######## ex_result_stage ########
==> ex_result_stage/clocks.png <==
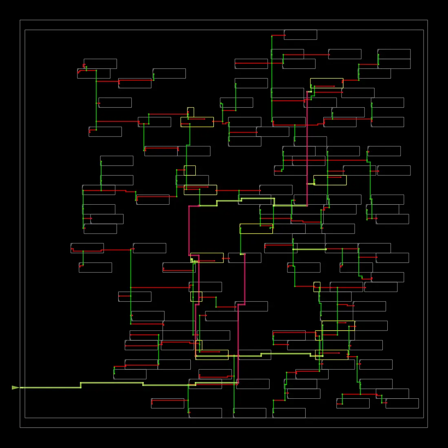
**config.mk**
```make
export PLATFORM = sky130hd
export DESIGN_NAME = ex_result_stage
export DESIGN_NICKNAME = d
export VERILOG_FILES = /design/src/rtl/ex_result_stage.sv
export SDC_FILE = /design/constraint.sdc
export NUM_CORES = 1
export LEC_CHECK = 0
export CORE_UTILIZATION = 45
export DETAILED_ROUTE_END_ITERATION = 16
export PLACE_DENSITY = 0.78
export SETUP_SLACK_MARGIN = 0.02
export SKIP_LAST_GASP = 1
export SLEW_MARGIN = 20
export SYNTH_ARGS = -nofsm -noshare
export SYNTH_HDL_FRONTEND = slang
export SYNTH_SLANG_ARGS = --single-unit
```
**constraint.sdc**
```tcl
create_clock -name clk -period 4 [get_ports clk]
set_input_delay 0.8 -clock clk [delete_from_list [all_inputs] [get_ports clk]]
set_output_delay 0.8 -clock clk [all_outputs]
set_load 0.02 [all_outputs]
```
**src/rtl/ex_result_stage.sv**
```systemverilog
// Execute-stage result register: resolves branches from ALU flags and hands
// results to the memory stage through a two-entry skid buffer.
module ex_result_stage #(
  parameter int size = 32
) (
  input  logic            clk,
  input  logic            rst_n,
  input  logic            flush,
  input  logic            in_valid,
  output logic            in_ready,
  input  logic [size-1:0] alu_result,
  input  logic            alu_c,
  input  logic            alu_v,
  input  logic            alu_z,
  input  logic            alu_n,
  input  logic [4:0]      rd_addr,
  input  logic            reg_we,
  input  logic            is_branch,
  input  logic [2:0]      br_funct3,
  input  logic [size-1:0] br_target,
  input  logic [size-1:0] pc_plus4,
  input  logic            pred_taken,
  output logic            out_valid,
  input  logic            out_ready,
  output logic [size-1:0] out_result,
  output logic [4:0]      out_rd,
  output logic            out_we,
  output logic            redirect_valid,
  output logic [size-1:0] redirect_pc
);
  typedef enum logic [1:0] {EMPTY, ONE, FULL} state_e;

  typedef struct packed {
    logic [size-1:0] result;
    logic [4:0]      rd;
    logic            we;
  } entry_t;

  state_e          state_q, state_d;
  entry_t          main_q, main_d, skid_q, skid_d, in_entry;
  logic            redirect_valid_q, redirect_valid_d;
  logic [size-1:0] redirect_pc_q, redirect_pc_d;
  logic            accept, pop, taken, mispredict;

  // alu_c is "no borrow" from A-B, i.e. A >= B unsigned
  always_comb begin
    taken = 1'b0;
    case (br_funct3)
      3'b000:  taken = alu_z;
      3'b001:  taken = !alu_z;
      3'b100:  taken = alu_n ^ alu_v;
      3'b101:  taken = !(alu_n ^ alu_v);
      3'b110:  taken = !alu_c;
      3'b111:  taken = alu_c;
      default: taken = 1'b0;
    endcase
  end

  assign in_ready  = (state_q != FULL);
  assign out_valid = (state_q != EMPTY);
  assign accept    = in_valid && in_ready && !flush;
  assign pop       = out_valid && out_ready;
  assign mispredict = accept && is_branch && (taken != pred_taken);

  always_comb begin
    in_entry         = '{result: alu_result, rd: rd_addr, we: reg_we && !is_branch};
    state_d          = state_q;
    main_d           = main_q;
    skid_d           = skid_q;
    redirect_valid_d = mispredict;
    redirect_pc_d    = redirect_pc_q;
    if (mispredict) redirect_pc_d = taken ? br_target : pc_plus4;

    case (state_q)
      EMPTY: if (accept) begin
        main_d  = in_entry;
        state_d = ONE;
      end
      ONE: begin
        if (accept && pop) begin
          main_d = in_entry;
        end else if (accept) begin
          skid_d  = in_entry;
          state_d = FULL;
        end else if (pop) begin
          state_d = EMPTY;
        end
      end
      FULL: if (pop) begin
        main_d  = skid_q;
        state_d = ONE;
      end
      default: state_d = EMPTY;
    endcase

    // data registers are left as-is; only occupancy is discarded
    if (flush) state_d = EMPTY;
  end

  always_ff @(posedge clk or negedge rst_n) begin
    if (!rst_n) begin
      state_q          <= EMPTY;
      main_q           <= '0;
      skid_q           <= '0;
      redirect_valid_q <= 1'b0;
      redirect_pc_q    <= '0;
    end else begin
      state_q          <= state_d;
      main_q           <= main_d;
      skid_q           <= skid_d;
      redirect_valid_q <= redirect_valid_d;
      redirect_pc_q    <= redirect_pc_d;
    end
  end

  assign out_result     = main_q.result;
  assign out_rd         = main_q.rd;
  assign out_we         = main_q.we;
  assign redirect_valid = redirect_valid_q;
  assign redirect_pc    = redirect_pc_q;
endmodule

```
==> run notes <==
Status on the layout run. The run finished with clean final reports. OpenSTA lists the critical path startpoint as br_funct3[0]. Count of input and output buffers landed at about 190. Buffer depth of the longest clock path landed at 2. Met1 routing resource usage after global routing landed at between 30% and 40%.

The clock tree synthesis step divided the H-tree into 3 levels. Logged for this run, the post-placement worst setup slack is 0.840 ns. In this run the biggest area consumer among cell types represents 49.0% of the synthesized area. The net count after synthesis is between 600 and 700. Yosys mapped the design onto 34 distinct sky130hd cell types. Total die area landed at 13,100 sq um. The worst pin sits at a relative slew slack of around half.

Initial antenna violation count landed at 0. Number of DRC violations after detailed-routing iteration 0 landed at ~480. Global-route track usage on met2 landed at 38.2%.

For reference, the critical path is captured by redirect_pc[24]. The report counts max-capacitance violations totalling 0. Routed via count landed at 5,229.

Looking at the global route congestion table, the highest-usage layer is met2. The post-route utilization of the core is recorded as 65.6%. The endpoint identified for the worst register-to-register timing path is redirect_pc[28].

Signal routing reaches up to met4. Counting flops with a built-in enable in the synthesized netlist gives 0. For reference, the most critical setup path is categorized as in -> reg. Clock skew landed at 0.00480 ns.

Number of post-CTS setup repair buffers landed at 0. Standard-cell row count landed at 40. Number of clock buffer instances in the layout landed at 9.

Fraction of the core area occupied by cells at floorplan landed at between 40 and 50%. After synthesis, the largest family of logic cells by area is AND-OR/OR-AND gates. Number of synthesized register bits landed at 111.

The number of global-route vias before repair is around 5,100. Area of combinational cells with multiple inputs landed at 2580 sq um. Number of nets in the layout landed at 855.

The report lists the power per cell area as 423 nW/um^2. Number of iterations in the first detailed-routing pass landed at 7. The highest clock rate this design can be run at is 354 MHz.

Number of filler cells placed in the layout landed at 949. Cell depth of the worst setup path landed at 7. Summing every instance area after synthesis gives 5670 sq um.
About ex_result_stage/clocks.png:
Skew-Pair Late Insertion Delay: 0.34 ns
total clock buffers created by CTS: 9

[stage by stage]
step / area (sq um) / hold slack [ns] / total power [mW] / std cells
after floorplan: 5670 / 0.481 / 2.06 / 579
after global placement: 7710 / 0.488 / 2.52 / 896
after detailed placement: 7710 / 0.495 / 2.56 / 896
after CTS: 7970 / 0.512 / 3.39 / 911
after global routing: 7970 / 0.519 / 3.54 / 911
final: 7970 / 0.485 / 3.37 / 911
[power breakdown]
part | internal, mW | leakage, nW | switching (mW)
registers | 1.35 | 1.35 | 0.143
logic | 0.557 | 1.76 | 0.497
clock network | 0.418 | 0.135 | 0.402
total | 2.33 | 3.24 | 1.04

######## cpu_reg_dump_flat ########
[config.mk]
export PLATFORM = sky130hd
export DESIGN_NAME = cpu_reg_dump_flat
export DESIGN_NICKNAME = d
export VERILOG_FILES = /design/src/rtl/cpu_reg_dump_if.sv /design/src/rtl/cpu_reg_dump.sv /design/src/flat_wrapper.sv
export SDC_FILE = /design/constraint.sdc
export NUM_CORES = 1
export LEC_CHECK = 0
export CORE_UTILIZATION = 52
export DETAILED_ROUTE_END_ITERATION = 8
export PLACE_DENSITY = 0.85
export SKIP_LAST_GASP = 1
export SYNTH_ARGS = -nofsm -noshare
export SYNTH_HDL_FRONTEND = slang
export SYNTH_SLANG_ARGS = --single-unit
[constraint.sdc]
create_clock -name CLK -period 2.6 [get_ports CLK]
set_clock_uncertainty 0.15 [all_clocks]
set_input_delay 0.52 -clock CLK [delete_from_list [all_inputs] [get_ports CLK]]
set_output_delay 0.52 -clock CLK [all_outputs]
set_load 0.05 [all_outputs]
[src/rtl/cpu_reg_dump_if.sv]
// Byte stream channel from the register dumper to a UART or capture sink.
// The master presents out_data/out_valid and the slave answers with out_ready.
interface cpu_reg_dump_if;
    logic [7:0] out_data;
    logic       out_valid;
    logic       out_ready;

    modport master (
        output out_data,
        output out_valid,
        input  out_ready
    );

    modport slave (
        input  out_data,
        input  out_valid,
        output out_ready
    );
endinterface

[src/rtl/cpu_reg_dump.sv]
// Snapshots the cpu register file on a halted rising edge and streams it as a
// framed byte sequence: header, (index, data MSB first) per register, XOR checksum.
module cpu_reg_dump #(
    parameter int         NUM_REGS    = 8,
    parameter int         REG_WIDTH   = 16,
    parameter logic [7:0] HEADER_BYTE = 8'hA5
) (
    input  logic                          CLK,
    input  logic                          RESET_N,
    input  logic                          halted,
    input  logic [NUM_REGS*REG_WIDTH-1:0] debug_reg_state,
    cpu_reg_dump_if.master                stream,
    output logic                          busy,
    output logic                          done
);

    localparam int SNAP_W = NUM_REGS * REG_WIDTH;
    localparam int BYTES  = REG_WIDTH / 8;
    localparam int BW     = (BYTES > 1) ? $clog2(BYTES) : 1;
    localparam int SEL_W  = $clog2(SNAP_W);

    localparam logic [BW-1:0] LAST_BYTE = BW'(BYTES - 1);
    localparam logic [7:0]    LAST_REG  = 8'(NUM_REGS - 1);

    typedef enum logic [2:0] {
        ST_IDLE   = 3'd0,
        ST_HEADER = 3'd1,
        ST_INDEX  = 3'd2,
        ST_DATA   = 3'd3,
        ST_CHECK  = 3'd4,
        ST_DONE   = 3'd5
    } state_t;

    // Byte byte_idx of register reg_idx, counting from the most significant byte.
    function automatic logic [7:0] snap_byte(
        input logic [SNAP_W-1:0] snap,
        input logic [7:0]        reg_idx,
        input logic [BW-1:0]     byte_idx
    );
        logic [31:0] base_v;
        base_v = 32'(reg_idx) * 32'(REG_WIDTH)
               + (32'(BYTES - 1) - 32'(byte_idx)) * 32'd8;
        return snap[base_v[SEL_W-1:0] +: 8];
    endfunction

    function automatic logic [7:0] csum_fold(
        input logic [7:0] acc,
        input logic [7:0] data_byte
    );
        return acc ^ data_byte;
    endfunction

    state_t              state_r;
    logic [SNAP_W-1:0]   snapshot_r;
    logic [7:0]          checksum_r;
    logic [7:0]          reg_idx_r;
    logic [BW-1:0]       byte_idx_r;
    logic                halted_q_r;
    logic [7:0]          out_data_r;
    logic                out_valid_r;
    logic                busy_r;
    logic                done_r;

    logic                xfer_s;
    logic                rise_s;
    logic [7:0]          csum_next_s;
    logic [7:0]          data_first_s;
    logic [7:0]          data_next_s;

    // Handshake, edge detect and the candidate next bytes for the FSM.
    always_comb begin
        xfer_s       = out_valid_r && stream.out_ready;
        rise_s       = halted && !halted_q_r;
        csum_next_s  = csum_fold(checksum_r, out_data_r);
        data_first_s = snap_byte(snapshot_r, reg_idx_r, {BW{1'b0}});
        data_next_s  = snap_byte(snapshot_r, reg_idx_r, byte_idx_r + BW'(1));
    end

    // Frame sequencer; the byte for the next state is loaded on the same edge
    // as the transition so out_data/out_valid stay registered.
    always_ff @(posedge CLK or negedge RESET_N) begin
        if (!RESET_N) begin
            state_r     <= ST_IDLE;
            snapshot_r  <= {SNAP_W{1'b0}};
            checksum_r  <= 8'd0;
            reg_idx_r   <= 8'd0;
            byte_idx_r  <= {BW{1'b0}};
            halted_q_r  <= 1'b0;
            out_data_r  <= 8'd0;
            out_valid_r <= 1'b0;
            busy_r      <= 1'b0;
            done_r      <= 1'b0;
        end else begin
            halted_q_r <= halted;
            case (state_r)
                ST_IDLE: begin
                    done_r <= 1'b0;
                    if (rise_s) begin
                        snapshot_r  <= debug_reg_state;
                        checksum_r  <= 8'd0;
                        reg_idx_r   <= 8'd0;
                        byte_idx_r  <= {BW{1'b0}};
                        out_data_r  <= HEADER_BYTE;
                        out_valid_r <= 1'b1;
                        busy_r      <= 1'b1;
                        state_r     <= ST_HEADER;
                    end else begin
                        out_valid_r <= 1'b0;
                        busy_r      <= 1'b0;
                    end
                end
                ST_HEADER: begin
                    if (xfer_s) begin
                        out_data_r <= reg_idx_r;
                        state_r    <= ST_INDEX;
                    end else begin
                        state_r    <= ST_HEADER;
                    end
                end
                ST_INDEX: begin
                    if (xfer_s) begin
                        checksum_r <= csum_next_s;
                        byte_idx_r <= {BW{1'b0}};
                        out_data_r <= data_first_s;
                        state_r    <= ST_DATA;
                    end else begin
                        state_r    <= ST_INDEX;
                    end
                end
                ST_DATA: begin
                    if (xfer_s) begin
                        checksum_r <= csum_next_s;
                        if (byte_idx_r != LAST_BYTE) begin
                            byte_idx_r <= byte_idx_r + BW'(1);
                            out_data_r <= data_next_s;
                        end else if (reg_idx_r != LAST_REG) begin
                            reg_idx_r  <= reg_idx_r + 8'd1;
                            out_data_r <= reg_idx_r + 8'd1;
                            state_r    <= ST_INDEX;
                        end else begin
                            // csum_next_s already folds in this final data byte.
                            out_data_r <= csum_next_s;
                            state_r    <= ST_CHECK;
                        end
                    end else begin
                        state_r <= ST_DATA;
                    end
                end
                ST_CHECK: begin
                    if (xfer_s) begin
                        out_valid_r <= 1'b0;
                        busy_r      <= 1'b0;
                        done_r      <= 1'b1;
                        state_r     <= ST_DONE;
                    end else begin
                        state_r     <= ST_CHECK;
                    end
                end
                ST_DONE: begin
                    out_valid_r <= 1'b0;
                    busy_r      <= 1'b0;
                    if (!halted) begin
                        done_r  <= 1'b0;
                        state_r <= ST_IDLE;
                    end else begin
                        done_r  <= 1'b1;
                    end
                end
                default: begin
                    out_valid_r <= 1'b0;
                    busy_r      <= 1'b0;
                    done_r      <= 1'b0;
                    state_r     <= ST_IDLE;
                end
            endcase
        end
    end

    assign stream.out_data  = out_data_r;
    assign stream.out_valid = out_valid_r;
    assign busy             = busy_r;
    assign done             = done_r;

endmodule

[src/flat_wrapper.sv]
// flat-port wrapper written by rule: the top's interface ports become plain ports
module cpu_reg_dump_flat 
#(
    parameter int         NUM_REGS    = 8,
    parameter int         REG_WIDTH   = 16,
    parameter logic [7:0] HEADER_BYTE = 8'hA5
)
  (CLK, RESET_N, halted, debug_reg_state, busy, done, stream_out_data, stream_out_valid, stream_out_ready);
  cpu_reg_dump_if stream_i ();
  input  logic CLK;
  input  logic RESET_N;
  input  logic halted;
  input  logic [NUM_REGS*REG_WIDTH-1:0] debug_reg_state;
  output logic busy;
  output logic done;
  output wire logic [$bits(stream_i.out_data)-1:0] stream_out_data;
  output wire logic [$bits(stream_i.out_valid)-1:0] stream_out_valid;
  input wire logic [$bits(stream_i.out_ready)-1:0] stream_out_ready;
  assign stream_out_data = stream_i.out_data;
  assign stream_out_valid = stream_i.out_valid;
  assign stream_i.out_ready = stream_out_ready;
  cpu_reg_dump #(.NUM_REGS(NUM_REGS), .REG_WIDTH(REG_WIDTH), .HEADER_BYTE(HEADER_BYTE)) u_core (.CLK(CLK), .RESET_N(RESET_N), .halted(halted), .debug_reg_state(debug_reg_state), .stream(stream_i), .busy(busy), .done(done));
endmodule
==> cpu_reg_dump_flat/clocks.png <==
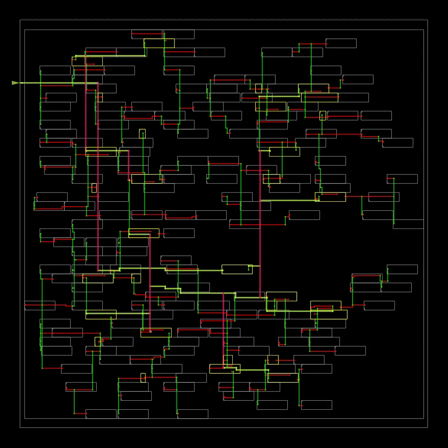
Skew-Pair Late Insertion Delay: 0.43 ns
sinks on the clock net: 159
clk_buf instances: 21

==> cpu_reg_dump_flat/layer_met4.png <==
Supply wires on this layer in gray.
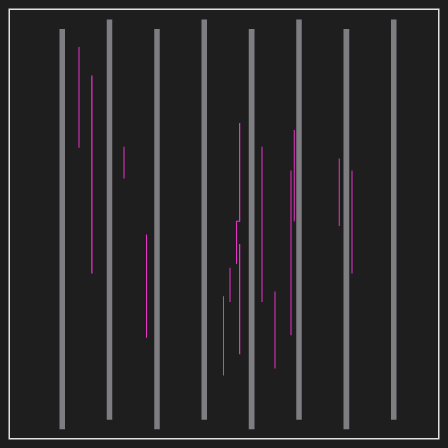
- share of all routed wire: 2.2%
- main direction: vertical
- wire length on this layer: 414 um
- nets with wire on the layer: 10
- longest straight run: 56.4 um
vias: 5,420
total routed wirelength: 18.9 mm

## flip-flops by register name, summed over array words and instances, names as in the netlist
name                     count
u_core.snapshot_r          128
u_core.checksum_r            8
u_core.reg_idx_r             8
u_core.stream.out_data       8
u_core.state_r               3
u_core.byte_idx_r            1
u_core.done                  1
u_core.halted_q_r            1
u_core.stream.out_valid      1
## layer usage
layer / GRT usage, % / vias to the layer above / routed length (um)
met5: 0 / - / 0
met4: 10.3 / 0 / 414
met3: 7.99 / 33 / 1640
met2: 44.8 / 253 / 9460
met1: 34.1 / 2727 / 7340
li1: - / 2407 / -
==> run notes <==
Status on the layout run. Remaining global-route overflow landed at 0. The HPWL after detailed placement is roughly 14 mm. Final setup violation count landed at 0. After clock tree synthesis, the setup repair step added 0 buffers. Entering global routing, the biggest net connects 62 pins. The combinational power reported by the tool is 3.92 mW. The run finished with clean final reports. According to the Yosys statistics, the synthesized design has a chip area of 7560 sq um. The biggest area contributor in the post-synthesis netlist is sky130_fd_sc_hd__dfrtp_1. Total die area landed at 15,000 sq um. After detailed routing, the number of remaining DRC violations is 0. After layout, the worst path uses 94.8% of the clock period. Number of distinct standard cells referenced by the synthesized netlist landed at 52. The main area contributors are sky130_fd_sc_hd__dfrtp_1 53%, sky130_fd_sc_hd__mux2_2 17%, sky130_fd_sc_hd__mux4_2 9.5%.

Standard-cell row count landed at 43. Checking hold timing, the worst path is listed with class reg -> reg. Routability-driven placement finished with a final weighted congestion of 0.951. In the final report, the number of hold violations comes to 0. Cell depth of the worst setup path landed at 1.

Number of tap instances landed at 180. Buffer depth of the longest clock path landed at 2.

######## nmr_qsw_en_wingen_multi ########
==> nmr_qsw_en_wingen_multi/detail.png <==
Bar = 10 um. Window x 51 to 81, y 51 to 81 um. Cells in gray, sequential cells in the stronger gray; small squares are vias.
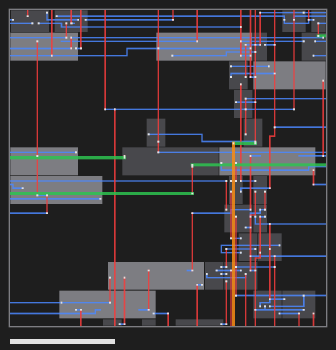
==> nmr_qsw_en_wingen_multi/layer_met1.png <==
Supply wires on this layer in gray.
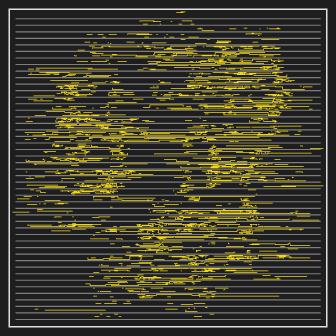
$ cat src/rtl/nmr_qsw_pkg.sv
// Shared definitions for the Q-switch enable window generator.
package nmr_qsw_pkg;

  localparam int CNT_W_DEF  = 16;
  localparam int ECHO_W_DEF = 10;

  // One-hot controller state encoding
  typedef enum logic [4:0] {
    ST_IDLE      = 5'b00001,
    ST_WAIT_LOW  = 5'b00010,
    ST_WAIT_RISE = 5'b00100,
    ST_DELAY     = 5'b01000,
    ST_ENABLE    = 5'b10000
  } qsw_state_e;

endpackage

$ cat src/rtl/nmr_dcnt.sv
// Loadable down-counter with a terminal-count flag (count == 1).
// Load wins over decrement; the count saturates at zero.
module nmr_dcnt #(
  parameter int W = 16
) (
  input  logic         clk_i,
  input  logic         rst_n_i,
  input  logic         load_i,
  input  logic [W-1:0] load_val_i,
  input  logic         dec_i,
  output logic         tc_o
);

  logic [W-1:0] cnt_q;
  logic [W-1:0] cnt_d;

  // Next count: load, else decrement while above zero
  always_comb begin
    cnt_d = cnt_q;
    if (load_i) begin
      cnt_d = load_val_i;
    end else if (dec_i && (cnt_q != '0)) begin
      cnt_d = cnt_q - {{(W-1){1'b0}}, 1'b1};
    end
  end

  // Count register
  always_ff @(posedge clk_i or negedge rst_n_i) begin
    if (!rst_n_i) begin
      cnt_q <= '0;
    end else begin
      cnt_q <= cnt_d;
    end
  end

  assign tc_o = (cnt_q == {{(W-1){1'b0}}, 1'b1});

endmodule

$ cat src/rtl/nmr_qsw_en_wingen_multi.sv
// Q-switch enable window generator: serves a whole CPMG echo train per ARM.
//
// state      | meaning
// -----------+------------------------------------------------------------
// IDLE       | waiting for ARM; configuration latched on acceptance
// WAIT_LOW   | waiting for ACQ_WND low so an already-open window is skipped
// WAIT_RISE  | waiting for ACQ_WND high; loads the delay counter
// DELAY      | counting DLY_CYC before enabling the Q-switch
// ENABLE     | EN_QSW high until ACQ_WND_PULSED or timeout
//
// ACQ_WND is retimed by one register before the FSM sees it, so EN_QSW rises
// DLY_CYC+2 cycles after the first edge that samples the window high.
module nmr_qsw_en_wingen_multi
  import nmr_qsw_pkg::*;
#(
  parameter int CNT_W  = CNT_W_DEF,
  parameter int ECHO_W = ECHO_W_DEF
) (
  input  logic              ADC_CLK,
  input  logic              RESET_n,
  input  logic              ARM,
  input  logic              ABORT,
  input  logic              ACQ_WND,
  input  logic              ACQ_WND_PULSED,
  input  logic [CNT_W-1:0]  DLY_CYC,
  input  logic [CNT_W-1:0]  TMO_CYC,
  input  logic [ECHO_W-1:0] N_ECHO,
  output logic              EN_QSW,
  output logic              BUSY,
  output logic              DONE,
  output logic              TIMEOUT,
  output logic [ECHO_W-1:0] ECHO_CNT
);

  qsw_state_e        state_q, state_d;
  logic              acq_q;
  logic [CNT_W-1:0]  dly_cfg_q, dly_cfg_d;
  logic [CNT_W-1:0]  tmo_cfg_q, tmo_cfg_d;
  logic [ECHO_W-1:0] n_cfg_q, n_cfg_d;
  logic [ECHO_W-1:0] echo_q, echo_d;
  logic              en_q, en_d;
  logic              busy_q, busy_d;
  logic              done_q, done_d;
  logic              tmo_flag_q, tmo_flag_d;

  logic              dly_load, dly_dec, dly_tc;
  logic              tmo_load, tmo_dec, tmo_tc;
  logic              tmo_hit;

  // Delay from window rise to enable
  nmr_dcnt #(.W(CNT_W)) u_dly_cnt (
    .clk_i      (ADC_CLK),
    .rst_n_i    (RESET_n),
    .load_i     (dly_load),
    .load_val_i (dly_cfg_q),
    .dec_i      (dly_dec),
    .tc_o       (dly_tc)
  );

  // Enable high-time limit; only counts cycles in which EN_QSW is actually high
  nmr_dcnt #(.W(CNT_W)) u_tmo_cnt (
    .clk_i      (ADC_CLK),
    .rst_n_i    (RESET_n),
    .load_i     (tmo_load),
    .load_val_i (tmo_cfg_q),
    .dec_i      (tmo_dec),
    .tc_o       (tmo_tc)
  );

  assign dly_dec = (state_q == ST_DELAY);
  assign tmo_dec = (state_q == ST_ENABLE) && en_q;

  // Next-state, configuration latch and registered-output logic
  always_comb begin
    state_d    = state_q;
    dly_cfg_d  = dly_cfg_q;
    tmo_cfg_d  = tmo_cfg_q;
    n_cfg_d    = n_cfg_q;
    echo_d     = echo_q;
    tmo_flag_d = tmo_flag_q;
    done_d     = 1'b0;
    dly_load   = 1'b0;
    tmo_load   = 1'b0;
    tmo_hit    = 1'b0;

    if (ABORT && (state_q != ST_IDLE)) begin
      state_d = ST_IDLE;
      done_d  = 1'b1;
    end else begin
      case (state_q)
        ST_IDLE: begin
          // ABORT alongside ARM drops the ARM
          if (ARM && !ABORT) begin
            dly_cfg_d  = DLY_CYC;
            tmo_cfg_d  = TMO_CYC;
            n_cfg_d    = N_ECHO;
            echo_d     = '0;
            tmo_flag_d = 1'b0;
            state_d    = ST_WAIT_LOW;
          end
        end
        ST_WAIT_LOW: begin
          if (!acq_q) begin
            state_d = ST_WAIT_RISE;
          end
        end
        ST_WAIT_RISE: begin
          if (acq_q) begin
            if (dly_cfg_q == '0) begin
              tmo_load = 1'b1;
              state_d  = ST_ENABLE;
            end else begin
              dly_load = 1'b1;
              state_d  = ST_DELAY;
            end
          end
        end
        ST_DELAY: begin
          if (dly_tc) begin
            tmo_load = 1'b1;
            state_d  = ST_ENABLE;
          end
        end
        ST_ENABLE: begin
          tmo_hit = (tmo_cfg_q != '0) && en_q && tmo_tc;
          if (ACQ_WND_PULSED || tmo_hit) begin
            // A strobe in the same cycle as the timeout counts as a normal end
            if (!ACQ_WND_PULSED) begin
              tmo_flag_d = 1'b1;
            end
            echo_d = echo_q + ECHO_W'(1);
            if ((n_cfg_q != '0) && (echo_d == n_cfg_q)) begin
              state_d = ST_IDLE;
              done_d  = 1'b1;
            end else begin
              state_d = ST_WAIT_LOW;
            end
          end
        end
        default: begin
          state_d = ST_IDLE;
        end
      endcase
    end

    en_d   = (state_q == ST_ENABLE) && (state_d == ST_ENABLE);
    busy_d = (state_d != ST_IDLE);
  end

  // State, configuration and output registers
  always_ff @(posedge ADC_CLK or negedge RESET_n) begin
    if (!RESET_n) begin
      state_q    <= ST_IDLE;
      acq_q      <= 1'b0;
      dly_cfg_q  <= '0;
      tmo_cfg_q  <= '0;
      n_cfg_q    <= '0;
      echo_q     <= '0;
      en_q       <= 1'b0;
      busy_q     <= 1'b0;
      done_q     <= 1'b0;
      tmo_flag_q <= 1'b0;
    end else begin
      state_q    <= state_d;
      acq_q      <= ACQ_WND;
      dly_cfg_q  <= dly_cfg_d;
      tmo_cfg_q  <= tmo_cfg_d;
      n_cfg_q    <= n_cfg_d;
      echo_q     <= echo_d;
      en_q       <= en_d;
      busy_q     <= busy_d;
      done_q     <= done_d;
      tmo_flag_q <= tmo_flag_d;
    end
  end

  assign EN_QSW   = en_q;
  assign BUSY     = busy_q;
  assign DONE     = done_q;
  assign TIMEOUT  = tmo_flag_q;
  assign ECHO_CNT = echo_q;

endmodule

$ cat config.mk
export PLATFORM = sky130hd
export DESIGN_NAME = nmr_qsw_en_wingen_multi
export DESIGN_NICKNAME = d
export VERILOG_FILES = /design/src/rtl/nmr_qsw_pkg.sv /design/src/rtl/nmr_dcnt.sv /design/src/rtl/nmr_qsw_en_wingen_multi.sv
export SDC_FILE = /design/constraint.sdc
export NUM_CORES = 1
export LEC_CHECK = 0
export CORE_MARGIN = 2
export CORE_UTILIZATION = 30
export DETAILED_ROUTE_END_ITERATION = 16
export GPL_TIMING_DRIVEN = 0
export PLACE_DENSITY = 0.46
export SETUP_SLACK_MARGIN = 0.1
export SLEW_MARGIN = 15
export SYNTH_ARGS = -nofsm -noshare
export SYNTH_HDL_FRONTEND = slang
export SYNTH_SLANG_ARGS = --single-unit
$ cat constraint.sdc
create_clock -name ADC_CLK -period 3.35 [get_ports ADC_CLK]
set_clock_uncertainty 0.15 [all_clocks]
set_input_delay 0.67 -clock ADC_CLK [delete_from_list [all_inputs] [get_ports ADC_CLK]]
set_output_delay 0.67 -clock ADC_CLK [all_outputs]
set_load 0.01 [all_outputs]
==> run notes <==
Status on the layout run. The flow ran to the end, and the final reports show no timing, DRC or antenna violations. OpenSTA lists the critical path startpoint as ECHO_CNT[0]. Layout overhead on the synthesized area landed at 24.8%. The top cell type in the final layout, fill and taps aside, is sky130_fd_sc_hd__dfrtp_1.

The final report lists a non-filler cell total of 763. Counting the clock-network buffers in the layout gives 12. Number of filler cells placed in the layout landed at 1,635. After layout, the worst path uses 86.6% of the clock period.

According to the floorplan report, the total die area is 17,300 sq um. The worst setup path is of the reg -> reg kind. Minimum hold slack landed at 0.0570 ns. The cell type that accounts for the most area after synthesis is sky130_fd_sc_hd__dfrtp_1. Number of buffers created by CTS landed at 9.

The number of placed instances, taps included, is 747. In this design, the largest share of critical-path delay is due to simple AND/OR/NAND/NOR gates. Yosys shows that the main logic family after synthesis is simple AND/OR/NAND/NOR gates. The report counts max-capacitance violations totalling 0. Together, buffers and inverters on the worst path number 2. STA classifies the critical path startpoint as a flop. For reference, the final report shows the hold violation count at 0. Number of DRC violations after detailed-routing iteration 0 landed at roughly 230. The capture point of the critical path was reported as BUSY. Simple-gate share of the synthesized area landed at 19.4%.

Cell area after synthesis landed at 4880 sq um. The floorplan has 46 rows. Number of instances in the synthesized netlist landed at between 400 and 500.

Final design utilization landed at 38.3%. The report lists the cells along the critical path as ha_1 -> buf_2 -> and4_1 -> clkbuf_1 -> a21oi_1 -> xnor2_1 -> o31a_1 -> or4b_4 -> and2_4. Clock tree synthesis selected as its root buffer the cell sky130_fd_sc_hd__clkbuf_16. In the final report, the number of endpoints failing setup comes to 0. Number of synthesis warnings landed at 0. The power report shows net switching accounting for 30.5% of the total. Net switching power landed at 1.12 mW. The chip area line in the Yosys stat output reads 4880 sq um. Largest voltage drop on the vdd net landed at 0.265 mV. Number of hold buffers added after cts landed at 0.

The transition time recorded at the tightest slew-check pin is 0.648 ns. Per-cell via count in the routed design landed at 5.18. Sequential cells placed in the final layout were counted as 94. The synthesized design contains 0 enable-type register cells. Power per standard cell area landed at 606 nW/um^2. The cell-mix breakdown from Yosys lists the XOR/XNOR area share as approximately 4.1%. Sequential cells consume a total of 1.81 mW. Count of input and output buffers landed at 61.

Setup repair after global routing left no endpoint under its margin. At the end of routability-driven placement, the weighted congestion stood at 0.821. The OpenROAD report gives the critical path a data arrival time of around 3 ns.
About nmr_qsw_en_wingen_multi/detail.png:
- green: metal 3
- red: metal 2
- orange: metal 4
- blue: metal 1
- cells with their middle in the window: 29
- sequential cells in the window: 8
- most frequent: dfrtp_1 (8), nor2_1 (4), buf_2 (4)
- netlist names of flops here include: state_q (2), u_dly_cnt.cnt_q (2), u_tmo_cnt.cnt_q (2)

About nmr_qsw_en_wingen_multi/layer_met1.png:
- share of all routed wire: 48%
- nets with wire on the layer: 542

[flip-flops by register name (all words and copies together), names as in the netlist]
signal	cells
acq_q	1
BUSY	1
state_q	5
dly_cfg_q	16
n_cfg_q	10
DONE	1
EN_QSW	1
ECHO_CNT	10
u_tmo_cnt.cnt_q	16
u_dly_cnt.cnt_q	16
tmo_cfg_q	16
TIMEOUT	1
[layer usage]
layer | up-vias | global-route usage (%) | wire length [um]
li1 | 1900 | - | -
met1 | 1954 | 20.3 | 5920
met2 | 79 | 24.5 | 5670
met3 | 19 | 2.78 | 455
met4 | 0 | 6.22 | 255
met5 | - | 0 | 0

######## i2c_transfer_sequencer ########
==> i2c_transfer_sequencer/detail.png <==
Bar = 10 um. Window x 23 to 53, y 50 to 80 um. Cells in gray, sequential cells in the stronger gray; small squares are vias.
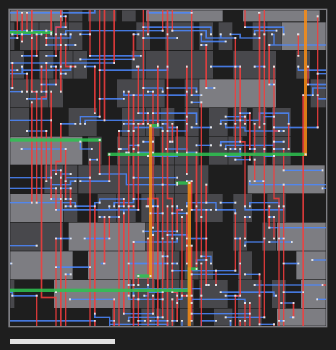
[config.mk]
export PLATFORM = sky130hd
export DESIGN_NAME = i2c_transfer_sequencer
export DESIGN_NICKNAME = d
export VERILOG_FILES = /design/src/rtl/i2c_seq_pkg.sv /design/src/rtl/i2c_seq_timer.sv /design/src/rtl/i2c_transfer_sequencer.sv
export SDC_FILE = /design/constraint.sdc
export NUM_CORES = 1
export LEC_CHECK = 0
export ABC_AREA = 1
export CORE_AREA = 2 2 74 129
export DETAILED_ROUTE_END_ITERATION = 12
export DIE_AREA = 0 0 76 131
export PLACE_DENSITY = 0.85
export SLEW_MARGIN = 0
export SYNTH_ARGS = -nofsm -noshare
export SYNTH_HDL_FRONTEND = slang
export SYNTH_SLANG_ARGS = --single-unit
[constraint.sdc]
create_clock -name pclk -period 5.2 [get_ports pclk]
set_input_delay 1.56 -clock pclk [delete_from_list [all_inputs] [get_ports pclk]]
set_output_delay 1.56 -clock pclk [all_outputs]
set_load 0.1 [all_outputs]
[src/rtl/i2c_seq_pkg.sv]
// rtl/i2c_seq_pkg.sv - state encoding, engine command codes and cfg field positions
package i2c_seq_pkg;

   typedef enum logic [2:0] {
      ST_IDLE,
      ST_START,
      ST_ADDR,
      ST_FETCH,
      ST_WRITE,
      ST_READ,
      ST_PUSH,
      ST_STOP
   } state_e;

   localparam logic [2:0] CMD_START     = 3'd0;
   localparam logic [2:0] CMD_STOP      = 3'd1;
   localparam logic [2:0] CMD_WRITE     = 3'd2;
   localparam logic [2:0] CMD_READ_ACK  = 3'd3;
   localparam logic [2:0] CMD_READ_NACK = 3'd4;

   localparam int CFG_ADDR_LSB = 0;
   localparam int CFG_ADDR_MSB = 6;
   localparam int CFG_RW       = 7;
   localparam int CFG_CNT_LSB  = 8;
   localparam int CFG_CNT_MSB  = 11;
   localparam int CFG_EN       = 13;

   // A zero count field encodes a 16-byte transfer.
   function automatic logic [4:0] byte_count(input logic [3:0] cnt);
      return (cnt == 4'd0) ? 5'd16 : {1'b0, cnt};
   endfunction

endpackage

[src/rtl/i2c_seq_timer.sv]
// rtl/i2c_seq_timer.sv - per-state wait counter; expired flags the limit-th counted cycle
module i2c_seq_timer #(
   parameter int TO_W = 14
) (
   input  logic            clk,
   input  logic            rst,
   input  logic            clr,
   input  logic            en,
   input  logic [TO_W-1:0] limit,
   output logic            expired
);

   logic [TO_W-1:0] cnt_q;
   logic [TO_W-1:0] cnt_d;
   logic [TO_W-1:0] cnt_inc;

   assign cnt_inc = cnt_q + TO_W'(1);
   assign expired = en && (limit != '0) && (cnt_inc == limit);

   always_comb begin
      cnt_d = cnt_q;
      if (clr) begin
         cnt_d = '0;
      end else if (en) begin
         cnt_d = cnt_inc;
      end
   end

   always_ff @(posedge clk) begin
      if (rst) begin
         cnt_q <= '0;
      end else begin
         cnt_q <= cnt_d;
      end
   end

endmodule

[src/rtl/i2c_transfer_sequencer.sv]
// rtl/i2c_transfer_sequencer.sv - sequences START/address/data/STOP commands to an I2C bit engine
module i2c_transfer_sequencer
   import i2c_seq_pkg::*;
#(
   parameter int TO_W = 14
) (
   input  logic            pclk,
   input  logic            preset,
   input  logic [13:0]     cfg,
   input  logic [TO_W-1:0] timeout,
   input  logic            tx_empty,
   input  logic [31:0]     tx_data,
   output logic            tx_rd_ena,
   input  logic            rx_full,
   output logic            rx_wr_ena,
   output logic [15:0]     rx_wdata,
   output logic [2:0]      eng_cmd,
   output logic [7:0]      eng_wdata,
   output logic            eng_valid,
   input  logic            eng_ready,
   input  logic            eng_done,
   input  logic            eng_ack,
   input  logic [7:0]      eng_rdata,
   output logic            busy,
   output logic            error,
   output logic            response_ack_nack,
   output logic [31:0]     current_data_tx
);

   state_e      state_q, state_d;
   logic        en_q, en_d, arm_q, arm_d;
   logic [6:0]  addr_q, addr_d;
   logic        rw_q, rw_d;
   logic [4:0]  rem_q, rem_d;
   logic [7:0]  rx_byte_q, rx_byte_d;
   logic        eng_valid_q, eng_valid_d;
   logic [2:0]  eng_cmd_q, eng_cmd_d;
   logic [7:0]  eng_wdata_q, eng_wdata_d;
   logic        tx_rd_ena_q, tx_rd_ena_d;
   logic        rx_wr_ena_q, rx_wr_ena_d;
   logic [15:0] rx_wdata_q, rx_wdata_d;
   logic        busy_q, busy_d;
   logic        error_q, error_d;
   logic        nack_q, nack_d;
   logic [31:0] cur_tx_q, cur_tx_d;
   logic        done_ok, start_edge, tmr_en, tmr_clr, tmr_expired;
   logic        unused_bits;

   assign unused_bits = ^{cfg[12], tx_data[31:8]};

   // A done pulse only belongs to the current command once it has been handed off.
   assign done_ok    = eng_done & ~eng_valid_q;
   // arm_q blocks an enable level that was already high coming out of reset.
   assign start_edge = cfg[CFG_EN] & ~en_q & arm_q & (state_q == ST_IDLE);
   assign tmr_en     = (state_q != ST_IDLE) && (state_q != ST_STOP);
   assign tmr_clr    = (state_d != state_q);

   i2c_seq_timer #(.TO_W(TO_W)) u_timer (
      .clk     (pclk),
      .rst     (preset),
      .clr     (tmr_clr),
      .en      (tmr_en),
      .limit   (timeout),
      .expired (tmr_expired)
   );

   always_comb begin
      state_d     = state_q;
      en_d        = cfg[CFG_EN];
      arm_d       = arm_q | ~cfg[CFG_EN];
      addr_d      = addr_q;
      rw_d        = rw_q;
      rem_d       = rem_q;
      rx_byte_d   = rx_byte_q;
      eng_valid_d = eng_valid_q & ~eng_ready;
      eng_cmd_d   = eng_cmd_q;
      eng_wdata_d = eng_wdata_q;
      tx_rd_ena_d = 1'b0;
      rx_wr_ena_d = 1'b0;
      rx_wdata_d  = rx_wdata_q;
      error_d     = error_q;
      nack_d      = nack_q;
      cur_tx_d    = cur_tx_q;

      case (state_q)
         ST_IDLE: if (start_edge) begin
            state_d = ST_START;
            addr_d  = cfg[CFG_ADDR_MSB:CFG_ADDR_LSB];
            rw_d    = cfg[CFG_RW];
            rem_d   = byte_count(cfg[CFG_CNT_MSB:CFG_CNT_LSB]);
            error_d = 1'b0;
            nack_d  = 1'b0;
         end
         ST_START: if (done_ok) state_d = ST_ADDR;
         ST_ADDR: if (done_ok) begin
            if (!eng_ack) begin
               nack_d  = 1'b1;
               state_d = ST_STOP;
            end else begin
               state_d = rw_q ? ST_READ : ST_FETCH;
            end
         end
         ST_FETCH: if (!tx_empty) begin
            tx_rd_ena_d = 1'b1;
            cur_tx_d    = {24'd0, tx_data[7:0]};
            state_d     = ST_WRITE;
         end
         ST_WRITE: if (done_ok) begin
            if (!eng_ack) begin
               nack_d  = 1'b1;
               state_d = ST_STOP;
            end else begin
               rem_d   = rem_q - 5'd1;
               state_d = (rem_q == 5'd1) ? ST_STOP : ST_FETCH;
            end
         end
         ST_READ: if (done_ok) begin
            rx_byte_d = eng_rdata;
            rem_d     = rem_q - 5'd1;
            state_d   = ST_PUSH;
         end
         ST_PUSH: if (!rx_full) begin
            rx_wr_ena_d = 1'b1;
            rx_wdata_d  = {1'b0, addr_q, rx_byte_q};
            state_d     = (rem_q == 5'd0) ? ST_STOP : ST_READ;
         end
         ST_STOP: if (done_ok) state_d = ST_IDLE;
         default: state_d = ST_IDLE;
      endcase

      // Timeout wins over any same-cycle move; a coincident NACK keeps its flag.
      if (tmr_expired) begin
         error_d     = 1'b1;
         state_d     = ST_STOP;
         tx_rd_ena_d = 1'b0;
         rx_wr_ena_d = 1'b0;
         cur_tx_d    = cur_tx_q;
         rx_wdata_d  = rx_wdata_q;
      end

      // Every entry into an engine state loads a fresh command.
      if (state_d != state_q) begin
         eng_valid_d = 1'b1;
         eng_wdata_d = 8'd0;
         case (state_d)
            ST_START: eng_cmd_d = CMD_START;
            ST_ADDR: begin
               eng_cmd_d   = CMD_WRITE;
               eng_wdata_d = {addr_d, rw_d};
            end
            ST_WRITE: begin
               eng_cmd_d   = CMD_WRITE;
               eng_wdata_d = cur_tx_d[7:0];
            end
            ST_READ: eng_cmd_d = (rem_d == 5'd1) ? CMD_READ_NACK : CMD_READ_ACK;
            ST_STOP: eng_cmd_d = CMD_STOP;
            default: begin
               eng_valid_d = 1'b0;
               eng_wdata_d = eng_wdata_q;
            end
         endcase
      end

      busy_d = (state_d != ST_IDLE);
   end

   always_ff @(posedge pclk) begin
      if (preset) begin
         state_q     <= ST_IDLE;
         en_q        <= 1'b0;
         arm_q       <= 1'b0;
         addr_q      <= '0;
         rw_q        <= 1'b0;
         rem_q       <= '0;
         rx_byte_q   <= '0;
         eng_valid_q <= 1'b0;
         eng_cmd_q   <= '0;
         eng_wdata_q <= '0;
         tx_rd_ena_q <= 1'b0;
         rx_wr_ena_q <= 1'b0;
         rx_wdata_q  <= '0;
         busy_q      <= 1'b0;
         error_q     <= 1'b0;
         nack_q      <= 1'b0;
         cur_tx_q    <= '0;
      end else begin
         state_q     <= state_d;
         en_q        <= en_d;
         arm_q       <= arm_d;
         addr_q      <= addr_d;
         rw_q        <= rw_d;
         rem_q       <= rem_d;
         rx_byte_q   <= rx_byte_d;
         eng_valid_q <= eng_valid_d;
         eng_cmd_q   <= eng_cmd_d;
         eng_wdata_q <= eng_wdata_d;
         tx_rd_ena_q <= tx_rd_ena_d;
         rx_wr_ena_q <= rx_wr_ena_d;
         rx_wdata_q  <= rx_wdata_d;
         busy_q      <= busy_d;
         error_q     <= error_d;
         nack_q      <= nack_d;
         cur_tx_q    <= cur_tx_d;
      end
   end

   assign eng_valid         = eng_valid_q;
   assign eng_cmd           = eng_cmd_q;
   assign eng_wdata         = eng_wdata_q;
   assign tx_rd_ena         = tx_rd_ena_q;
   assign rx_wr_ena         = rx_wr_ena_q;
   assign rx_wdata          = rx_wdata_q;
   assign busy              = busy_q;
   assign error             = error_q;
   assign response_ack_nack = nack_q;
   assign current_data_tx   = cur_tx_q;

endmodule

==> run notes <==
Status on the layout run. In this run the VDD rail shows a maximum IR drop of 0.245 mV. For this run the top cell type by instance count after synthesis was sky130_fd_sc_hd__nand2_1. The run finished with clean final reports. For this design the static power due to leakage is roughly 2.5 nW.

Non-clock buffer share of cell area landed at approximately 17%. The top cell type in the final layout, fill and taps aside, is sky130_fd_sc_hd__nand2_1. The clock H-tree reported by CTS has 3 levels. Multi-input combinational cell count landed at 512. Proportion of cell area spent on the clock network landed at 5.02%. Number of buffers created by CTS landed at 9. Internal power consumption landed at 1.08 mW. In the finished design, the share of the clock period the worst path needs comes to 75.8%.

In this run the critical register-to-register path is captured at u_timer.cnt_q[0]. The final power report lists total power as 1.62 mW. The worst setup path is captured at a flop.

The most critical hold endpoint after final layout shows a slack of 0.460 ns.
About i2c_transfer_sequencer/detail.png:
- red: metal 2
- blue: metal 1
- green: metal 3
- orange: metal 4
- most frequent: nand2_1 (23), dfxtp_1 (11)
- cells with their middle in the window: 89
- sequential cells in the window: 11
- netlist names of flops here include: state_q (3), eng_cmd (2)

## tightest hold or removal path, stage by stage (launching register included)
cell	delay (ns)
sky130_fd_sc_hd__dfxtp_1	0.31
sky130_fd_sc_hd__nand2_1	0.06
sky130_fd_sc_hd__a21oi_1	0.05
## registers in the layout, indices dropped and copies added (netlist names), 3 cells and up
name,flops
state_q,3
addr_q,7
eng_wdata,8
rx_byte_q,8
u_timer.cnt_q,14
eng_cmd,3
rem_q,5
current_data_tx,8
rx_wdata,15
## metal layers
layer	vias up	routed length (um)
met3	35	622
met1	2015	4070
li1	2326	-
met4	0	399
met2	128	6520
met5	-	0

######## alu_operand_stage_flat ########
File: src/rtl/alu_pkg.sv
// Shared ALU definitions: opcode width and the operand-stage opcode enumeration.
package alu_pkg;

    localparam int ALU_OP_WIDTH = 3;

    typedef enum logic [ALU_OP_WIDTH-1:0] {
        OP_ADD  = 3'b000,
        OP_SUB  = 3'b001,
        OP_RSUB = 3'b010,
        OP_NEG  = 3'b011,
        OP_INC  = 3'b100,
        OP_DEC  = 3'b101,
        OP_PASS = 3'b110,
        OP_RSVD = 3'b111
    } alu_op_e;

endpackage

File: src/rtl/alu_operand_stage_if.sv
// Handshake bundle of the ALU operand stage: raw op in, conditioned adder operands out.
interface alu_operand_stage_if
    import alu_pkg::*;
#(
    parameter int SRC_WIDTH = 32,
    parameter int TAG_WIDTH = 6
);
    logic                    in_valid;
    logic                    in_ready;
    logic [ALU_OP_WIDTH-1:0] in_op;
    logic [SRC_WIDTH-1:0]    in_src1;
    logic [SRC_WIDTH-1:0]    in_src2;
    logic [TAG_WIDTH-1:0]    in_tag;
    logic                    out_valid;
    logic                    out_ready;
    logic [SRC_WIDTH-1:0]    out_src1;
    logic [SRC_WIDTH-1:0]    out_src2;
    logic                    out_cin;
    logic [TAG_WIDTH-1:0]    out_tag;
    logic                    out_illegal;

    modport master (
        output in_valid, in_op, in_src1, in_src2, in_tag, out_ready,
        input  in_ready, out_valid, out_src1, out_src2, out_cin, out_tag, out_illegal
    );

    modport slave (
        input  in_valid, in_op, in_src1, in_src2, in_tag, out_ready,
        output in_ready, out_valid, out_src1, out_src2, out_cin, out_tag, out_illegal
    );
endinterface

File: src/rtl/alu_op_cond.sv
// Maps an ALU op and raw operands to the (src1, src2, cin) triple so that src1 + src2 + cin
// equals the requested result; reserved encodings behave as ADD and raise illegal.
module alu_op_cond
    import alu_pkg::*;
#(
    parameter int SRC_WIDTH = 32
) (
    input  alu_op_e              i_op,
    input  logic [SRC_WIDTH-1:0] i_src1,
    input  logic [SRC_WIDTH-1:0] i_src2,
    output logic [SRC_WIDTH-1:0] o_src1,
    output logic [SRC_WIDTH-1:0] o_src2,
    output logic                 o_cin,
    output logic                 o_illegal
);

    // Opcode decode into adder operands; subtraction uses invert-plus-carry.
    always_comb begin
        o_src1    = i_src1;
        o_src2    = i_src2;
        o_cin     = 1'b0;
        o_illegal = 1'b0;
        case (i_op)
            OP_ADD:  begin o_src1 = i_src1;         o_src2 = i_src2;          o_cin = 1'b0; end
            OP_SUB:  begin o_src1 = i_src1;         o_src2 = ~i_src2;         o_cin = 1'b1; end
            OP_RSUB: begin o_src1 = i_src2;         o_src2 = ~i_src1;         o_cin = 1'b1; end
            OP_NEG:  begin o_src1 = {SRC_WIDTH{1'b0}}; o_src2 = ~i_src1;      o_cin = 1'b1; end
            OP_INC:  begin o_src1 = i_src1;         o_src2 = {SRC_WIDTH{1'b0}}; o_cin = 1'b1; end
            OP_DEC:  begin o_src1 = i_src1;         o_src2 = {SRC_WIDTH{1'b1}}; o_cin = 1'b0; end
            OP_PASS: begin o_src1 = i_src1;         o_src2 = {SRC_WIDTH{1'b0}}; o_cin = 1'b0; end
            OP_RSVD: begin o_illegal = 1'b1; end
            default: begin o_illegal = 1'b1; end
        endcase
    end

endmodule

File: src/rtl/alu_operand_stage.sv
// Registered operand-conditioning stage with a two-entry skid buffer ahead of the ALU adder.
// Define ALU_OPSTAGE_PERF_EN to add the issue/stall performance counters.
module alu_operand_stage
    import alu_pkg::*;
#(
    parameter int SRC_WIDTH = 32,
    parameter int TAG_WIDTH = 6
) (
    input  logic                clk,
    input  logic                rst,
    alu_operand_stage_if.slave  io_bus
`ifdef ALU_OPSTAGE_PERF_EN
    ,
    output logic [31:0]         perf_issue_cnt,
    output logic [31:0]         perf_stall_cnt
`endif
);

    logic                 w_in_fire;
    logic                 w_out_fire;
    logic                 w_main_load;
    logic                 w_skid_valid_nxt;
    logic [SRC_WIDTH-1:0] w_c_src1;
    logic [SRC_WIDTH-1:0] w_c_src2;
    logic                 w_c_cin;
    logic                 w_c_illegal;

    logic                 r_in_ready;
    logic                 r_main_valid;
    logic [SRC_WIDTH-1:0] r_main_src1;
    logic [SRC_WIDTH-1:0] r_main_src2;
    logic                 r_main_cin;
    logic                 r_main_illegal;
    logic [TAG_WIDTH-1:0] r_main_tag;
    logic                 r_skid_valid;
    logic [SRC_WIDTH-1:0] r_skid_src1;
    logic [SRC_WIDTH-1:0] r_skid_src2;
    logic                 r_skid_cin;
    logic                 r_skid_illegal;
    logic [TAG_WIDTH-1:0] r_skid_tag;

    alu_op_cond #(.SRC_WIDTH(SRC_WIDTH)) u_cond (
        .i_op      (alu_op_e'(io_bus.in_op)),
        .i_src1    (io_bus.in_src1),
        .i_src2    (io_bus.in_src2),
        .o_src1    (w_c_src1),
        .o_src2    (w_c_src2),
        .o_cin     (w_c_cin),
        .o_illegal (w_c_illegal)
    );

    // Handshake qualification and next skid occupancy.
    always_comb begin
        w_in_fire   = io_bus.in_valid && r_in_ready;
        w_out_fire  = r_main_valid && io_bus.out_ready;
        w_main_load = !r_main_valid || w_out_fire;
        if (w_main_load) begin
            w_skid_valid_nxt = 1'b0;
        end else if (w_in_fire) begin
            w_skid_valid_nxt = 1'b1;
        end else begin
            w_skid_valid_nxt = r_skid_valid;
        end
    end

    // Main/skid storage; skid always drains into main before new input so order stays FIFO.
    always_ff @(posedge clk or posedge rst) begin
        if (rst) begin
            r_in_ready     <= 1'b1;
            r_main_valid   <= 1'b0;
            r_main_src1    <= {SRC_WIDTH{1'b0}};
            r_main_src2    <= {SRC_WIDTH{1'b0}};
            r_main_cin     <= 1'b0;
            r_main_illegal <= 1'b0;
            r_main_tag     <= {TAG_WIDTH{1'b0}};
            r_skid_valid   <= 1'b0;
            r_skid_src1    <= {SRC_WIDTH{1'b0}};
            r_skid_src2    <= {SRC_WIDTH{1'b0}};
            r_skid_cin     <= 1'b0;
            r_skid_illegal <= 1'b0;
            r_skid_tag     <= {TAG_WIDTH{1'b0}};
        end else begin
            r_skid_valid <= w_skid_valid_nxt;
            r_in_ready   <= !w_skid_valid_nxt;
            if (w_main_load) begin
                if (r_skid_valid) begin
                    r_main_valid   <= 1'b1;
                    r_main_src1    <= r_skid_src1;
                    r_main_src2    <= r_skid_src2;
                    r_main_cin     <= r_skid_cin;
                    r_main_illegal <= r_skid_illegal;
                    r_main_tag     <= r_skid_tag;
                end else if (w_in_fire) begin
                    r_main_valid   <= 1'b1;
                    r_main_src1    <= w_c_src1;
                    r_main_src2    <= w_c_src2;
                    r_main_cin     <= w_c_cin;
                    r_main_illegal <= w_c_illegal;
                    r_main_tag     <= io_bus.in_tag;
                end else begin
                    r_main_valid   <= 1'b0;
                end
            end else if (w_in_fire) begin
                r_skid_src1    <= w_c_src1;
                r_skid_src2    <= w_c_src2;
                r_skid_cin     <= w_c_cin;
                r_skid_illegal <= w_c_illegal;
                r_skid_tag     <= io_bus.in_tag;
            end
        end
    end

    assign io_bus.in_ready    = r_in_ready;
    assign io_bus.out_valid   = r_main_valid;
    assign io_bus.out_src1    = r_main_src1;
    assign io_bus.out_src2    = r_main_src2;
    assign io_bus.out_cin     = r_main_cin;
    assign io_bus.out_illegal = r_main_illegal;
    assign io_bus.out_tag     = r_main_tag;

`ifdef ALU_OPSTAGE_PERF_EN
    logic [31:0] r_issue_cnt;
    logic [31:0] r_stall_cnt;

    // Issue and back-pressure counters, free-running with natural wrap.
    always_ff @(posedge clk or posedge rst) begin
        if (rst) begin
            r_issue_cnt <= 32'd0;
            r_stall_cnt <= 32'd0;
        end else begin
            if (w_out_fire) begin
                r_issue_cnt <= r_issue_cnt + 32'd1;
            end
            if (r_main_valid && !io_bus.out_ready) begin
                r_stall_cnt <= r_stall_cnt + 32'd1;
            end
        end
    end

    assign perf_issue_cnt = r_issue_cnt;
    assign perf_stall_cnt = r_stall_cnt;
`endif

endmodule

File: src/flat_wrapper.sv
// flat-port wrapper written by rule: the top's interface ports become plain ports
module alu_operand_stage_flat import alu_pkg::*;
#(
    parameter int SRC_WIDTH = 32,
    parameter int TAG_WIDTH = 6
)
  (clk, rst, io_bus_in_valid, io_bus_in_op, io_bus_in_src1, io_bus_in_src2, io_bus_in_tag, io_bus_out_ready, io_bus_in_ready, io_bus_out_valid, io_bus_out_src1, io_bus_out_src2, io_bus_out_cin, io_bus_out_tag, io_bus_out_illegal);
  alu_operand_stage_if #(.SRC_WIDTH(SRC_WIDTH), .TAG_WIDTH(TAG_WIDTH)) io_bus_i ();
  input  logic clk;
  input  logic rst;
  input wire logic [$bits(io_bus_i.in_valid)-1:0] io_bus_in_valid;
  input wire logic [$bits(io_bus_i.in_op)-1:0] io_bus_in_op;
  input wire logic [$bits(io_bus_i.in_src1)-1:0] io_bus_in_src1;
  input wire logic [$bits(io_bus_i.in_src2)-1:0] io_bus_in_src2;
  input wire logic [$bits(io_bus_i.in_tag)-1:0] io_bus_in_tag;
  input wire logic [$bits(io_bus_i.out_ready)-1:0] io_bus_out_ready;
  output wire logic [$bits(io_bus_i.in_ready)-1:0] io_bus_in_ready;
  output wire logic [$bits(io_bus_i.out_valid)-1:0] io_bus_out_valid;
  output wire logic [$bits(io_bus_i.out_src1)-1:0] io_bus_out_src1;
  output wire logic [$bits(io_bus_i.out_src2)-1:0] io_bus_out_src2;
  output wire logic [$bits(io_bus_i.out_cin)-1:0] io_bus_out_cin;
  output wire logic [$bits(io_bus_i.out_tag)-1:0] io_bus_out_tag;
  output wire logic [$bits(io_bus_i.out_illegal)-1:0] io_bus_out_illegal;
  assign io_bus_i.in_valid = io_bus_in_valid;
  assign io_bus_i.in_op = io_bus_in_op;
  assign io_bus_i.in_src1 = io_bus_in_src1;
  assign io_bus_i.in_src2 = io_bus_in_src2;
  assign io_bus_i.in_tag = io_bus_in_tag;
  assign io_bus_i.out_ready = io_bus_out_ready;
  assign io_bus_in_ready = io_bus_i.in_ready;
  assign io_bus_out_valid = io_bus_i.out_valid;
  assign io_bus_out_src1 = io_bus_i.out_src1;
  assign io_bus_out_src2 = io_bus_i.out_src2;
  assign io_bus_out_cin = io_bus_i.out_cin;
  assign io_bus_out_tag = io_bus_i.out_tag;
  assign io_bus_out_illegal = io_bus_i.out_illegal;
  alu_operand_stage #(.SRC_WIDTH(SRC_WIDTH), .TAG_WIDTH(TAG_WIDTH)) u_core (.clk(clk), .rst(rst), .io_bus(io_bus_i));
endmodule
File: config.mk
export PLATFORM = sky130hd
export DESIGN_NAME = alu_operand_stage_flat
export DESIGN_NICKNAME = d
export VERILOG_FILES = /design/src/rtl/alu_pkg.sv /design/src/rtl/alu_operand_stage_if.sv /design/src/rtl/alu_op_cond.sv /design/src/rtl/alu_operand_stage.sv /design/src/flat_wrapper.sv
export SDC_FILE = /design/constraint.sdc
export NUM_CORES = 1
export LEC_CHECK = 0
export CAP_MARGIN = 40
export CELL_PAD_IN_SITES_DETAIL_PLACEMENT = 0
export CELL_PAD_IN_SITES_GLOBAL_PLACEMENT = 1
export CORE_ASPECT_RATIO = 0.8
export CORE_MARGIN = 4
export CORE_UTILIZATION = 44
export DETAILED_ROUTE_END_ITERATION = 8
export HOLD_SLACK_MARGIN = 0.12
export PLACE_DENSITY_LB_ADDON = 0.15
export SETUP_SLACK_MARGIN = 0.1
export SLEW_MARGIN = 10
export SYNTH_ARGS = -nofsm -noshare
export SYNTH_HDL_FRONTEND = slang
export SYNTH_SLANG_ARGS = --single-unit
File: constraint.sdc
create_clock -name clk -period 12.3 [get_ports clk]
set_input_delay 2.46 -clock clk [delete_from_list [all_inputs] [get_ports clk]]
set_output_delay 2.46 -clock clk [all_outputs]
set_load 0.005 [all_outputs]
==> alu_operand_stage_flat/wires.png <==
Only two layers are drawn.
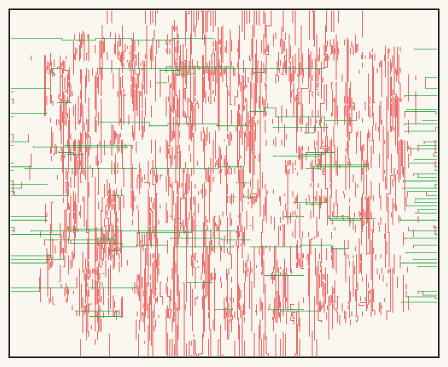
- red: metal 2 (wire length 10,700 um)
- green: metal 3 (wire length 1,630 um)
vias: 7,346
final routed wire length divided by cell count: 20.8 um

==> run notes <==
Status on the layout run. Simple-gate share of the synthesized area landed at 27.7%. The library cell used most frequently in the layout, excluding fill and tap cells, is sky130_fd_sc_hd__clkdlybuf4s50_1. The number of sequential cells reported for the layout is 147.

Fraction of the core area occupied by cells at floorplan landed at 44.7%. Of the combinational cells, the family taking the most area is simple AND/OR/NAND/NOR gates. Top cell type's share of synthesized area landed at 43.0%. STA classifies the critical path startpoint as an input pin. The initialized floorplan defines around 45 standard-cell rows.

The floorplan report gives the top-level pin count as around 150. Summed standard-cell area reported by yosys landed at 8490 sq um. Per report_power, the top consumer among the power groups is sequential cells. Summing the sequential cell areas from Yosys gives 43.4% of the chip area. Clock network fraction of total power landed at 31.8%.

According to the timing report, the critical path is launched from io_bus_out_ready. The worst register-to-register path has a setup slack of 9.72 ns. Vertical extent of the die landed at 132 um. For the pin with the worst max-slew slack, the measured transition is 0.860 ns.

The clock tree has to reach 147 sinks. Half-perimeter wire length after placement landed at roughly 16 mm. Data arrival time of the critical path landed at 4.81 ns. Final standard cell area without fillers landed at 10,600 sq um. After detailed routing, no signal wire sits above met4.

The startpoint identified for the worst register-to-register timing path is u_core.r_skid_valid. Number of instances in the synthesized netlist landed at 876. The run finished with clean final reports. Sum of routed wire segments on met1 landed at 12.9 mm. Detailed routing placed a total of 10.7 mm of wire on met2. For this design the static power due to leakage is 4.16 nW. Horizontal die size landed at 163 um. Achievable clock frequency landed at approximately 220 MHz.

Non-clock buffering takes up 15.6% of total cell area after layout. Summed over all nets, the switching power comes to around 0.53 mW. By instance count after routing, the leading logic cell types are 147 x sky130_fd_sc_hd__clkdlybuf4s50_1, 145 x sky130_fd_sc_hd__dfrtp_1, 100 x sky130_fd_sc_hd__o21ai_0, 69 x sky130_fd_sc_hd__nand2_1, 64 x sky130_fd_sc_hd__nor3b_1.

Share of synthesized cell area in and-or and or-and compound cells landed at 20.9%. The clock passes through at most 2 buffers. Number of synthesis warnings landed at 0.
[flip-flops by register name (all words and copies together), names as in the netlist]
signal and flops:
u_core.io_bus.out_src1 32, u_core.io_bus.out_src2 32, u_core.r_skid_src1 32, u_core.r_skid_src2 32, u_core.io_bus.out_tag 6, u_core.r_skid_tag 6
u_core.io_bus.in_ready 1, u_core.io_bus.out_cin 1, u_core.io_bus.out_illegal 1, u_core.io_bus.out_valid 1, u_core.r_skid_cin 1, u_core.r_skid_illegal 1
u_core.r_skid_valid 1

######## life_ctrl ########
==> life_ctrl/wires.png <==
Only two layers are drawn.
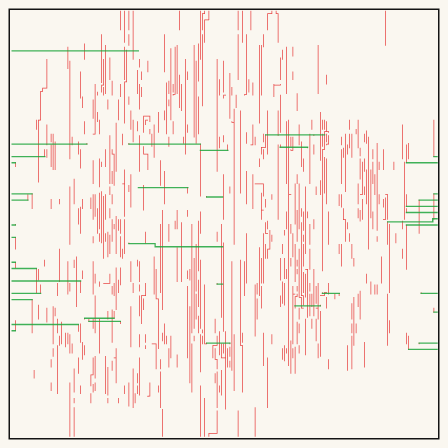
==> life_ctrl/detail.png <==
Bar = 10 um. Window x 32 to 62, y 32 to 62 um. Cells in gray, sequential cells in the stronger gray; small squares are vias.
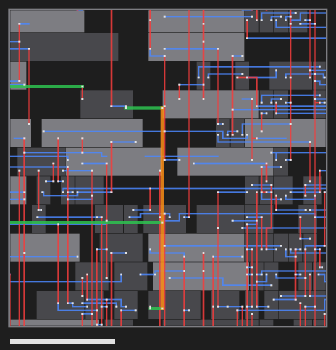
<file path="src/rtl/life_pkg.sv">
// life_pkg: shared definitions for the Game-of-Life control slice.
// Holds the sequencer state encoding and the default board geometry.
// CELLS and POS_W describe the default 8x8 board. Modules recompute
// both values from their own parameters, so overriding X/Y stays consistent.
package life_pkg;

    localparam int X_DEF     = 8;
    localparam int Y_DEF     = 8;
    localparam int LOG2X_DEF = 3;
    localparam int LOG2Y_DEF = 3;
    localparam int GEN_W_DEF = 16;

    localparam int CELLS = X_DEF * Y_DEF;
    localparam int POS_W = LOG2X_DEF + LOG2Y_DEF;

    typedef enum logic [1:0] {
        ST_IDLE  = 2'd0,
        ST_WAIT  = 2'd1,
        ST_SWEEP = 2'd2
    } state_e;

endpackage

</file>
<file path="src/rtl/life_cursor.sv">
// life_cursor: edit cursor for the life board.
// The cursor wraps modulo X horizontally and modulo Y vertically.
//   clk, reset             clock, async active-low reset
//   btn_up/down/left/right single-cycle move pulses; opposite pairs cancel
//   cur_x, cur_y           current cursor position
module life_cursor #(
    parameter int X     = 8,
    parameter int Y     = 8,
    parameter int LOG2X = 3,
    parameter int LOG2Y = 3
) (
    input  logic             clk,
    input  logic             reset,
    input  logic             btn_up,
    input  logic             btn_down,
    input  logic             btn_left,
    input  logic             btn_right,
    output logic [LOG2X-1:0] cur_x,
    output logic [LOG2Y-1:0] cur_y
);

    localparam logic [LOG2X-1:0] X_MAX = LOG2X'(X - 1);
    localparam logic [LOG2Y-1:0] Y_MAX = LOG2Y'(Y - 1);

    logic [LOG2X-1:0] x_q, x_d;
    logic [LOG2Y-1:0] y_q, y_d;

    always_comb begin
        x_d = x_q;
        y_d = y_q;
        if (btn_right && !btn_left)
            x_d = (x_q == X_MAX) ? '0 : x_q + 1'b1;
        else if (btn_left && !btn_right)
            x_d = (x_q == '0) ? X_MAX : x_q - 1'b1;
        if (btn_down && !btn_up)
            y_d = (y_q == Y_MAX) ? '0 : y_q + 1'b1;
        else if (btn_up && !btn_down)
            y_d = (y_q == '0) ? Y_MAX : y_q - 1'b1;
    end

    always_ff @(posedge clk or negedge reset) begin
        if (!reset) begin
            x_q <= '0;
            y_q <= '0;
        end else begin
            x_q <= x_d;
            y_q <= y_d;
        end
    end

    assign cur_x = x_q;
    assign cur_y = y_q;

endmodule

</file>
<file path="src/rtl/life_ctrl.sv">
// life_ctrl: run/step/edit sequencer for a recirculating life board.
// bit_pos tracks the rotation phase of the board shift register. A
// generation is one full-rotation sweep aligned to phase 0.
//   clk, reset              clock, async active-low reset
//   btn_run/step/flip       run toggle, single step, flip cell under cursor
//   btn_up/down/left/right  cursor moves
//   rate                    idle rotations between generations while running
//   nxt_bit, busy           high for the X*Y cycles of a sweep
//   cell_flip               one-cycle flip strobe at phase 0, never in a sweep
//   cursor_x, cursor_y      cursor, or latched flip target during cell_flip
//   bit_pos                 rotation phase
//   gen_count               completed generations
//   running                 run mode flag
module life_ctrl
    import life_pkg::*;
#(
    parameter int X     = X_DEF,
    parameter int Y     = Y_DEF,
    parameter int LOG2X = LOG2X_DEF,
    parameter int LOG2Y = LOG2Y_DEF,
    parameter int GEN_W = GEN_W_DEF
) (
    input  logic                   clk,
    input  logic                   reset,
    input  logic                   btn_run,
    input  logic                   btn_step,
    input  logic                   btn_flip,
    input  logic                   btn_up,
    input  logic                   btn_down,
    input  logic                   btn_left,
    input  logic                   btn_right,
    input  logic [7:0]             rate,
    output logic                   nxt_bit,
    output logic                   cell_flip,
    output logic [LOG2X-1:0]       cursor_x,
    output logic [LOG2Y-1:0]       cursor_y,
    output logic [LOG2X+LOG2Y-1:0] bit_pos,
    output logic [GEN_W-1:0]       gen_count,
    output logic                   running,
    output logic                   busy
);

    localparam int NCELL = X * Y;
    localparam int PW    = LOG2X + LOG2Y;

    state_e           state_q, state_d;
    logic [PW-1:0]    bit_pos_q, bit_pos_d;
    logic [GEN_W-1:0] gen_q, gen_d;
    logic [7:0]       wait_cnt_q, wait_cnt_d;
    logic             running_q, running_d;
    logic             step_pend_q, step_pend_d;
    logic             flip_pend_q, flip_pend_d;
    logic [LOG2X-1:0] flip_x_q, flip_x_d;
    logic [LOG2Y-1:0] flip_y_q, flip_y_d;
    logic [LOG2X-1:0] cur_x;
    logic [LOG2Y-1:0] cur_y;
    logic             last;
    logic             flip_fire;
    logic             run_now;

    life_cursor #(.X(X), .Y(Y), .LOG2X(LOG2X), .LOG2Y(LOG2Y)) u_cursor (
        .clk      (clk),
        .reset    (reset),
        .btn_up   (btn_up),
        .btn_down (btn_down),
        .btn_left (btn_left),
        .btn_right(btn_right),
        .cur_x    (cur_x),
        .cur_y    (cur_y)
    );

    always_comb begin
        last      = (bit_pos_q == PW'(NCELL - 1));
        bit_pos_d = last ? '0 : bit_pos_q + 1'b1;
        flip_fire = flip_pend_q && (state_q != ST_SWEEP) && (bit_pos_q == '0);
        run_now   = running_q ^ btn_run;

        // The flip target is captured at the button press, so later cursor
        // moves cannot retarget a pending flip.
        flip_pend_d = flip_pend_q;
        flip_x_d    = flip_x_q;
        flip_y_d    = flip_y_q;
        if (flip_fire) begin
            flip_pend_d = 1'b0;
        end else if (btn_flip && !flip_pend_q) begin
            flip_pend_d = 1'b1;
            flip_x_d    = cur_x;
            flip_y_d    = cur_y;
        end

        state_d     = state_q;
        running_d   = running_q;
        step_pend_d = step_pend_q;
        wait_cnt_d  = wait_cnt_q;
        gen_d       = gen_q;

        // Sweeps start on the last phase so they span phases 0..NCELL-1.
        // A pending flip holds the start off by one rotation so the flip
        // strobe at phase 0 is issued first.
        case (state_q)
            ST_IDLE: begin
                // running is always clear here, so btn_step is accepted
                if (btn_run) begin
                    running_d   = 1'b1;
                    state_d     = ST_WAIT;
                    wait_cnt_d  = '0;
                    step_pend_d = 1'b0;
                end else begin
                    if (btn_step)
                        step_pend_d = 1'b1;
                    if (step_pend_q && last && !flip_pend_q)
                        state_d = ST_SWEEP;
                end
            end
            ST_WAIT: begin
                if (btn_run) begin
                    running_d = 1'b0;
                    state_d   = ST_IDLE;
                end else if (last) begin
                    if (wait_cnt_q >= rate) begin
                        if (!flip_pend_q)
                            state_d = ST_SWEEP;
                    end else begin
                        wait_cnt_d = wait_cnt_q + 8'd1;
                    end
                end
            end
            ST_SWEEP: begin
                running_d = run_now;
                if (last) begin
                    gen_d       = gen_q + 1'b1;
                    step_pend_d = 1'b0;
                    if (!run_now) begin
                        state_d = ST_IDLE;
                    end else if (rate == 8'd0 && !flip_pend_q) begin
                        state_d = ST_SWEEP;
                    end else begin
                        // the exit edge is itself a wrap to phase 0
                        state_d    = ST_WAIT;
                        wait_cnt_d = 8'd1;
                    end
                end
            end
            default: state_d = ST_IDLE;
        endcase
    end

    always_ff @(posedge clk or negedge reset) begin
        if (!reset) begin
            state_q     <= ST_IDLE;
            bit_pos_q   <= '0;
            gen_q       <= '0;
            wait_cnt_q  <= '0;
            running_q   <= 1'b0;
            step_pend_q <= 1'b0;
            flip_pend_q <= 1'b0;
            flip_x_q    <= '0;
            flip_y_q    <= '0;
        end else begin
            state_q     <= state_d;
            bit_pos_q   <= bit_pos_d;
            gen_q       <= gen_d;
            wait_cnt_q  <= wait_cnt_d;
            running_q   <= running_d;
            step_pend_q <= step_pend_d;
            flip_pend_q <= flip_pend_d;
            flip_x_q    <= flip_x_d;
            flip_y_q    <= flip_y_d;
        end
    end

    // Decoded straight from state so reset drops them without a clock edge.
    assign nxt_bit   = (state_q == ST_SWEEP);
    assign busy      = (state_q == ST_SWEEP);
    assign cell_flip = flip_fire;
    assign cursor_x  = flip_fire ? flip_x_q : cur_x;
    assign cursor_y  = flip_fire ? flip_y_q : cur_y;
    assign bit_pos   = bit_pos_q;
    assign gen_count = gen_q;
    assign running   = running_q;

endmodule

</file>
<file path="config.mk">
export PLATFORM = sky130hd
export DESIGN_NAME = life_ctrl
export DESIGN_NICKNAME = d
export VERILOG_FILES = /design/src/rtl/life_pkg.sv /design/src/rtl/life_cursor.sv /design/src/rtl/life_ctrl.sv
export SDC_FILE = /design/constraint.sdc
export NUM_CORES = 1
export LEC_CHECK = 0
export ABC_AREA = 1
export CORE_MARGIN = 3
export CORE_UTILIZATION = 40
export DETAILED_ROUTE_END_ITERATION = 8
export HOLD_SLACK_MARGIN = 0.12
export PLACE_DENSITY_LB_ADDON = 0.2
export SYNTH_ARGS = -nofsm -noshare
export SYNTH_HDL_FRONTEND = slang
export SYNTH_HIERARCHICAL = 1
export SYNTH_SLANG_ARGS = --single-unit
export TNS_END_PERCENT = 20
</file>
<file path="constraint.sdc">
create_clock -name clk -period 2.15 [get_ports clk]
set_input_delay 0.5375 -clock clk [delete_from_list [all_inputs] [get_ports clk]]
set_output_delay 0.5375 -clock clk [all_outputs]
set_load 0.03 [all_outputs]
</file>
==> run notes <==
Status on the layout run. STA classifies the critical path endpoint as an output port. Per report_power, the Combinational row totals 1.58 mW. The synthesized design devotes to its leading area cell type 38.3% of total area. Layout overhead on the synthesized area landed at 31.0%. The layout contains a multi-input combinational cell count of between 200 and 300.

The power report shows net switching accounting for 39.8% of the total. Routed length on met3 landed at 270 um. Summed standard-cell area reported by yosys landed at 3070 sq um. The first global-routing pass estimated roughly 11 mm of wire. STA classifies the critical path startpoint as a flop.

Setup violations remaining at the end of the flow were counted as 7. The global route stage reports its total congestion overflow as 0. The run finished, with violations left.

The initial antenna violation count came to 0. Worst-skew pair later-pin latency landed at 0.30 ns. The number of cells reported by Yosys stat comes to 397. Count of H-tree levels built during CTS landed at 2.

The analysis attributes to net switching a power of 1.37 mW. Non-clock inverter count in the final layout landed at 66. Among all cell types in the netlist, the one instantiated most often is sky130_fd_sc_hd__nand2_1. Setup repair after global routing could not meet its margin everywhere. Counting the warning lines in the Yosys log gives 6.

In the finished design, the share of the clock period the worst path needs comes to 107%. Cell depth of the worst setup path landed at 9. Post-synth tally of flip-flops with integrated enable landed at 0. Depth of the most critical reg-to-reg path landed at 9. On the worst path, the slowest cell contributes a delay of 0.40 ns. Of the total power, registers draw about a third. TritonCTS sink count landed at ~47. Number of global-route vias before repair landed at 2,544. For this run the detailed placement stage logged an HPWL of 4.96 mm. Number of DRC violations after detailed routing landed at 0.

Number of distinct standard cells referenced by the synthesized netlist landed at 32. The sequential cells in the finished layout cover a total of 1180 sq um. Count of endpoints failing hold in the final timing report landed at 0. Per STA, the startpoint of the critical path is state_q[0]. Total power consumption of the routed design landed at 3.44 mW.

Worst-case setup margin in the final layout landed at -0.158 ns. STA lists the maximum fanout along the critical path as 6. The checks that failed: negative setup slack.
Notes on life_ctrl/wires.png above:
- red: metal 2 (wire length 2,900 um)
- green: metal 3 (wire length 270 um)

Notes on life_ctrl/detail.png above:
- blue: metal 1
- orange: metal 4
- red: metal 2
- green: metal 3
- netlist names of flops here include: wait_cnt_q (5), bit_pos (2), state_q (2)
- sequential cells in the window: 11
- cells with their middle in the window: 61
- most frequent: nand2_1 (18), dfrtp_1 (10), nand3_1 (6)

==> worst max path at each step <==
stage,slack (ns),endpoint
final,-0.16,cursor_x[1]
after CTS,-0.17,cursor_x[1]
after global placement,-0.11,wait_cnt_q[5]
after global routing,-0.26,cursor_x[1]
after detailed placement,-0.19,wait_cnt_q[1]
after floorplan,-0.02,cursor_y[0]
==> cells by family after synthesis <==
family | Yosys count | share of synthesized area, %
fa+ha+maj | 26 | 10.6
buf+inv | 70 | 9.21
flops | 47 | 38.3
simple gates | 193 | 29.6
compound gates | 44 | 7.46
xor+xnor | 17 | 4.85

######## esram_arbiter ########
**src/rtl/esram_arbiter.sv**
```systemverilog
// N-channel request arbiter and transfer sequencer in front of the eSRAM AHB master.
// One transfer in flight at a time; completion is signalled by a one-cycle ack (and err on timeout).
module esram_arbiter #(
   parameter int          NUM_CH    = 2,
   parameter int          ADDR_W    = 16,
   parameter int          DATA_W    = 8,
   parameter logic [31:0] BASE_ADDR = 32'h2000_0000,
   parameter int          RR_MODE   = 1,
   parameter int          TIMEOUT   = 255
) (
   input  logic                       clk,
   input  logic                       rst,
   input  logic [NUM_CH-1:0]          req,
   input  logic [NUM_CH-1:0]          wr,
   input  logic [NUM_CH*ADDR_W-1:0]   addr,
   input  logic [NUM_CH*DATA_W-1:0]   wdata,
   output logic [NUM_CH-1:0]          ack,
   output logic [NUM_CH-1:0]          err,
   output logic [DATA_W-1:0]          rdata,
   output logic                       busy,
   output logic [31:0]                ahb_addr,
   output logic [DATA_W-1:0]          ahb_data_out,
   output logic                       ahb_write,
   output logic                       ahb_read,
   input  logic [DATA_W-1:0]          ahb_data_in,
   input  logic                       ahb_valid,
   input  logic                       ahb_busy
);

   localparam int CH_W = (NUM_CH > 1) ? $clog2(NUM_CH) : 1;

   typedef enum logic [1:0] {IDLE, START, RUN, DONE} state_t;

   state_t            state;
   logic [CH_W-1:0]   rr_ptr;
   logic [CH_W-1:0]   gnt;
   logic [CH_W-1:0]   win;
   logic [CH_W-1:0]   next_ptr;
   logic [NUM_CH-1:0] gnt_oh;
   logic              is_write;
   logic [7:0]        tmo_cnt;
   logic              tmo_hit;
   int                idx;

   // NOTE: every always_comb output gets a default first so no latch is inferred.
   always_comb begin
      win = '0;
      idx = 0;
      if (RR_MODE != 0) begin
         // Scan from the farthest slot back to the pointer so the nearest requester is taken last.
         for (int k = NUM_CH - 1; k >= 0; k--) begin
            idx = (int'(rr_ptr) + k) % NUM_CH;
            if (req[CH_W'(idx)]) win = CH_W'(idx);
         end
      end else begin
         for (int i = 0; i < NUM_CH; i++)
            if (req[CH_W'(i)]) win = CH_W'(i);
      end
   end

   always_comb begin
      gnt_oh      = '0;
      gnt_oh[gnt] = 1'b1;
   end

   assign next_ptr = (gnt == CH_W'(NUM_CH - 1)) ? '0 : gnt + CH_W'(1);
   assign tmo_hit  = (tmo_cnt == 8'(TIMEOUT - 1));

   // NOTE: sequential state uses non-blocking assignments only; pulses default low each cycle.
   always_ff @(posedge clk) begin
      if (rst) begin
         state        <= IDLE;
         rr_ptr       <= '0;
         gnt          <= '0;
         is_write     <= 1'b0;
         tmo_cnt      <= '0;
         ack          <= '0;
         err          <= '0;
         rdata        <= '0;
         busy         <= 1'b0;
         ahb_addr     <= '0;
         ahb_data_out <= '0;
         ahb_write    <= 1'b0;
         ahb_read     <= 1'b0;
      end else begin
         ahb_write <= 1'b0;
         ahb_read  <= 1'b0;
         ack       <= '0;
         err       <= '0;
         case (state)
            IDLE: begin
               if (|req) begin
                  gnt          <= win;
                  is_write     <= wr[win];
                  ahb_addr     <= BASE_ADDR + 32'(addr[win*ADDR_W +: ADDR_W]);
                  ahb_data_out <= wdata[win*DATA_W +: DATA_W];
                  ahb_write    <= wr[win];
                  ahb_read     <= ~wr[win];
                  tmo_cnt      <= '0;
                  busy         <= 1'b1;
                  state        <= START;
               end
            end
            START, RUN: begin
               tmo_cnt <= tmo_cnt + 8'd1;
               // A real completion on the same edge as the timeout wins over the abort.
               if (!is_write && ahb_valid) begin
                  rdata <= ahb_data_in;
                  ack   <= gnt_oh;
                  state <= DONE;
               end else if (is_write && state == RUN && !ahb_busy) begin
                  ack   <= gnt_oh;
                  state <= DONE;
               end else if (tmo_hit) begin
                  if (!is_write) rdata <= '1;
                  ack   <= gnt_oh;
                  err   <= gnt_oh;
                  state <= DONE;
               end else if (state == START && ahb_busy) begin
                  state <= RUN;
               end
            end
            DONE: begin
               if (RR_MODE != 0) rr_ptr <= next_ptr;
               busy  <= 1'b0;
               state <= IDLE;
            end
            default: state <= IDLE;
         endcase
      end
   end

endmodule

```
**config.mk**
```make
export PLATFORM = sky130hd
export DESIGN_NAME = esram_arbiter
export DESIGN_NICKNAME = d
export VERILOG_FILES = /design/src/rtl/esram_arbiter.sv
export SDC_FILE = /design/constraint.sdc
export NUM_CORES = 1
export LEC_CHECK = 0
export CORE_MARGIN = 2
export CORE_UTILIZATION = 43
export DETAILED_ROUTE_END_ITERATION = 8
export GPL_TIMING_DRIVEN = 0
export PLACE_DENSITY = 0.84
export SKIP_CTS_REPAIR_TIMING = 1
export SLEW_MARGIN = 20
export SYNTH_ARGS = -nofsm -noshare
export SYNTH_HDL_FRONTEND = slang
export SYNTH_SLANG_ARGS = --single-unit
```
**constraint.sdc**
```tcl
create_clock -name clk -period 4.27 [get_ports clk]
set_clock_uncertainty 0.1 [all_clocks]
set_input_delay 0.854 -clock clk [delete_from_list [all_inputs] [get_ports clk]]
set_output_delay 0.854 -clock clk [all_outputs]
set_load 0.03 [all_outputs]
```
==> esram_arbiter/detail.png <==
Bar = 10 um. Window x 24 to 54, y 24 to 54 um. Cells in gray, sequential cells in the stronger gray; small squares are vias.
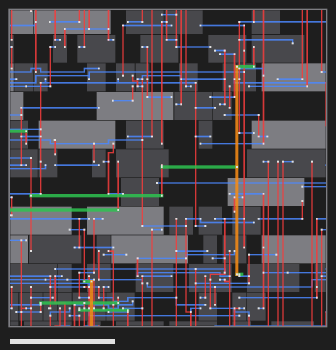
- blue: metal 1
- orange: metal 4
- red: metal 2
- green: metal 3
- netlist names of flops here include: ahb_addr (3), ahb_data_out (3)
- cells with their middle in the window: 57
- most frequent: dfxtp_1 (10), nand2_1 (6), clkdlybuf4s50_1 (6)
- sequential cells in the window: 10

==> esram_arbiter/io_fan.png <==
Bar = 20 um.
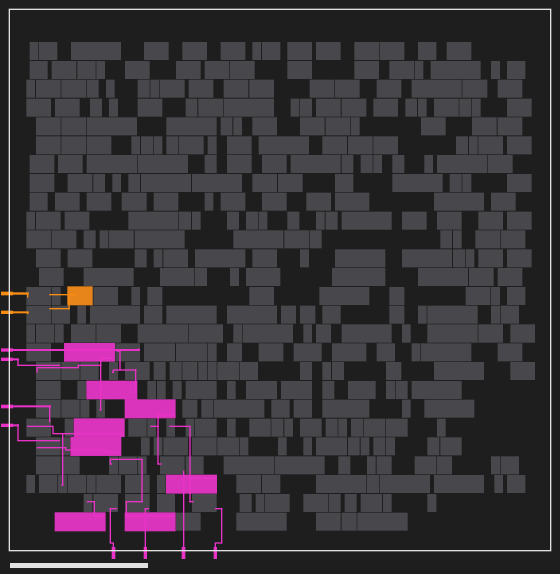
- magenta: rdata (direction output; end cells 8; buffers 8; wire 195 um)
- orange: wr (direction input; end cells 1; buffers 2; wire 13.0 um)

==> run notes <==
Status on the layout run. STA classifies the critical path startpoint as a flop. The cell type that accounts for the most area after synthesis is sky130_fd_sc_hd__dfxtp_1. Per the hold report, the tightest min-delay path originates at gnt. The flow ran to the end, and the final reports show no timing, DRC or antenna violations. The worst path needs approximately 2.3 ns of the cycle, external delays included.

Count of H-tree levels built during CTS landed at 2. Met1 routing resource usage after global routing landed at 21.4%. CTS saw 53 sinks. Per the detail_route log, met2 wirelength is roughly 2.8 mm.

After synthesis, the cell types taking the most area are sky130_fd_sc_hd__dfxtp_1 45%, sky130_fd_sc_hd__mux2i_1 11%, sky130_fd_sc_hd__o21ai_0 5.9%. Of the total power, registers draw a little under two fifths. OpenROAD warning count landed at 30. The detailed router reports a met3 wire length of 420 um. Largest voltage drop on the vdd net landed at 0.290 mV.

Total inserted antenna cells landed at 0. Adder-cell share of the synthesized area landed at 3.19%. Summed standard-cell area reported by yosys landed at 2360 sq um. The finished layout reports a core utilization of 69.2%. The startpoint identified for the worst register-to-register timing path is state[1]. In this run, CTS created clock tree buffers numbering 5. Number of nets in the layout landed at roughly 450. Each instance of the synthesized netlist takes up on average 9.03 sq um.

The flow measured a signed area growth from synthesis to layout of 52.9%. After synthesis, the largest family of logic cells by area is simple AND/OR/NAND/NOR gates. The synthesized netlist handed to floorplanning was reported with a cell count of roughly 260. The number of cells reported by Yosys stat comes to 261. The setup path with the least slack is of type reg -> out. The first global-routing pass estimated 9.03 mm of wire. The registers of the reported paths see a clock transition of 0.09 ns. Registers represent a cell area share of 29.4%.

Worst-case headroom to the max-slew limit landed at 56.5%. Across the run, the number of max-cap violations was 0. Routing usage on met3 landed at 4.37%. The clock reaches the later pin of the worst-skew pair after 0.30 ns. In the synthesized netlist, the cells that appear most often are 53 x sky130_fd_sc_hd__dfxtp_1, 33 x sky130_fd_sc_hd__nand2_1, 28 x sky130_fd_sc_hd__o21ai_0, 26 x sky130_fd_sc_hd__mux2i_1, 21 x sky130_fd_sc_hd__nor2_1. The pin closest to its max-slew limit shows a slew of 0.646 ns. Fraction of power spent switching nets landed at slightly below 40%. The launch point of the critical path was reported as ahb_data_out[3].

After the flow finishes, the layout carries non-filler instances totaling around 460. For this run the top cell type by instance count after synthesis was sky130_fd_sc_hd__dfxtp_1. Number of nets with antenna violations after routing landed at 0.

Power share of the combinational group landed at 46.3%. After detailed routing, the wire length on met1 is about 2.4 mm. Warnings reported by Yosys during synthesis add up to 0. Looking at the group totals, the largest power group turns out to be combinational cells. The flow reports power dissipated in combinational cells as 0.812 mW.

The slowest stage of the critical path belongs to the cell sky130_fd_sc_hd__clkdlybuf4s50_1. Share of async-settable or async-resettable flops after synthesis landed at 0%. Final setup TNS landed at 0 ns. The longest incremental delay of any stage on the critical path is reported as between 0.7 and 0.8 ns. RePlAce ended its routability-driven mode at a weighted congestion of 0.875.

Per the OpenROAD power report, leakage power amounts to 1.55 nW. Clock network fraction of total power landed at 15.4%. Routed length per instance landed at approximately 12 um. Register area landed at around 1100 sq um.
==> esram_arbiter/wires.png <==
Only two layers are drawn.
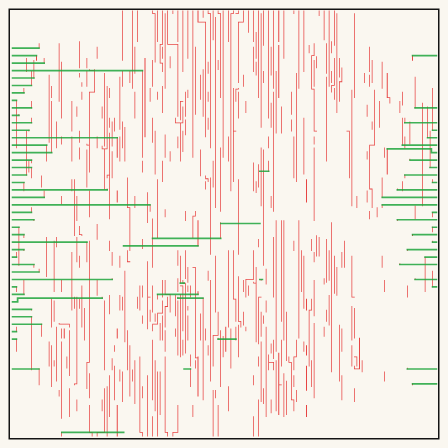
- red: metal 2 (wire length 2,770 um)
- green: metal 3 (wire length 420 um)

[worst paths after layout]
| kind | endpoint | slack, ns | cells past startpoint |
|---|---|---|---|
| max | ahb_data_out[3] | 1.98 | 1 |
| min | ack[0] | 0.34 | 1 |
| max reg2reg | tmo_cnt[7] | 2.35 | 7 |
| min reg2reg | ack[0] | 0.34 | 1 |
[state kept, by name, indices dropped and copies added, names as in the netlist]
signal	flops
rr_ptr	1
state	2
ahb_data_out	8
ahb_addr	17
ack	2
tmo_cnt	8
ahb_write	1
err	2
ahb_read	1
busy	1
gnt	1
is_write	1
rdata	8

######## baud_gen_frac ########
## src/rtl/baud_gen_frac.sv

```systemverilog
// baud_gen_frac: runtime-programmable UART baud tick generator.
// One phase counter yields an oversample tick (tick_rx) and a bit tick
// (tick_tx) on every OVERSAMPLE-th tick_rx. Divisor writes are held in a
// shadow register and only take effect at a period start. resync and a
// rising en restart the phase.
// Optional feature macro: BAUD_GEN_FRAC_EN enables the fractional
// accumulator. Without it every period is exactly div_int cycles and the
// fractional inputs and parameters are ignored.
module baud_gen_frac #(
  parameter int                DIV_W        = 16,
  parameter int                FRAC_W       = 8,
  parameter int                OVERSAMPLE   = 16,
  parameter logic [DIV_W-1:0]  RST_DIV_INT  = DIV_W'(32'd27),
  parameter logic [FRAC_W-1:0] RST_DIV_FRAC = FRAC_W'(32'd32)
) (
  input  logic                          clk,
  input  logic                          rst,
  input  logic                          en,
  input  logic                          resync,
  input  logic                          cfg_we,
  input  logic [DIV_W-1:0]              cfg_div_int,
  input  logic [FRAC_W-1:0]             cfg_div_frac,
  output logic                          cfg_busy,
  output logic                          tick_rx,
  output logic                          tick_tx,
  output logic [$clog2(OVERSAMPLE)-1:0] sub_phase
);

  localparam int SUB_W = $clog2(OVERSAMPLE);

  // Registered state
  logic              en_prev_q, en_prev_d;
  logic [DIV_W-1:0]  cnt_q, cnt_d;
  logic [SUB_W-1:0]  sub_q, sub_d;
  logic              tick_rx_q, tick_rx_d;
  logic              tick_tx_q, tick_tx_d;
  logic              busy_q, busy_d;
  logic [DIV_W-1:0]  div_int_q, div_int_d;
  logic [DIV_W-1:0]  sh_int_q, sh_int_d;
`ifdef BAUD_GEN_FRAC_EN
  logic [FRAC_W-1:0] acc_q, acc_d;
  logic [FRAC_W-1:0] div_frac_q, div_frac_d;
  logic [FRAC_W-1:0] sh_frac_q, sh_frac_d;
  logic [FRAC_W-1:0] sel_frac_s;
  logic [FRAC_W-1:0] acc_base_s;
  logic [FRAC_W:0]   acc_sum_s;
`else
  logic              unused_frac_s;
`endif

  // Combinational helpers
  logic              restart_s;
  logic              start_s;
  logic [DIV_W-1:0]  sel_int_s;
  logic [DIV_W-1:0]  int_eff_s;
  logic              carry_s;

  // Event decode, divisor selection for this period start and the carry
  always_comb begin
    restart_s = en & (resync | ~en_prev_q);
    start_s   = restart_s | (en & tick_rx_q);

    // A write coinciding with a restart is used directly; otherwise a
    // pending shadow wins over the active divisor.
    if (restart_s && cfg_we) begin
      sel_int_s = cfg_div_int;
    end else if (busy_q) begin
      sel_int_s = sh_int_q;
    end else begin
      sel_int_s = div_int_q;
    end

    if (sel_int_s < DIV_W'(32'd2)) begin
      int_eff_s = DIV_W'(32'd2);
    end else begin
      int_eff_s = sel_int_s;
    end

`ifdef BAUD_GEN_FRAC_EN
    if (restart_s && cfg_we) begin
      sel_frac_s = cfg_div_frac;
    end else if (busy_q) begin
      sel_frac_s = sh_frac_q;
    end else begin
      sel_frac_s = div_frac_q;
    end

    // A restart begins the accumulation afresh from zero.
    if (restart_s) begin
      acc_base_s = '0;
    end else begin
      acc_base_s = acc_q;
    end

    acc_sum_s = {1'b0, acc_base_s} + {1'b0, sel_frac_s};
    carry_s   = acc_sum_s[FRAC_W];
`else
    carry_s   = 1'b0;
`endif
  end

`ifndef BAUD_GEN_FRAC_EN
  assign unused_frac_s = ^{cfg_div_frac, RST_DIV_FRAC};
`endif

  // Next-state logic for the period counter, ticks, sub-phase and config
  always_comb begin
    en_prev_d  = en_prev_q;
    cnt_d      = cnt_q;
    sub_d      = sub_q;
    tick_rx_d  = 1'b0;
    tick_tx_d  = 1'b0;
    busy_d     = busy_q;
    div_int_d  = div_int_q;
    sh_int_d   = sh_int_q;
`ifdef BAUD_GEN_FRAC_EN
    acc_d      = acc_q;
    div_frac_d = div_frac_q;
    sh_frac_d  = sh_frac_q;
`endif

    if (!en) begin
      // Idle: phase held at zero, any pending divisor is applied at once.
      en_prev_d = 1'b0;
      cnt_d     = '0;
      sub_d     = '0;
`ifdef BAUD_GEN_FRAC_EN
      acc_d     = '0;
`endif
      if (busy_q) begin
        div_int_d  = sh_int_q;
`ifdef BAUD_GEN_FRAC_EN
        div_frac_d = sh_frac_q;
`endif
      end else begin
        div_int_d  = div_int_q;
      end
      if (cfg_we) begin
        sh_int_d  = cfg_div_int;
`ifdef BAUD_GEN_FRAC_EN
        sh_frac_d = cfg_div_frac;
`endif
        busy_d    = 1'b1;
      end else begin
        busy_d    = 1'b0;
      end
    end else begin
      en_prev_d = 1'b1;

      // A restart suppresses the natural tick that would otherwise fire.
      tick_rx_d = ~restart_s & (cnt_q == DIV_W'(32'd1));
      tick_tx_d = tick_rx_d & (sub_q == SUB_W'(OVERSAMPLE - 1));

      if (restart_s) begin
        sub_d = '0;
      end else if (tick_rx_d) begin
        sub_d = sub_q + SUB_W'(32'd1);
      end else begin
        sub_d = sub_q;
      end

      if (start_s) begin
        // Load remaining cycles of the new period; tick fires when it hits 1.
        cnt_d      = int_eff_s - DIV_W'(32'd1) + {{(DIV_W-1){1'b0}}, carry_s};
        div_int_d  = sel_int_s;
`ifdef BAUD_GEN_FRAC_EN
        acc_d      = acc_sum_s[FRAC_W-1:0];
        div_frac_d = sel_frac_s;
`endif
        // A write on a tick cycle waits for the following period start.
        if (cfg_we && !restart_s) begin
          sh_int_d  = cfg_div_int;
`ifdef BAUD_GEN_FRAC_EN
          sh_frac_d = cfg_div_frac;
`endif
          busy_d    = 1'b1;
        end else begin
          busy_d    = 1'b0;
        end
      end else begin
        if (cnt_q != '0) begin
          cnt_d = cnt_q - DIV_W'(32'd1);
        end else begin
          cnt_d = '0;
        end
        if (cfg_we) begin
          sh_int_d  = cfg_div_int;
`ifdef BAUD_GEN_FRAC_EN
          sh_frac_d = cfg_div_frac;
`endif
          busy_d    = 1'b1;
        end else begin
          busy_d    = busy_q;
        end
      end
    end
  end

  // State registers with asynchronous reset to the power-on divisor
  always_ff @(posedge clk or posedge rst) begin
    if (rst) begin
      en_prev_q  <= 1'b0;
      cnt_q      <= '0;
      sub_q      <= '0;
      tick_rx_q  <= 1'b0;
      tick_tx_q  <= 1'b0;
      busy_q     <= 1'b0;
      div_int_q  <= RST_DIV_INT;
      sh_int_q   <= RST_DIV_INT;
`ifdef BAUD_GEN_FRAC_EN
      acc_q      <= '0;
      div_frac_q <= RST_DIV_FRAC;
      sh_frac_q  <= RST_DIV_FRAC;
`endif
    end else begin
      en_prev_q  <= en_prev_d;
      cnt_q      <= cnt_d;
      sub_q      <= sub_d;
      tick_rx_q  <= tick_rx_d;
      tick_tx_q  <= tick_tx_d;
      busy_q     <= busy_d;
      div_int_q  <= div_int_d;
      sh_int_q   <= sh_int_d;
`ifdef BAUD_GEN_FRAC_EN
      acc_q      <= acc_d;
      div_frac_q <= div_frac_d;
      sh_frac_q  <= sh_frac_d;
`endif
    end
  end

  assign cfg_busy  = busy_q;
  assign tick_rx   = tick_rx_q;
  assign tick_tx   = tick_tx_q;
  assign sub_phase = sub_q;

endmodule

```

## config.mk

```make
export PLATFORM = sky130hd
export DESIGN_NAME = baud_gen_frac
export DESIGN_NICKNAME = d
export VERILOG_FILES = /design/src/rtl/baud_gen_frac.sv
export SDC_FILE = /design/constraint.sdc
export NUM_CORES = 1
export LEC_CHECK = 0
export CORE_AREA = 2 2 96 98
export CTS_BUF_LIST = sky130_fd_sc_hd__clkbuf_8
export DETAILED_ROUTE_END_ITERATION = 7
export DIE_AREA = 0 0 98 100
export GPL_TIMING_DRIVEN = 1
export HOLD_SLACK_MARGIN = 0.12
export SLEW_MARGIN = 30
export SYNTH_ARGS = -nofsm -noshare
export SYNTH_HDL_FRONTEND = slang
export SYNTH_SLANG_ARGS = --single-unit
```

## constraint.sdc

```tcl
create_clock -name clk -period 4.1 [get_ports clk]
set_input_delay 0.615 -clock clk [delete_from_list [all_inputs] [get_ports clk]]
set_output_delay 0.615 -clock clk [all_outputs]
set_load 0.005 [all_outputs]
```

==> baud_gen_frac/io_fan.png <==
Bar = 20 um.
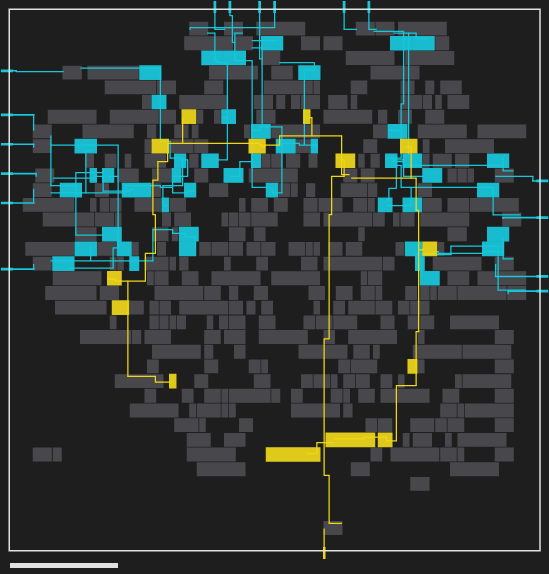
- yellow: en (direction input; end cells 15; buffers 2; wire 288 um)
- cyan: cfg_div_int (direction input; end cells 46; buffers 16; wire 710 um)
number of port buffers: 27
number of primary I/O pins: 36

==> baud_gen_frac/detail.png <==
Bar = 10 um. Window x 34 to 64, y 35 to 65 um. Cells in gray, sequential cells in the stronger gray; small squares are vias.
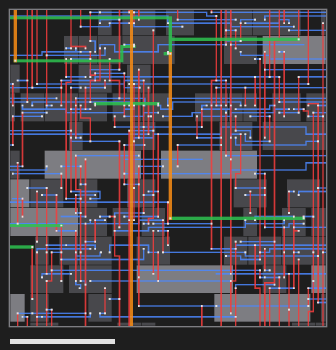
- red: metal 2
- blue: metal 1
- orange: metal 4
- green: metal 3
- cells with their middle in the window: 54
- netlist names of flops here include: cnt_q (6)
- most frequent: xnor2_1 (6), dfrtp_1 (6), nor2_1 (5)
- sequential cells in the window: 6

==> run notes <==
Status on the layout run. Number of synthesis warnings landed at 0. The layout has 5 clock buffers. The analysis attributes to net switching a power of 0.584 mW. The run finished with clean final reports. The fraction of final cell area spent on non-clock buffers in this run is 10.3%. By count the netlist is led by 48 x sky130_fd_sc_hd__dfrtp_1, 32 x sky130_fd_sc_hd__nor2_1, 24 x sky130_fd_sc_hd__mux2_2, 22 x sky130_fd_sc_hd__nand2_1, 19 x sky130_fd_sc_hd__mux2i_1. In the layout the commonest cells are 48 x sky130_fd_sc_hd__dfrtp_1, 32 x sky130_fd_sc_hd__nor2_1, 27 x sky130_fd_sc_hd__clkdlybuf4s50_1, 24 x sky130_fd_sc_hd__mux2_2, 22 x sky130_fd_sc_hd__nand2_1. The final timing summary puts the cycle share of the worst path at 91.2%.

Layout overhead on the synthesized area landed at 17.8%. The tree built by TritonCTS fans out to 56 sinks. Portion of the post-synthesis area used by sequential elements landed at between 40% and 50%. In the routed layout, each cell is associated on average with a via count of 5.94. Among all stages on the critical path, the maximum delay recorded is between 0.5 and 0.6 ns. Counting endpoints that fail hold in the final report gives 0. Subtracting the final worst setup slack from the clock period gives 3.74 ns. The tree is rooted in a sky130_fd_sc_hd__clkbuf_8. The number of antenna diodes in the final layout is 0.

Buffer depth of the longest clock path landed at 2. Per the layout report, the design carries 46 non-clock buffers. Met1 routing resource usage after global routing landed at between 20% and 30%.

The number of global-route vias before repair came to between 2,000 and 3,000. In the final design database the tool counted 410 nets. Net count entering floorplan landed at between 300 and 400. For reference, the top cells by area after synthesis are sky130_fd_sc_hd__dfrtp_1 35%, sky130_fd_sc_hd__mux2_2 8.0%, sky130_fd_sc_hd__dfstp_2 6.2%. The power report attributes to the combinational group a share of 33.7%. Looking at the critical path, the single cell with the biggest stage delay is sky130_fd_sc_hd__o32ai_1. Horizontal die size landed at 98 um. Number of DRC violations after detailed routing landed at 0. Of all cell types, the one taking the most synthesized area is sky130_fd_sc_hd__dfrtp_1. Detailed routing placed a total of 4.36 mm of wire on met2. Power dissipated in the clock network landed at 0.383 mW. Standard-cell row count landed at 35.

At the pin with the least slew margin, the transition time is 0.764 ns. Area of the placeable core landed at 8890 sq um. The script logs the mean routed wire length per placed instance as about 18 um.
-- worst min-delay path, cell delays in order (launching register included) --
cell	delay [ns]
sky130_fd_sc_hd__dfrtp_1	0.36
sky130_fd_sc_hd__nand2_1	0.05
sky130_fd_sc_hd__o211ai_1	0.07
-- logic make-up (layout without fill, tap and decap cells) --
family | Yosys count | after routing | synth area share, %
and+or+nand+nor | 105 | 105 | 16.1
AOI/OAI and AO/OA | 87 | 87 | 19.1
DFF | 56 | 56 | 41.6
muxes | 43 | 43 | 13.6
buffers and inverters | 24 | 62 | 2.91
xor gates and xnor gates | 19 | 19 | 4.90
adders and majority gates | 5 | 5 | 1.84

######## bubble_data_serializer_flat ########
==> bubble_data_serializer_flat/layer_met1.png <==
Supply wires on this layer in gray.
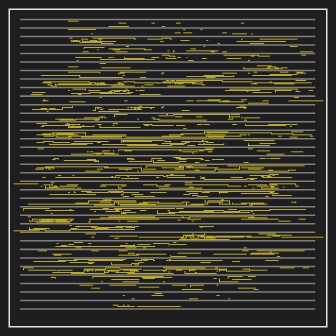
==> bubble_data_serializer_flat/wires.png <==
Only two layers are drawn.
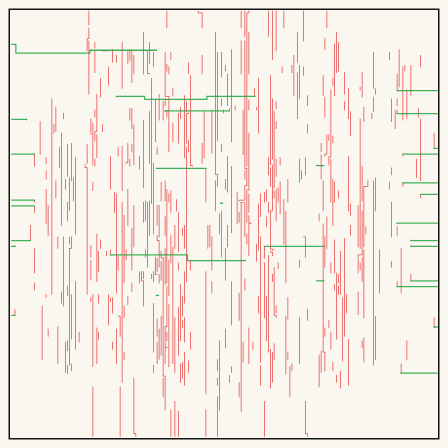
File: config.mk
export PLATFORM = sky130hd
export DESIGN_NAME = bubble_data_serializer_flat
export DESIGN_NICKNAME = d
export VERILOG_FILES = /design/src/rtl/bubble_data_serializer_pkg.sv /design/src/rtl/bubble_data_serializer_if.sv /design/src/rtl/bubble_data_serializer_byte_cache.sv /design/src/rtl/bubble_data_serializer.sv /design/src/flat_wrapper.sv
export SDC_FILE = /design/constraint.sdc
export NUM_CORES = 1
export LEC_CHECK = 0
export CELL_PAD_IN_SITES_DETAIL_PLACEMENT = 1
export CELL_PAD_IN_SITES_GLOBAL_PLACEMENT = 2
export CORE_MARGIN = 3
export CORE_UTILIZATION = 30
export CTS_CLUSTER_SIZE = 14
export DETAILED_ROUTE_END_ITERATION = 6
export GPL_ROUTABILITY_DRIVEN = 0
export PLACE_DENSITY_LB_ADDON = 0.1
export SKIP_LAST_GASP = 1
export SLEW_MARGIN = 20
export SYNTH_ARGS = -nofsm -noshare
export SYNTH_HDL_FRONTEND = slang
export SYNTH_SLANG_ARGS = --single-unit
export TNS_END_PERCENT = 1
File: constraint.sdc
create_clock -name MCLK -period 2.5 [get_ports MCLK]
set_clock_uncertainty 0.2 [all_clocks]
set_input_delay 0.375 -clock MCLK [delete_from_list [all_inputs] [get_ports MCLK]]
set_output_delay 0.375 -clock MCLK [all_outputs]
set_load 0.05 [all_outputs]
File: src/rtl/bubble_data_serializer_pkg.sv
// Shared definitions for the bubble data serializer: access-type encodings,
// default buffer geometry and the serializer FSM state type.
package bubble_pkg;

  typedef enum logic [2:0] {
    ACC_RST  = 3'b000,
    ACC_STBY = 3'b001,
    ACC_IDLE = 3'b100,
    ACC_SWAP = 3'b101,
    ACC_BOOT = 3'b110,
    ACC_USER = 3'b111
  } acctype_e;

  localparam int          DEF_BOOT_BITS = 4106;
  localparam int          DEF_USER_BITS = 584;
  localparam logic [10:0] DEF_BOOT_BASE = 11'h000;
  localparam logic [10:0] DEF_USER_BASE = 11'h600;

  typedef enum logic [1:0] {
    ST_IDLE   = 2'd0,
    ST_LOOKUP = 2'd1,
    ST_WAIT   = 2'd2,
    ST_EMIT   = 2'd3
  } state_e;

endpackage

File: src/rtl/bubble_data_serializer_if.sv
// Strobe/control inputs, buffer read port and serial outputs of the serializer.
// The slave side is the serializer; the master side is its environment.
interface bubble_data_serializer_if;
  logic [2:0]  ACCTYPE;
  logic [12:0] BOUTCYCLENUM;
  logic        nBOUTCLKEN;
  logic        nNOBUBBLE;
  logic [10:0] BUFADDR;
  logic        BUFRDEN;
  logic [7:0]  BUFDATA;
  logic        BOUT;
  logic        BOUTVALID;
  logic        OVERRUN;

  modport slave (
    input  ACCTYPE, BOUTCYCLENUM, nBOUTCLKEN, nNOBUBBLE, BUFDATA,
    output BUFADDR, BUFRDEN, BOUT, BOUTVALID, OVERRUN
  );

  modport master (
    output ACCTYPE, BOUTCYCLENUM, nBOUTCLKEN, nNOBUBBLE, BUFDATA,
    input  BUFADDR, BUFRDEN, BOUT, BOUTVALID, OVERRUN
  );
endinterface

File: src/rtl/bubble_data_serializer_byte_cache.sv
// One-byte cache of the last buffer byte fetched, tagged with its address and
// access type; dropped whenever the live access type leaves the cached mode.
module bubble_byte_cache (
  input  logic        clk,
  input  logic        rst,
  input  logic [2:0]  i_acctype,
  input  logic [10:0] i_lookup_addr,
  output logic        o_hit,
  input  logic        i_load,
  input  logic [10:0] i_load_addr,
  input  logic [2:0]  i_load_mode,
  input  logic [7:0]  i_load_data,
  output logic [7:0]  o_data
);

  logic [7:0]  r_data;
  logic [10:0] r_addr;
  logic [2:0]  r_mode;
  logic        r_valid;
  logic        w_inval;

  assign w_inval = ~i_acctype[1] | (i_acctype != r_mode);
  // Invalidation wins over a tag match in the same cycle.
  assign o_hit   = r_valid & ~w_inval & (r_addr == i_lookup_addr);
  assign o_data  = r_data;

  // NOTE: a single byte of storage, so the data is reset along with its tag
  // rather than left undefined as a larger memory array would be.
  always_ff @(posedge clk or posedge rst) begin
    if (rst) begin
      r_data  <= 8'h00;
      r_addr  <= 11'h000;
      r_mode  <= 3'b000;
      r_valid <= 1'b0;
    end else if (i_load) begin
      r_data  <= i_load_data;
      r_addr  <= i_load_addr;
      r_mode  <= i_load_mode;
      r_valid <= i_acctype[1] & (i_acctype == i_load_mode);
    end else if (w_inval) begin
      r_valid <= 1'b0;
    end
  end

endmodule

File: src/rtl/bubble_data_serializer.sv
// Turns each output-clock strobe into one serial bubble bit with a fixed
// three-cycle latency, fetching buffer bytes through a one-byte cache.
module bubble_data_serializer
  import bubble_pkg::*;
#(
  parameter logic [10:0] BOOT_BASE = DEF_BOOT_BASE,
  parameter logic [10:0] USER_BASE = DEF_USER_BASE,
  parameter int          BOOT_BITS = DEF_BOOT_BITS,
  parameter int          USER_BITS = DEF_USER_BITS
) (
  input  logic                     MCLK,
  input  logic                     RESET,
  bubble_data_serializer_if.slave  bus
);

  state_e      r_state;
  logic [12:0] r_idx;
  logic [2:0]  r_mode;
  logic [10:0] r_addr;
  logic        r_forcenb;
  logic        r_fetch;
  logic        r_bout;
  logic        r_boutvalid;
  logic        r_bufrden;
  logic [10:0] r_bufaddr;
  logic        r_overrun;

  logic [13:0] w_limit;
  logic [10:0] w_base;
  logic [10:0] w_addr;
  logic        w_forcenb;
  logic        w_hit;
  logic        w_fetch;
  logic        w_strobe;
  logic        w_load;
  logic [7:0]  w_cache_data;

  always_comb begin
    w_limit = 14'd0;
    if (bus.ACCTYPE == ACC_BOOT)      w_limit = 14'(BOOT_BITS);
    else if (bus.ACCTYPE == ACC_USER) w_limit = 14'(USER_BITS);
  end

  assign w_base    = bus.ACCTYPE[0] ? USER_BASE : BOOT_BASE;
  assign w_addr    = w_base + {1'b0, bus.BOUTCYCLENUM[12:3]};
  assign w_forcenb = ~bus.nNOBUBBLE | ~bus.ACCTYPE[1] |
                     ({1'b0, bus.BOUTCYCLENUM} >= w_limit);
  assign w_fetch   = ~w_forcenb & ~w_hit;
  assign w_strobe  = ~bus.nBOUTCLKEN;
  assign w_load    = (r_state == ST_WAIT) & r_fetch;

  bubble_byte_cache u_cache (
    .clk           (MCLK),
    .rst           (RESET),
    .i_acctype     (bus.ACCTYPE),
    .i_lookup_addr (w_addr),
    .o_hit         (w_hit),
    .i_load        (w_load),
    .i_load_addr   (r_addr),
    .i_load_mode   (r_mode),
    .i_load_data   (bus.BUFDATA),
    .o_data        (w_cache_data)
  );

  // The lookup is resolved on the strobe edge so that BUFRDEN/BUFADDR are
  // registered and present for exactly the LOOKUP cycle.
  // NOTE: every state and output register below uses <= so all of them
  // update together from the same pre-edge values.
  always_ff @(posedge MCLK or posedge RESET) begin
    if (RESET) begin
      r_state     <= ST_IDLE;
      r_idx       <= 13'd0;
      r_mode      <= 3'b000;
      r_addr      <= 11'h000;
      r_forcenb   <= 1'b0;
      r_fetch     <= 1'b0;
      r_bout      <= 1'b1;
      r_boutvalid <= 1'b0;
      r_bufrden   <= 1'b0;
      r_bufaddr   <= 11'h000;
      r_overrun   <= 1'b0;
    end else begin
      r_bufrden   <= 1'b0;
      r_boutvalid <= 1'b0;
      if (w_strobe && (r_state != ST_IDLE)) r_overrun <= 1'b1;

      case (r_state)
        ST_IDLE: begin
          if (w_strobe) begin
            r_idx     <= bus.BOUTCYCLENUM;
            r_mode    <= bus.ACCTYPE;
            r_addr    <= w_addr;
            r_forcenb <= w_forcenb;
            r_fetch   <= w_fetch;
            if (w_fetch) begin
              r_bufrden <= 1'b1;
              r_bufaddr <= w_addr;
            end
            r_state <= ST_LOOKUP;
          end
        end
        ST_LOOKUP: r_state <= ST_WAIT;
        ST_WAIT:   r_state <= ST_EMIT;
        ST_EMIT: begin
          // Byte MSB holds the lowest bit index; a set data bit is a bubble.
          r_bout      <= r_forcenb | ~w_cache_data[~r_idx[2:0]];
          r_boutvalid <= 1'b1;
          r_state     <= ST_IDLE;
        end
      endcase
    end
  end

  assign bus.BOUT      = r_bout;
  assign bus.BOUTVALID = r_boutvalid;
  assign bus.BUFRDEN   = r_bufrden;
  assign bus.BUFADDR   = r_bufaddr;
  assign bus.OVERRUN   = r_overrun;

endmodule

File: src/flat_wrapper.sv
// flat-port wrapper written by rule: the top's interface ports become plain ports
module bubble_data_serializer_flat import bubble_pkg::*;
#(
  parameter logic [10:0] BOOT_BASE = DEF_BOOT_BASE,
  parameter logic [10:0] USER_BASE = DEF_USER_BASE,
  parameter int          BOOT_BITS = DEF_BOOT_BITS,
  parameter int          USER_BITS = DEF_USER_BITS
)
  (MCLK, RESET, bus_ACCTYPE, bus_BOUTCYCLENUM, bus_nBOUTCLKEN, bus_nNOBUBBLE, bus_BUFDATA, bus_BUFADDR, bus_BUFRDEN, bus_BOUT, bus_BOUTVALID, bus_OVERRUN);
  bubble_data_serializer_if bus_i ();
  input  logic MCLK;
  input  logic RESET;
  input wire logic [$bits(bus_i.ACCTYPE)-1:0] bus_ACCTYPE;
  input wire logic [$bits(bus_i.BOUTCYCLENUM)-1:0] bus_BOUTCYCLENUM;
  input wire logic [$bits(bus_i.nBOUTCLKEN)-1:0] bus_nBOUTCLKEN;
  input wire logic [$bits(bus_i.nNOBUBBLE)-1:0] bus_nNOBUBBLE;
  input wire logic [$bits(bus_i.BUFDATA)-1:0] bus_BUFDATA;
  output wire logic [$bits(bus_i.BUFADDR)-1:0] bus_BUFADDR;
  output wire logic [$bits(bus_i.BUFRDEN)-1:0] bus_BUFRDEN;
  output wire logic [$bits(bus_i.BOUT)-1:0] bus_BOUT;
  output wire logic [$bits(bus_i.BOUTVALID)-1:0] bus_BOUTVALID;
  output wire logic [$bits(bus_i.OVERRUN)-1:0] bus_OVERRUN;
  assign bus_i.ACCTYPE = bus_ACCTYPE;
  assign bus_i.BOUTCYCLENUM = bus_BOUTCYCLENUM;
  assign bus_i.nBOUTCLKEN = bus_nBOUTCLKEN;
  assign bus_i.nNOBUBBLE = bus_nNOBUBBLE;
  assign bus_i.BUFDATA = bus_BUFDATA;
  assign bus_BUFADDR = bus_i.BUFADDR;
  assign bus_BUFRDEN = bus_i.BUFRDEN;
  assign bus_BOUT = bus_i.BOUT;
  assign bus_BOUTVALID = bus_i.BOUTVALID;
  assign bus_OVERRUN = bus_i.OVERRUN;
  bubble_data_serializer #(.BOOT_BASE(BOOT_BASE), .USER_BASE(USER_BASE), .BOOT_BITS(BOOT_BITS), .USER_BITS(USER_BITS)) u_core (.MCLK(MCLK), .RESET(RESET), .bus(bus_i));
endmodule
==> run notes <==
Status on the layout run. The run finished with clean final reports. The initialized floorplan defines 34 standard-cell rows. Minimum setup slack among reg-to-reg paths landed at 0.25 ns. I/O pin count landed at 43.

The worst VDD IR drop from the latest analysis is 0.459 mV. Across all setup checks in the final design, the least slack found is between 0.09 and 0.1 ns. Number of nets with antenna violations after routing landed at 0. Number of nets in the layout landed at ~340. On the worst path, the slowest cell contributes a delay of 0.49 ns. The synthesis report gives the async set-or-reset register share as 100%. Final design utilization landed at 43.7%. Setup repair after global routing left no endpoint under its margin.

After detailed routing, no signal wire sits above met4. For reference, the clock transition at the flip-flops on the worst setup and hold paths is 0.07 ns. Power per standard cell area landed at approximately 1100 nW/um^2. The number of nets in the synthesized netlist is 262. Per the placement log, port buffering inserted 42 buffers.

According to the floorplan report, the placeable core area is 8720 sq um. Routing usage on met3 landed at 3.74%. After detailed placement, the design holds a cell count of ~400.

Sequential group share of total power landed at 39.2%. The routed wirelength on the met1 layer is recorded as roughly 3.4 mm. The worst setup path is captured at a flop. Per the detailed placement report, the placed cell area equals 3480 sq um. The worst setup path is of the in -> reg kind. Routed length per instance landed at 16.5 um. Sequential power for this build is 1.66 mW.

In the layout the commonest cells are 58 x sky130_fd_sc_hd__dfrtp_1, 52 x sky130_fd_sc_hd__nand2_1, 37 x sky130_fd_sc_hd__clkdlybuf4s50_1, 32 x sky130_fd_sc_hd__buf_4, 23 x sky130_fd_sc_hd__mux2_2. Measured along the x axis, the die boundary spans 101 um. After the flow finishes, the layout carries non-filler instances totaling 419. Number of DRC violations after detailed-routing iteration 0 landed at 23. Per the timing report, the most critical flop-to-flop path finishes at u_core.bus.BUFADDR[8]. Met2 wire length landed at 3.14 mm. Post-synth tally of flip-flops with integrated enable landed at 0. The run reported a max-capacitance violation count of 0. Hold repair after CTS inserted 0 buffers. Total global-route track usage landed at 15.0%. The H-tree was split into 3 levels. After synthesis, the cell types taking the most area are sky130_fd_sc_hd__dfrtp_1 54%, sky130_fd_sc_hd__mux2_2 9.6%, sky130_fd_sc_hd__nand2_1 7.2%. TritonCTS built the clock tree. Summing all non-filler instances in the final layout gives an area of between 3000 and 4000 sq um. Fraction of the cycle the final worst path needs landed at 96.2%.

Timing would allow up to 416 MHz. The synthesized netlist was found by Yosys to have 225 cells. In this run the vertical extent of the chip is 101 um. The initial utilization of the core area, before any placement, comes to 31.0%. Of all cell types, the one taking the most synthesized area is sky130_fd_sc_hd__dfrtp_1. Met1 routing resource usage after global routing landed at 20.7%.
About bubble_data_serializer_flat/layer_met1.png:
- share of all routed wire: 49%
- main direction: horizontal
vias: 1,965
total routed wirelength: 6.90 mm

About bubble_data_serializer_flat/wires.png:
- green: metal 3 (wire length 260 um)
- red: metal 2 (wire length 3,140 um)

-- cells by family after synthesis --
group,after synthesis,synth area share [%]
AND/OR/NAND/NOR,73,12.5
flip-flops,59,54.6
multiplexers,34,16.1
AND-OR/OR-AND,21,5.46
buffers and inverters,15,2.68
XOR/XNOR,14,4.53
adder cells (fa/ha/maj),9,4.16
-- area by class of cell --
class / count / area [sq um]
tap: 108 / 135
multi-input combinational: 151 / 1220
sequential: 59 / 1480
inverter: 8 / 30.0
clock inverter: 4 / 73.8
fill: 935 / 4910
timing repair buffer: 77 / 722
clock buffer: 12 / 145

######## dcache_responder ########
**config.mk**
```make
export PLATFORM = sky130hd
export DESIGN_NAME = dcache_responder
export DESIGN_NICKNAME = d
export VERILOG_FILES = /design/src/rtl/rv32i_types.sv /design/src/rtl/dcache_datapath.sv /design/src/rtl/dcache_responder.sv
export SDC_FILE = /design/constraint.sdc
export NUM_CORES = 2
export LEC_CHECK = 0
export CORE_UTILIZATION = 59
export CTS_BUF_LIST = sky130_fd_sc_hd__clkbuf_4 sky130_fd_sc_hd__clkbuf_8 sky130_fd_sc_hd__clkbuf_16
export CTS_CLUSTER_DIAMETER = 100
export DETAILED_ROUTE_END_ITERATION = 12
export PLACE_DENSITY = 0.8
export SLEW_MARGIN = 0
export SYNTH_ARGS = -nofsm -noshare
export SYNTH_HDL_FRONTEND = slang
export SYNTH_SLANG_ARGS = --single-unit
export TNS_END_PERCENT = 100
```
**constraint.sdc**
```tcl
create_clock -name clk -period 17.99 [get_ports clk]
set_clock_uncertainty 0.15 [all_clocks]
set_input_delay 3.598 -clock clk [delete_from_list [all_inputs] [get_ports clk]]
set_output_delay 3.598 -clock clk [all_outputs]
set_load 0.03 [all_outputs]
```
**src/rtl/rv32i_types.sv**
```systemverilog
// Shared types for the data-side cache responder.
//   dcache_state_t : controller states
//   LINE_BITS      : width of one cache line / physical-memory beat
package rv32i_types;

  localparam int LINE_BITS = 256;

  typedef enum logic [1:0] {
    IDLE      = 2'd0,
    WRITEBACK = 2'd1,
    FILL      = 2'd2
  } dcache_state_t;

endpackage

```
**src/rtl/dcache_datapath.sv**
```systemverilog
// Direct-mapped cache storage: per-set valid/dirty/tag/line flops, hit
// compare, store byte-merge and load word select.
//   address/byte_enable/wdata : CPU request fields
//   write_hit                 : merge store bytes into the selected line
//   load_line                 : install line_in with the request tag (fill)
//   clear_dirty               : victim has been written back
//   hit, valid_sel, dirty_sel, tag_sel, line_sel : state of the indexed set
//   rdata                     : selected word of the indexed line
module dcache_datapath
  import rv32i_types::*;
#(
  parameter int S_INDEX = 3
) (
  input  logic                 clk,
  input  logic                 reset,
  input  logic [31:0]          address,
  input  logic [3:0]           byte_enable,
  input  logic [31:0]          wdata,
  input  logic                 write_hit,
  input  logic                 load_line,
  input  logic                 clear_dirty,
  input  logic [LINE_BITS-1:0] line_in,
  output logic                 hit,
  output logic                 valid_sel,
  output logic                 dirty_sel,
  output logic [26-S_INDEX:0]  tag_sel,
  output logic [LINE_BITS-1:0] line_sel,
  output logic [31:0]          rdata
);

  localparam int SETS  = 2 ** S_INDEX;
  localparam int TAG_W = 27 - S_INDEX;

  logic [S_INDEX-1:0]   idx;
  logic [TAG_W-1:0]     tag;
  logic [2:0]           wsel;
  logic [SETS-1:0]      valid_q;
  logic [SETS-1:0]      dirty_q;
  logic [TAG_W-1:0]     tag_q  [SETS];
  logic [LINE_BITS-1:0] data_q [SETS];
  logic [LINE_BITS-1:0] merged;

  assign idx  = address[4+S_INDEX:5];
  assign tag  = address[31:5+S_INDEX];
  assign wsel = address[4:2];

  assign valid_sel = valid_q[idx];
  assign dirty_sel = dirty_q[idx];
  assign tag_sel   = tag_q[idx];
  assign line_sel  = data_q[idx];
  assign hit       = valid_sel && (tag_sel == tag);
  assign rdata     = line_sel[{wsel, 5'b00000} +: 32];

  always_comb begin
    merged = line_sel;
    for (int b = 0; b < 4; b++) begin
      if (byte_enable[b]) merged[{wsel, b[1:0], 3'b000} +: 8] = wdata[8*b +: 8];
    end
  end

  always_ff @(posedge clk or posedge reset) begin
    if (reset) begin
      valid_q <= '0;
      dirty_q <= '0;
    end else if (load_line) begin
      valid_q[idx] <= 1'b1;
      dirty_q[idx] <= 1'b0;
    end else begin
      if (clear_dirty) dirty_q[idx] <= 1'b0;
      // an all-zero mask changes nothing, so the line stays clean
      if (write_hit && (byte_enable != 4'b0000)) dirty_q[idx] <= 1'b1;
    end
  end

  // tag and data contents are meaningless until valid is set
  always_ff @(posedge clk) begin
    if (load_line) begin
      tag_q[idx]  <= tag;
      data_q[idx] <= line_in;
    end else if (write_hit) begin
      data_q[idx] <= merged;
    end
  end

endmodule

```
**src/rtl/dcache_responder.sv**
```systemverilog
// Data-side responder for the MEM-stage load/store port. Direct-mapped,
// write-back, write-allocate cache with 32-byte lines; misses go out over a
// 256-bit line interface.
//   mem_*  : CPU word port (request held until mem_resp)
//   pmem_* : physical memory line port (request held until pmem_resp)
//
// state     | meaning
// IDLE      | compare tag; hit answers this cycle, miss picks WRITEBACK/FILL
// WRITEBACK | victim line out on pmem_write until pmem_resp
// FILL      | requested line in on pmem_read until pmem_resp
module dcache_responder
  import rv32i_types::*;
#(
  parameter int S_INDEX = 3
) (
  input  logic                 clk,
  input  logic                 reset,
  input  logic                 mem_read,
  input  logic                 mem_write,
  input  logic [3:0]           mem_byte_enable,
  input  logic [31:0]          mem_address,
  input  logic [31:0]          mem_wdata,
  output logic                 mem_resp,
  output logic [31:0]          mem_rdata,
  output logic                 pmem_read,
  output logic                 pmem_write,
  output logic [31:0]          pmem_address,
  output logic [LINE_BITS-1:0] pmem_wdata,
  input  logic [LINE_BITS-1:0] pmem_rdata,
  input  logic                 pmem_resp
);

  dcache_state_t state, state_next;

  logic [S_INDEX-1:0]  idx;
  logic [26-S_INDEX:0] req_tag;
  logic [26-S_INDEX:0] tag_sel;
  logic                req, hit, valid_sel, dirty_sel;
  logic                write_hit, load_line, clear_dirty;

  assign idx     = mem_address[4+S_INDEX:5];
  assign req_tag = mem_address[31:5+S_INDEX];
  assign req     = mem_read | mem_write;

  dcache_datapath #(.S_INDEX(S_INDEX)) u_datapath (
    .clk         (clk),
    .reset       (reset),
    .address     (mem_address),
    .byte_enable (mem_byte_enable),
    .wdata       (mem_wdata),
    .write_hit   (write_hit),
    .load_line   (load_line),
    .clear_dirty (clear_dirty),
    .line_in     (pmem_rdata),
    .hit         (hit),
    .valid_sel   (valid_sel),
    .dirty_sel   (dirty_sel),
    .tag_sel     (tag_sel),
    .line_sel    (pmem_wdata),
    .rdata       (mem_rdata)
  );

  always_ff @(posedge clk or posedge reset) begin
    if (reset) state <= IDLE;
    else       state <= state_next;
  end

  // pmem requests decode straight from state, so reset drops them at once
  always_comb begin
    state_next   = state;
    mem_resp     = 1'b0;
    pmem_read    = 1'b0;
    pmem_write   = 1'b0;
    pmem_address = '0;
    write_hit    = 1'b0;
    load_line    = 1'b0;
    clear_dirty  = 1'b0;
    unique case (state)
      IDLE: begin
        if (req) begin
          if (hit) begin
            mem_resp  = 1'b1;
            write_hit = mem_write;
          end else if (valid_sel && dirty_sel) begin
            state_next = WRITEBACK;
          end else begin
            state_next = FILL;
          end
        end
      end
      WRITEBACK: begin
        pmem_write   = 1'b1;
        pmem_address = {tag_sel, idx, 5'b00000};
        if (pmem_resp) begin
          clear_dirty = 1'b1;
          state_next  = FILL;
        end
      end
      FILL: begin
        pmem_read    = 1'b1;
        pmem_address = {req_tag, idx, 5'b00000};
        if (pmem_resp) begin
          load_line  = 1'b1;
          state_next = IDLE;
        end
      end
      default: state_next = IDLE;
    endcase
  end

endmodule

```
==> dcache_responder/layer_met1.png <==
Supply wires on this layer in gray.
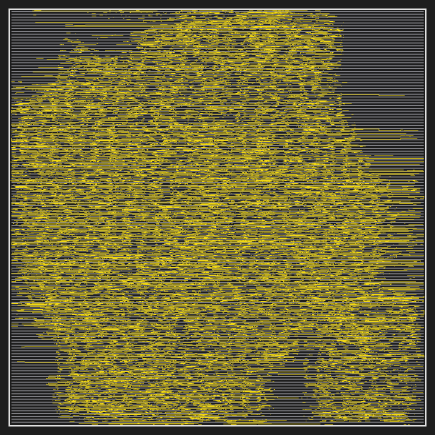
- longest straight run: 119 um
- share of all routed wire: 32%
- nets with wire on the layer: 6,158
- main direction: horizontal

==> run notes <==
Status on the layout run. The run finished with clean final reports. Dividing the detail-routed via count by the number of cells gives 7.23. Including well taps, the total number of placed cells is 8,023. For met1 alone, demand over resource in global routing was between 50% and 60%.

Achievable clock frequency landed at slightly above 70 MHz. Remaining global-route overflow landed at 0. The number of cells reported by Yosys stat comes to 5,619. Summed over all nets, wire length on met3 after detailed routing comes to 58.7 mm. The routed layout reports a DRC error count of 0. The top cell types in the final layout, fill and taps aside, are 2,240 x sky130_fd_sc_hd__edfxtp_1, 720 x sky130_fd_sc_hd__a22oi_1, 638 x sky130_fd_sc_hd__clkdlybuf4s50_1, 319 x sky130_fd_sc_hd__nand2_1, 298 x sky130_fd_sc_hd__a21oi_1.

Buffer depth of the longest clock path landed at 3. Power share of the combinational group landed at 13.3%. Clock-pin slew reported for the worst setup and hold paths after clock tree synthesis landed at ~0.060 ns.

Data on the critical path arrives at its endpoint at 10.12 ns. Sequential group share of total power landed at around half. The synthesis log from Yosys contains 0 warnings.

STA shows the worst min-delay path finishing at u_datapath.valid_q[7]. First-pass GRT wire length landed at 432 mm. Clock network fraction of total power landed at 37.2%.

The most critical min-delay path falls under reg -> reg. The run reported a max-capacitance violation count of 0. The worst-case max-slew headroom was logged as 2.02%. Per the synth log, the flip-flop and latch total comes to 2,258. Final setup TNS landed at 0 ns. After routing the design area is 107,000 sq um. For the pin with the worst max-slew slack, the measured transition is approximately 1.5 ns. Setup repair after global routing left no endpoint under its margin. TritonCTS sink count landed at 2,258. Cell area after synthesis landed at 91,500 sq um. Routing usage on met3 landed at 17.0%. Counting I/O delays and the setup requirement, the final critical path takes 13.86 ns. Summing the areas of all compound-gate instances in the mapped netlist gives between 10% and 20% of the synthesized area. The vertical die dimension reported for this design is just under 400 um. Routed via count landed at 61,000. Final design utilization landed at 69.5%.

Portion of the post-synthesis area used by sequential elements landed at approximately three quarters. Gates resized during post-CTS repair numbered 0. For this design, the slowest cell found on the critical path is sky130_fd_sc_hd__nor2_4. Top cell type's share of synthesized area landed at 73.5%. Per the GRT log, the top usage layer is met2. Note, the detailed placer reported a final HPWL of around 190 mm. Summed standard-cell area reported by yosys landed at approximately 92,000 sq um.

The capture point of the critical path was reported as mem_rdata[24]. TritonCTS built the clock tree. The net count of the finished layout is around 6,500. The cell-mix breakdown from Yosys lists the XOR/XNOR area share as less than 1%. Traced cell by cell, the critical path runs through buf_8 -> buf_4 -> nand2_1 -> nor2_4 -> buf_12 -> a22oi_1 -> and4_1 -> mux4_2 -> mux2i_1 -> clkdlybuf4s50_1.

For this run, global-route usage on met2 was measured as a little under three fifths. Sum of routed wire segments on met1 landed at 100 mm. Fraction of power spent switching nets landed at around a quarter. Measured in cells, the most critical reg-to-reg path has a length of 11. In the finished design, the share of the clock period the worst path needs comes to 77.1%. The skew report gives the latency at the later pin of the worst-skew pair as between 0.8 and 0.9 ns. The worst register-to-register path has a setup slack of 11.45 ns. Per the timing report, the most critical flop-to-flop path finishes at u_datapath.data_q[2][186].

Largest voltage drop on the vdd net landed at 0.115 mV. Highest cell delay on the worst timing path landed at roughly 0.87 ns. Timing analysis after detailed placement gives a worst setup slack of 4.76 ns. Fraction of the core area occupied by cells at floorplan landed at about 59%.

Yosys instantiated no cell more often than sky130_fd_sc_hd__edfxtp_1. The internal power of the cells totals ~9 mW. Reported leakage power landed at 35.0 nW.
[layout make-up]
type                            instances  area, sq um
Timing Repair Buffer                  757         7510
Tap cell                             2044         2560
Antenna cell                           27         67.6
Sequential cell                      2258        67700
Fill cell                            9496        46900
Inverter                              150          567
Clock inverter                        117         1200
Multi-Input combinational cell       2814        21700
Clock buffer                          267         5810
[flip-flops by register name, indices dropped and copies added (netlist names), named ones only]
| name | cells |
|---|---|
| u_datapath.data_q | 2048 |
| u_datapath.tag_q | 192 |
| u_datapath.valid_q | 8 |
| state | 2 |
| u_datapath.dirty_q | 1 |


==> screenshots <==
A small window of the routed layout.
Plate I
Bar = 10 um. Window x 67 to 97, y 51 to 81 um. Cells in gray, sequential cells in the stronger gray; small squares are vias.
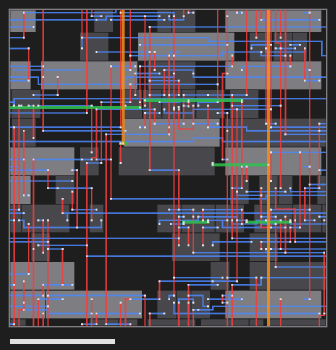
Plate II
Bar = 10 um. Window x 46 to 76, y 46 to 76 um. Cells in gray, sequential cells in the stronger gray; small squares are vias.
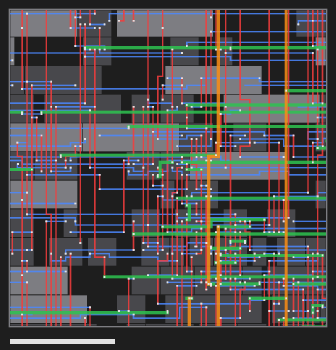
Plate III
Bar = 10 um. Window x 183 to 213, y 183 to 213 um. Cells in gray, sequential cells in the stronger gray; small squares are vias.
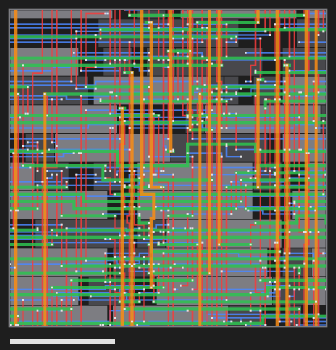
Plate IV
Bar = 10 um. Window x 42 to 72, y 42 to 72 um. Cells in gray, sequential cells in the stronger gray; small squares are vias.
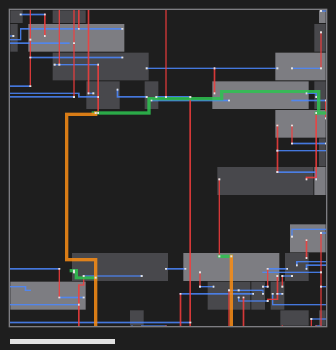
Plate V
Bar = 10 um. Window x 35 to 65, y 35 to 65 um. Cells in gray, sequential cells in the stronger gray; small squares are vias.
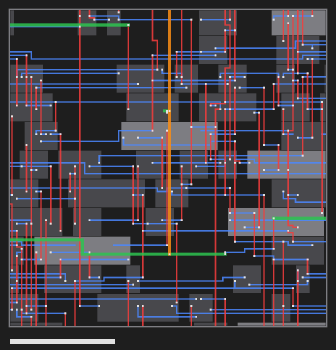
The one with the smallest die is Plate V.
The one with the largest die is Plate III.
alu_operand_stage_flat is Plate I.
ex_result_stage is Plate IV.
dcache_responder is Plate III.
cpu_reg_dump_flat is Plate II.
bubble_data_serializer_flat is Plate V.


==> gallery <==
The metal 4 layer.
Supply wires on this layer in gray.
(a)
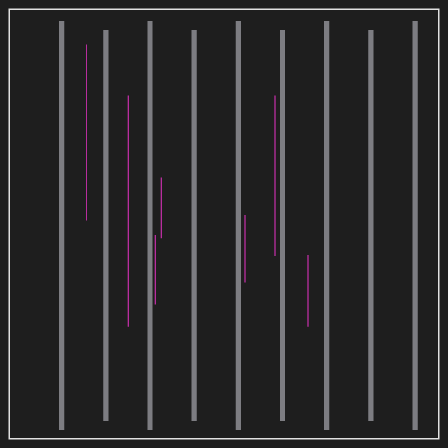
(b)
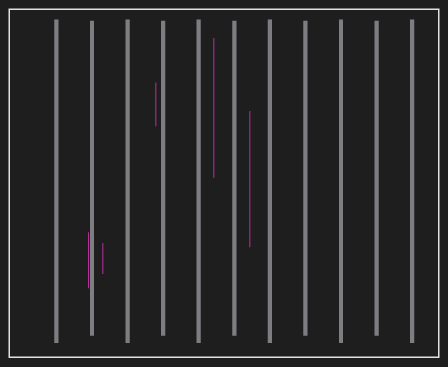
(c)
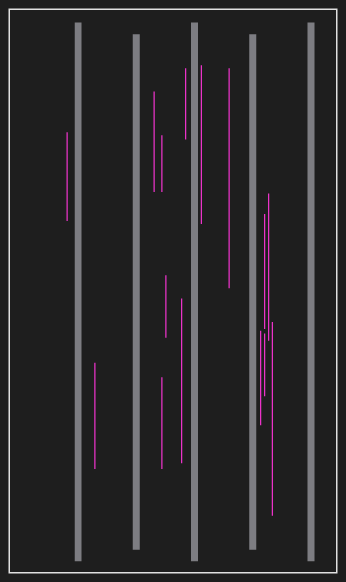
(d)
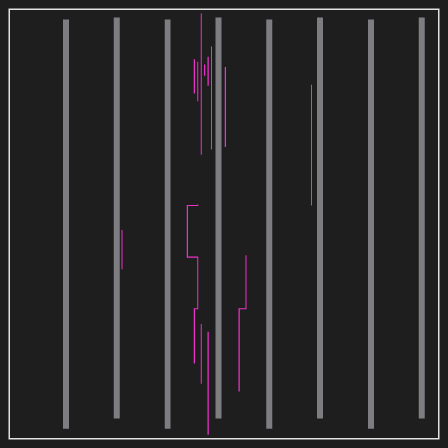
(e)
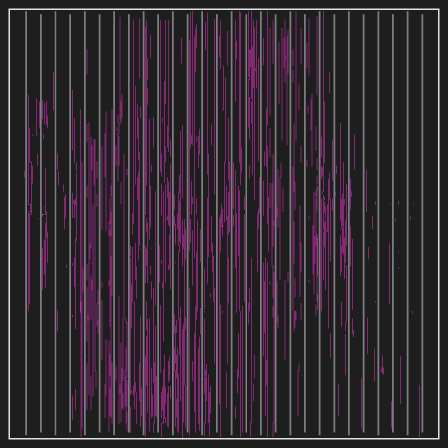
For alu_operand_stage_flat, see (b).
For i2c_transfer_sequencer, see (c).
For nmr_qsw_en_wingen_multi, see (a).
For dcache_responder, see (e).
For ex_result_stage, see (d).

No activity file was given, so power comes from the tool's default toggle rates.
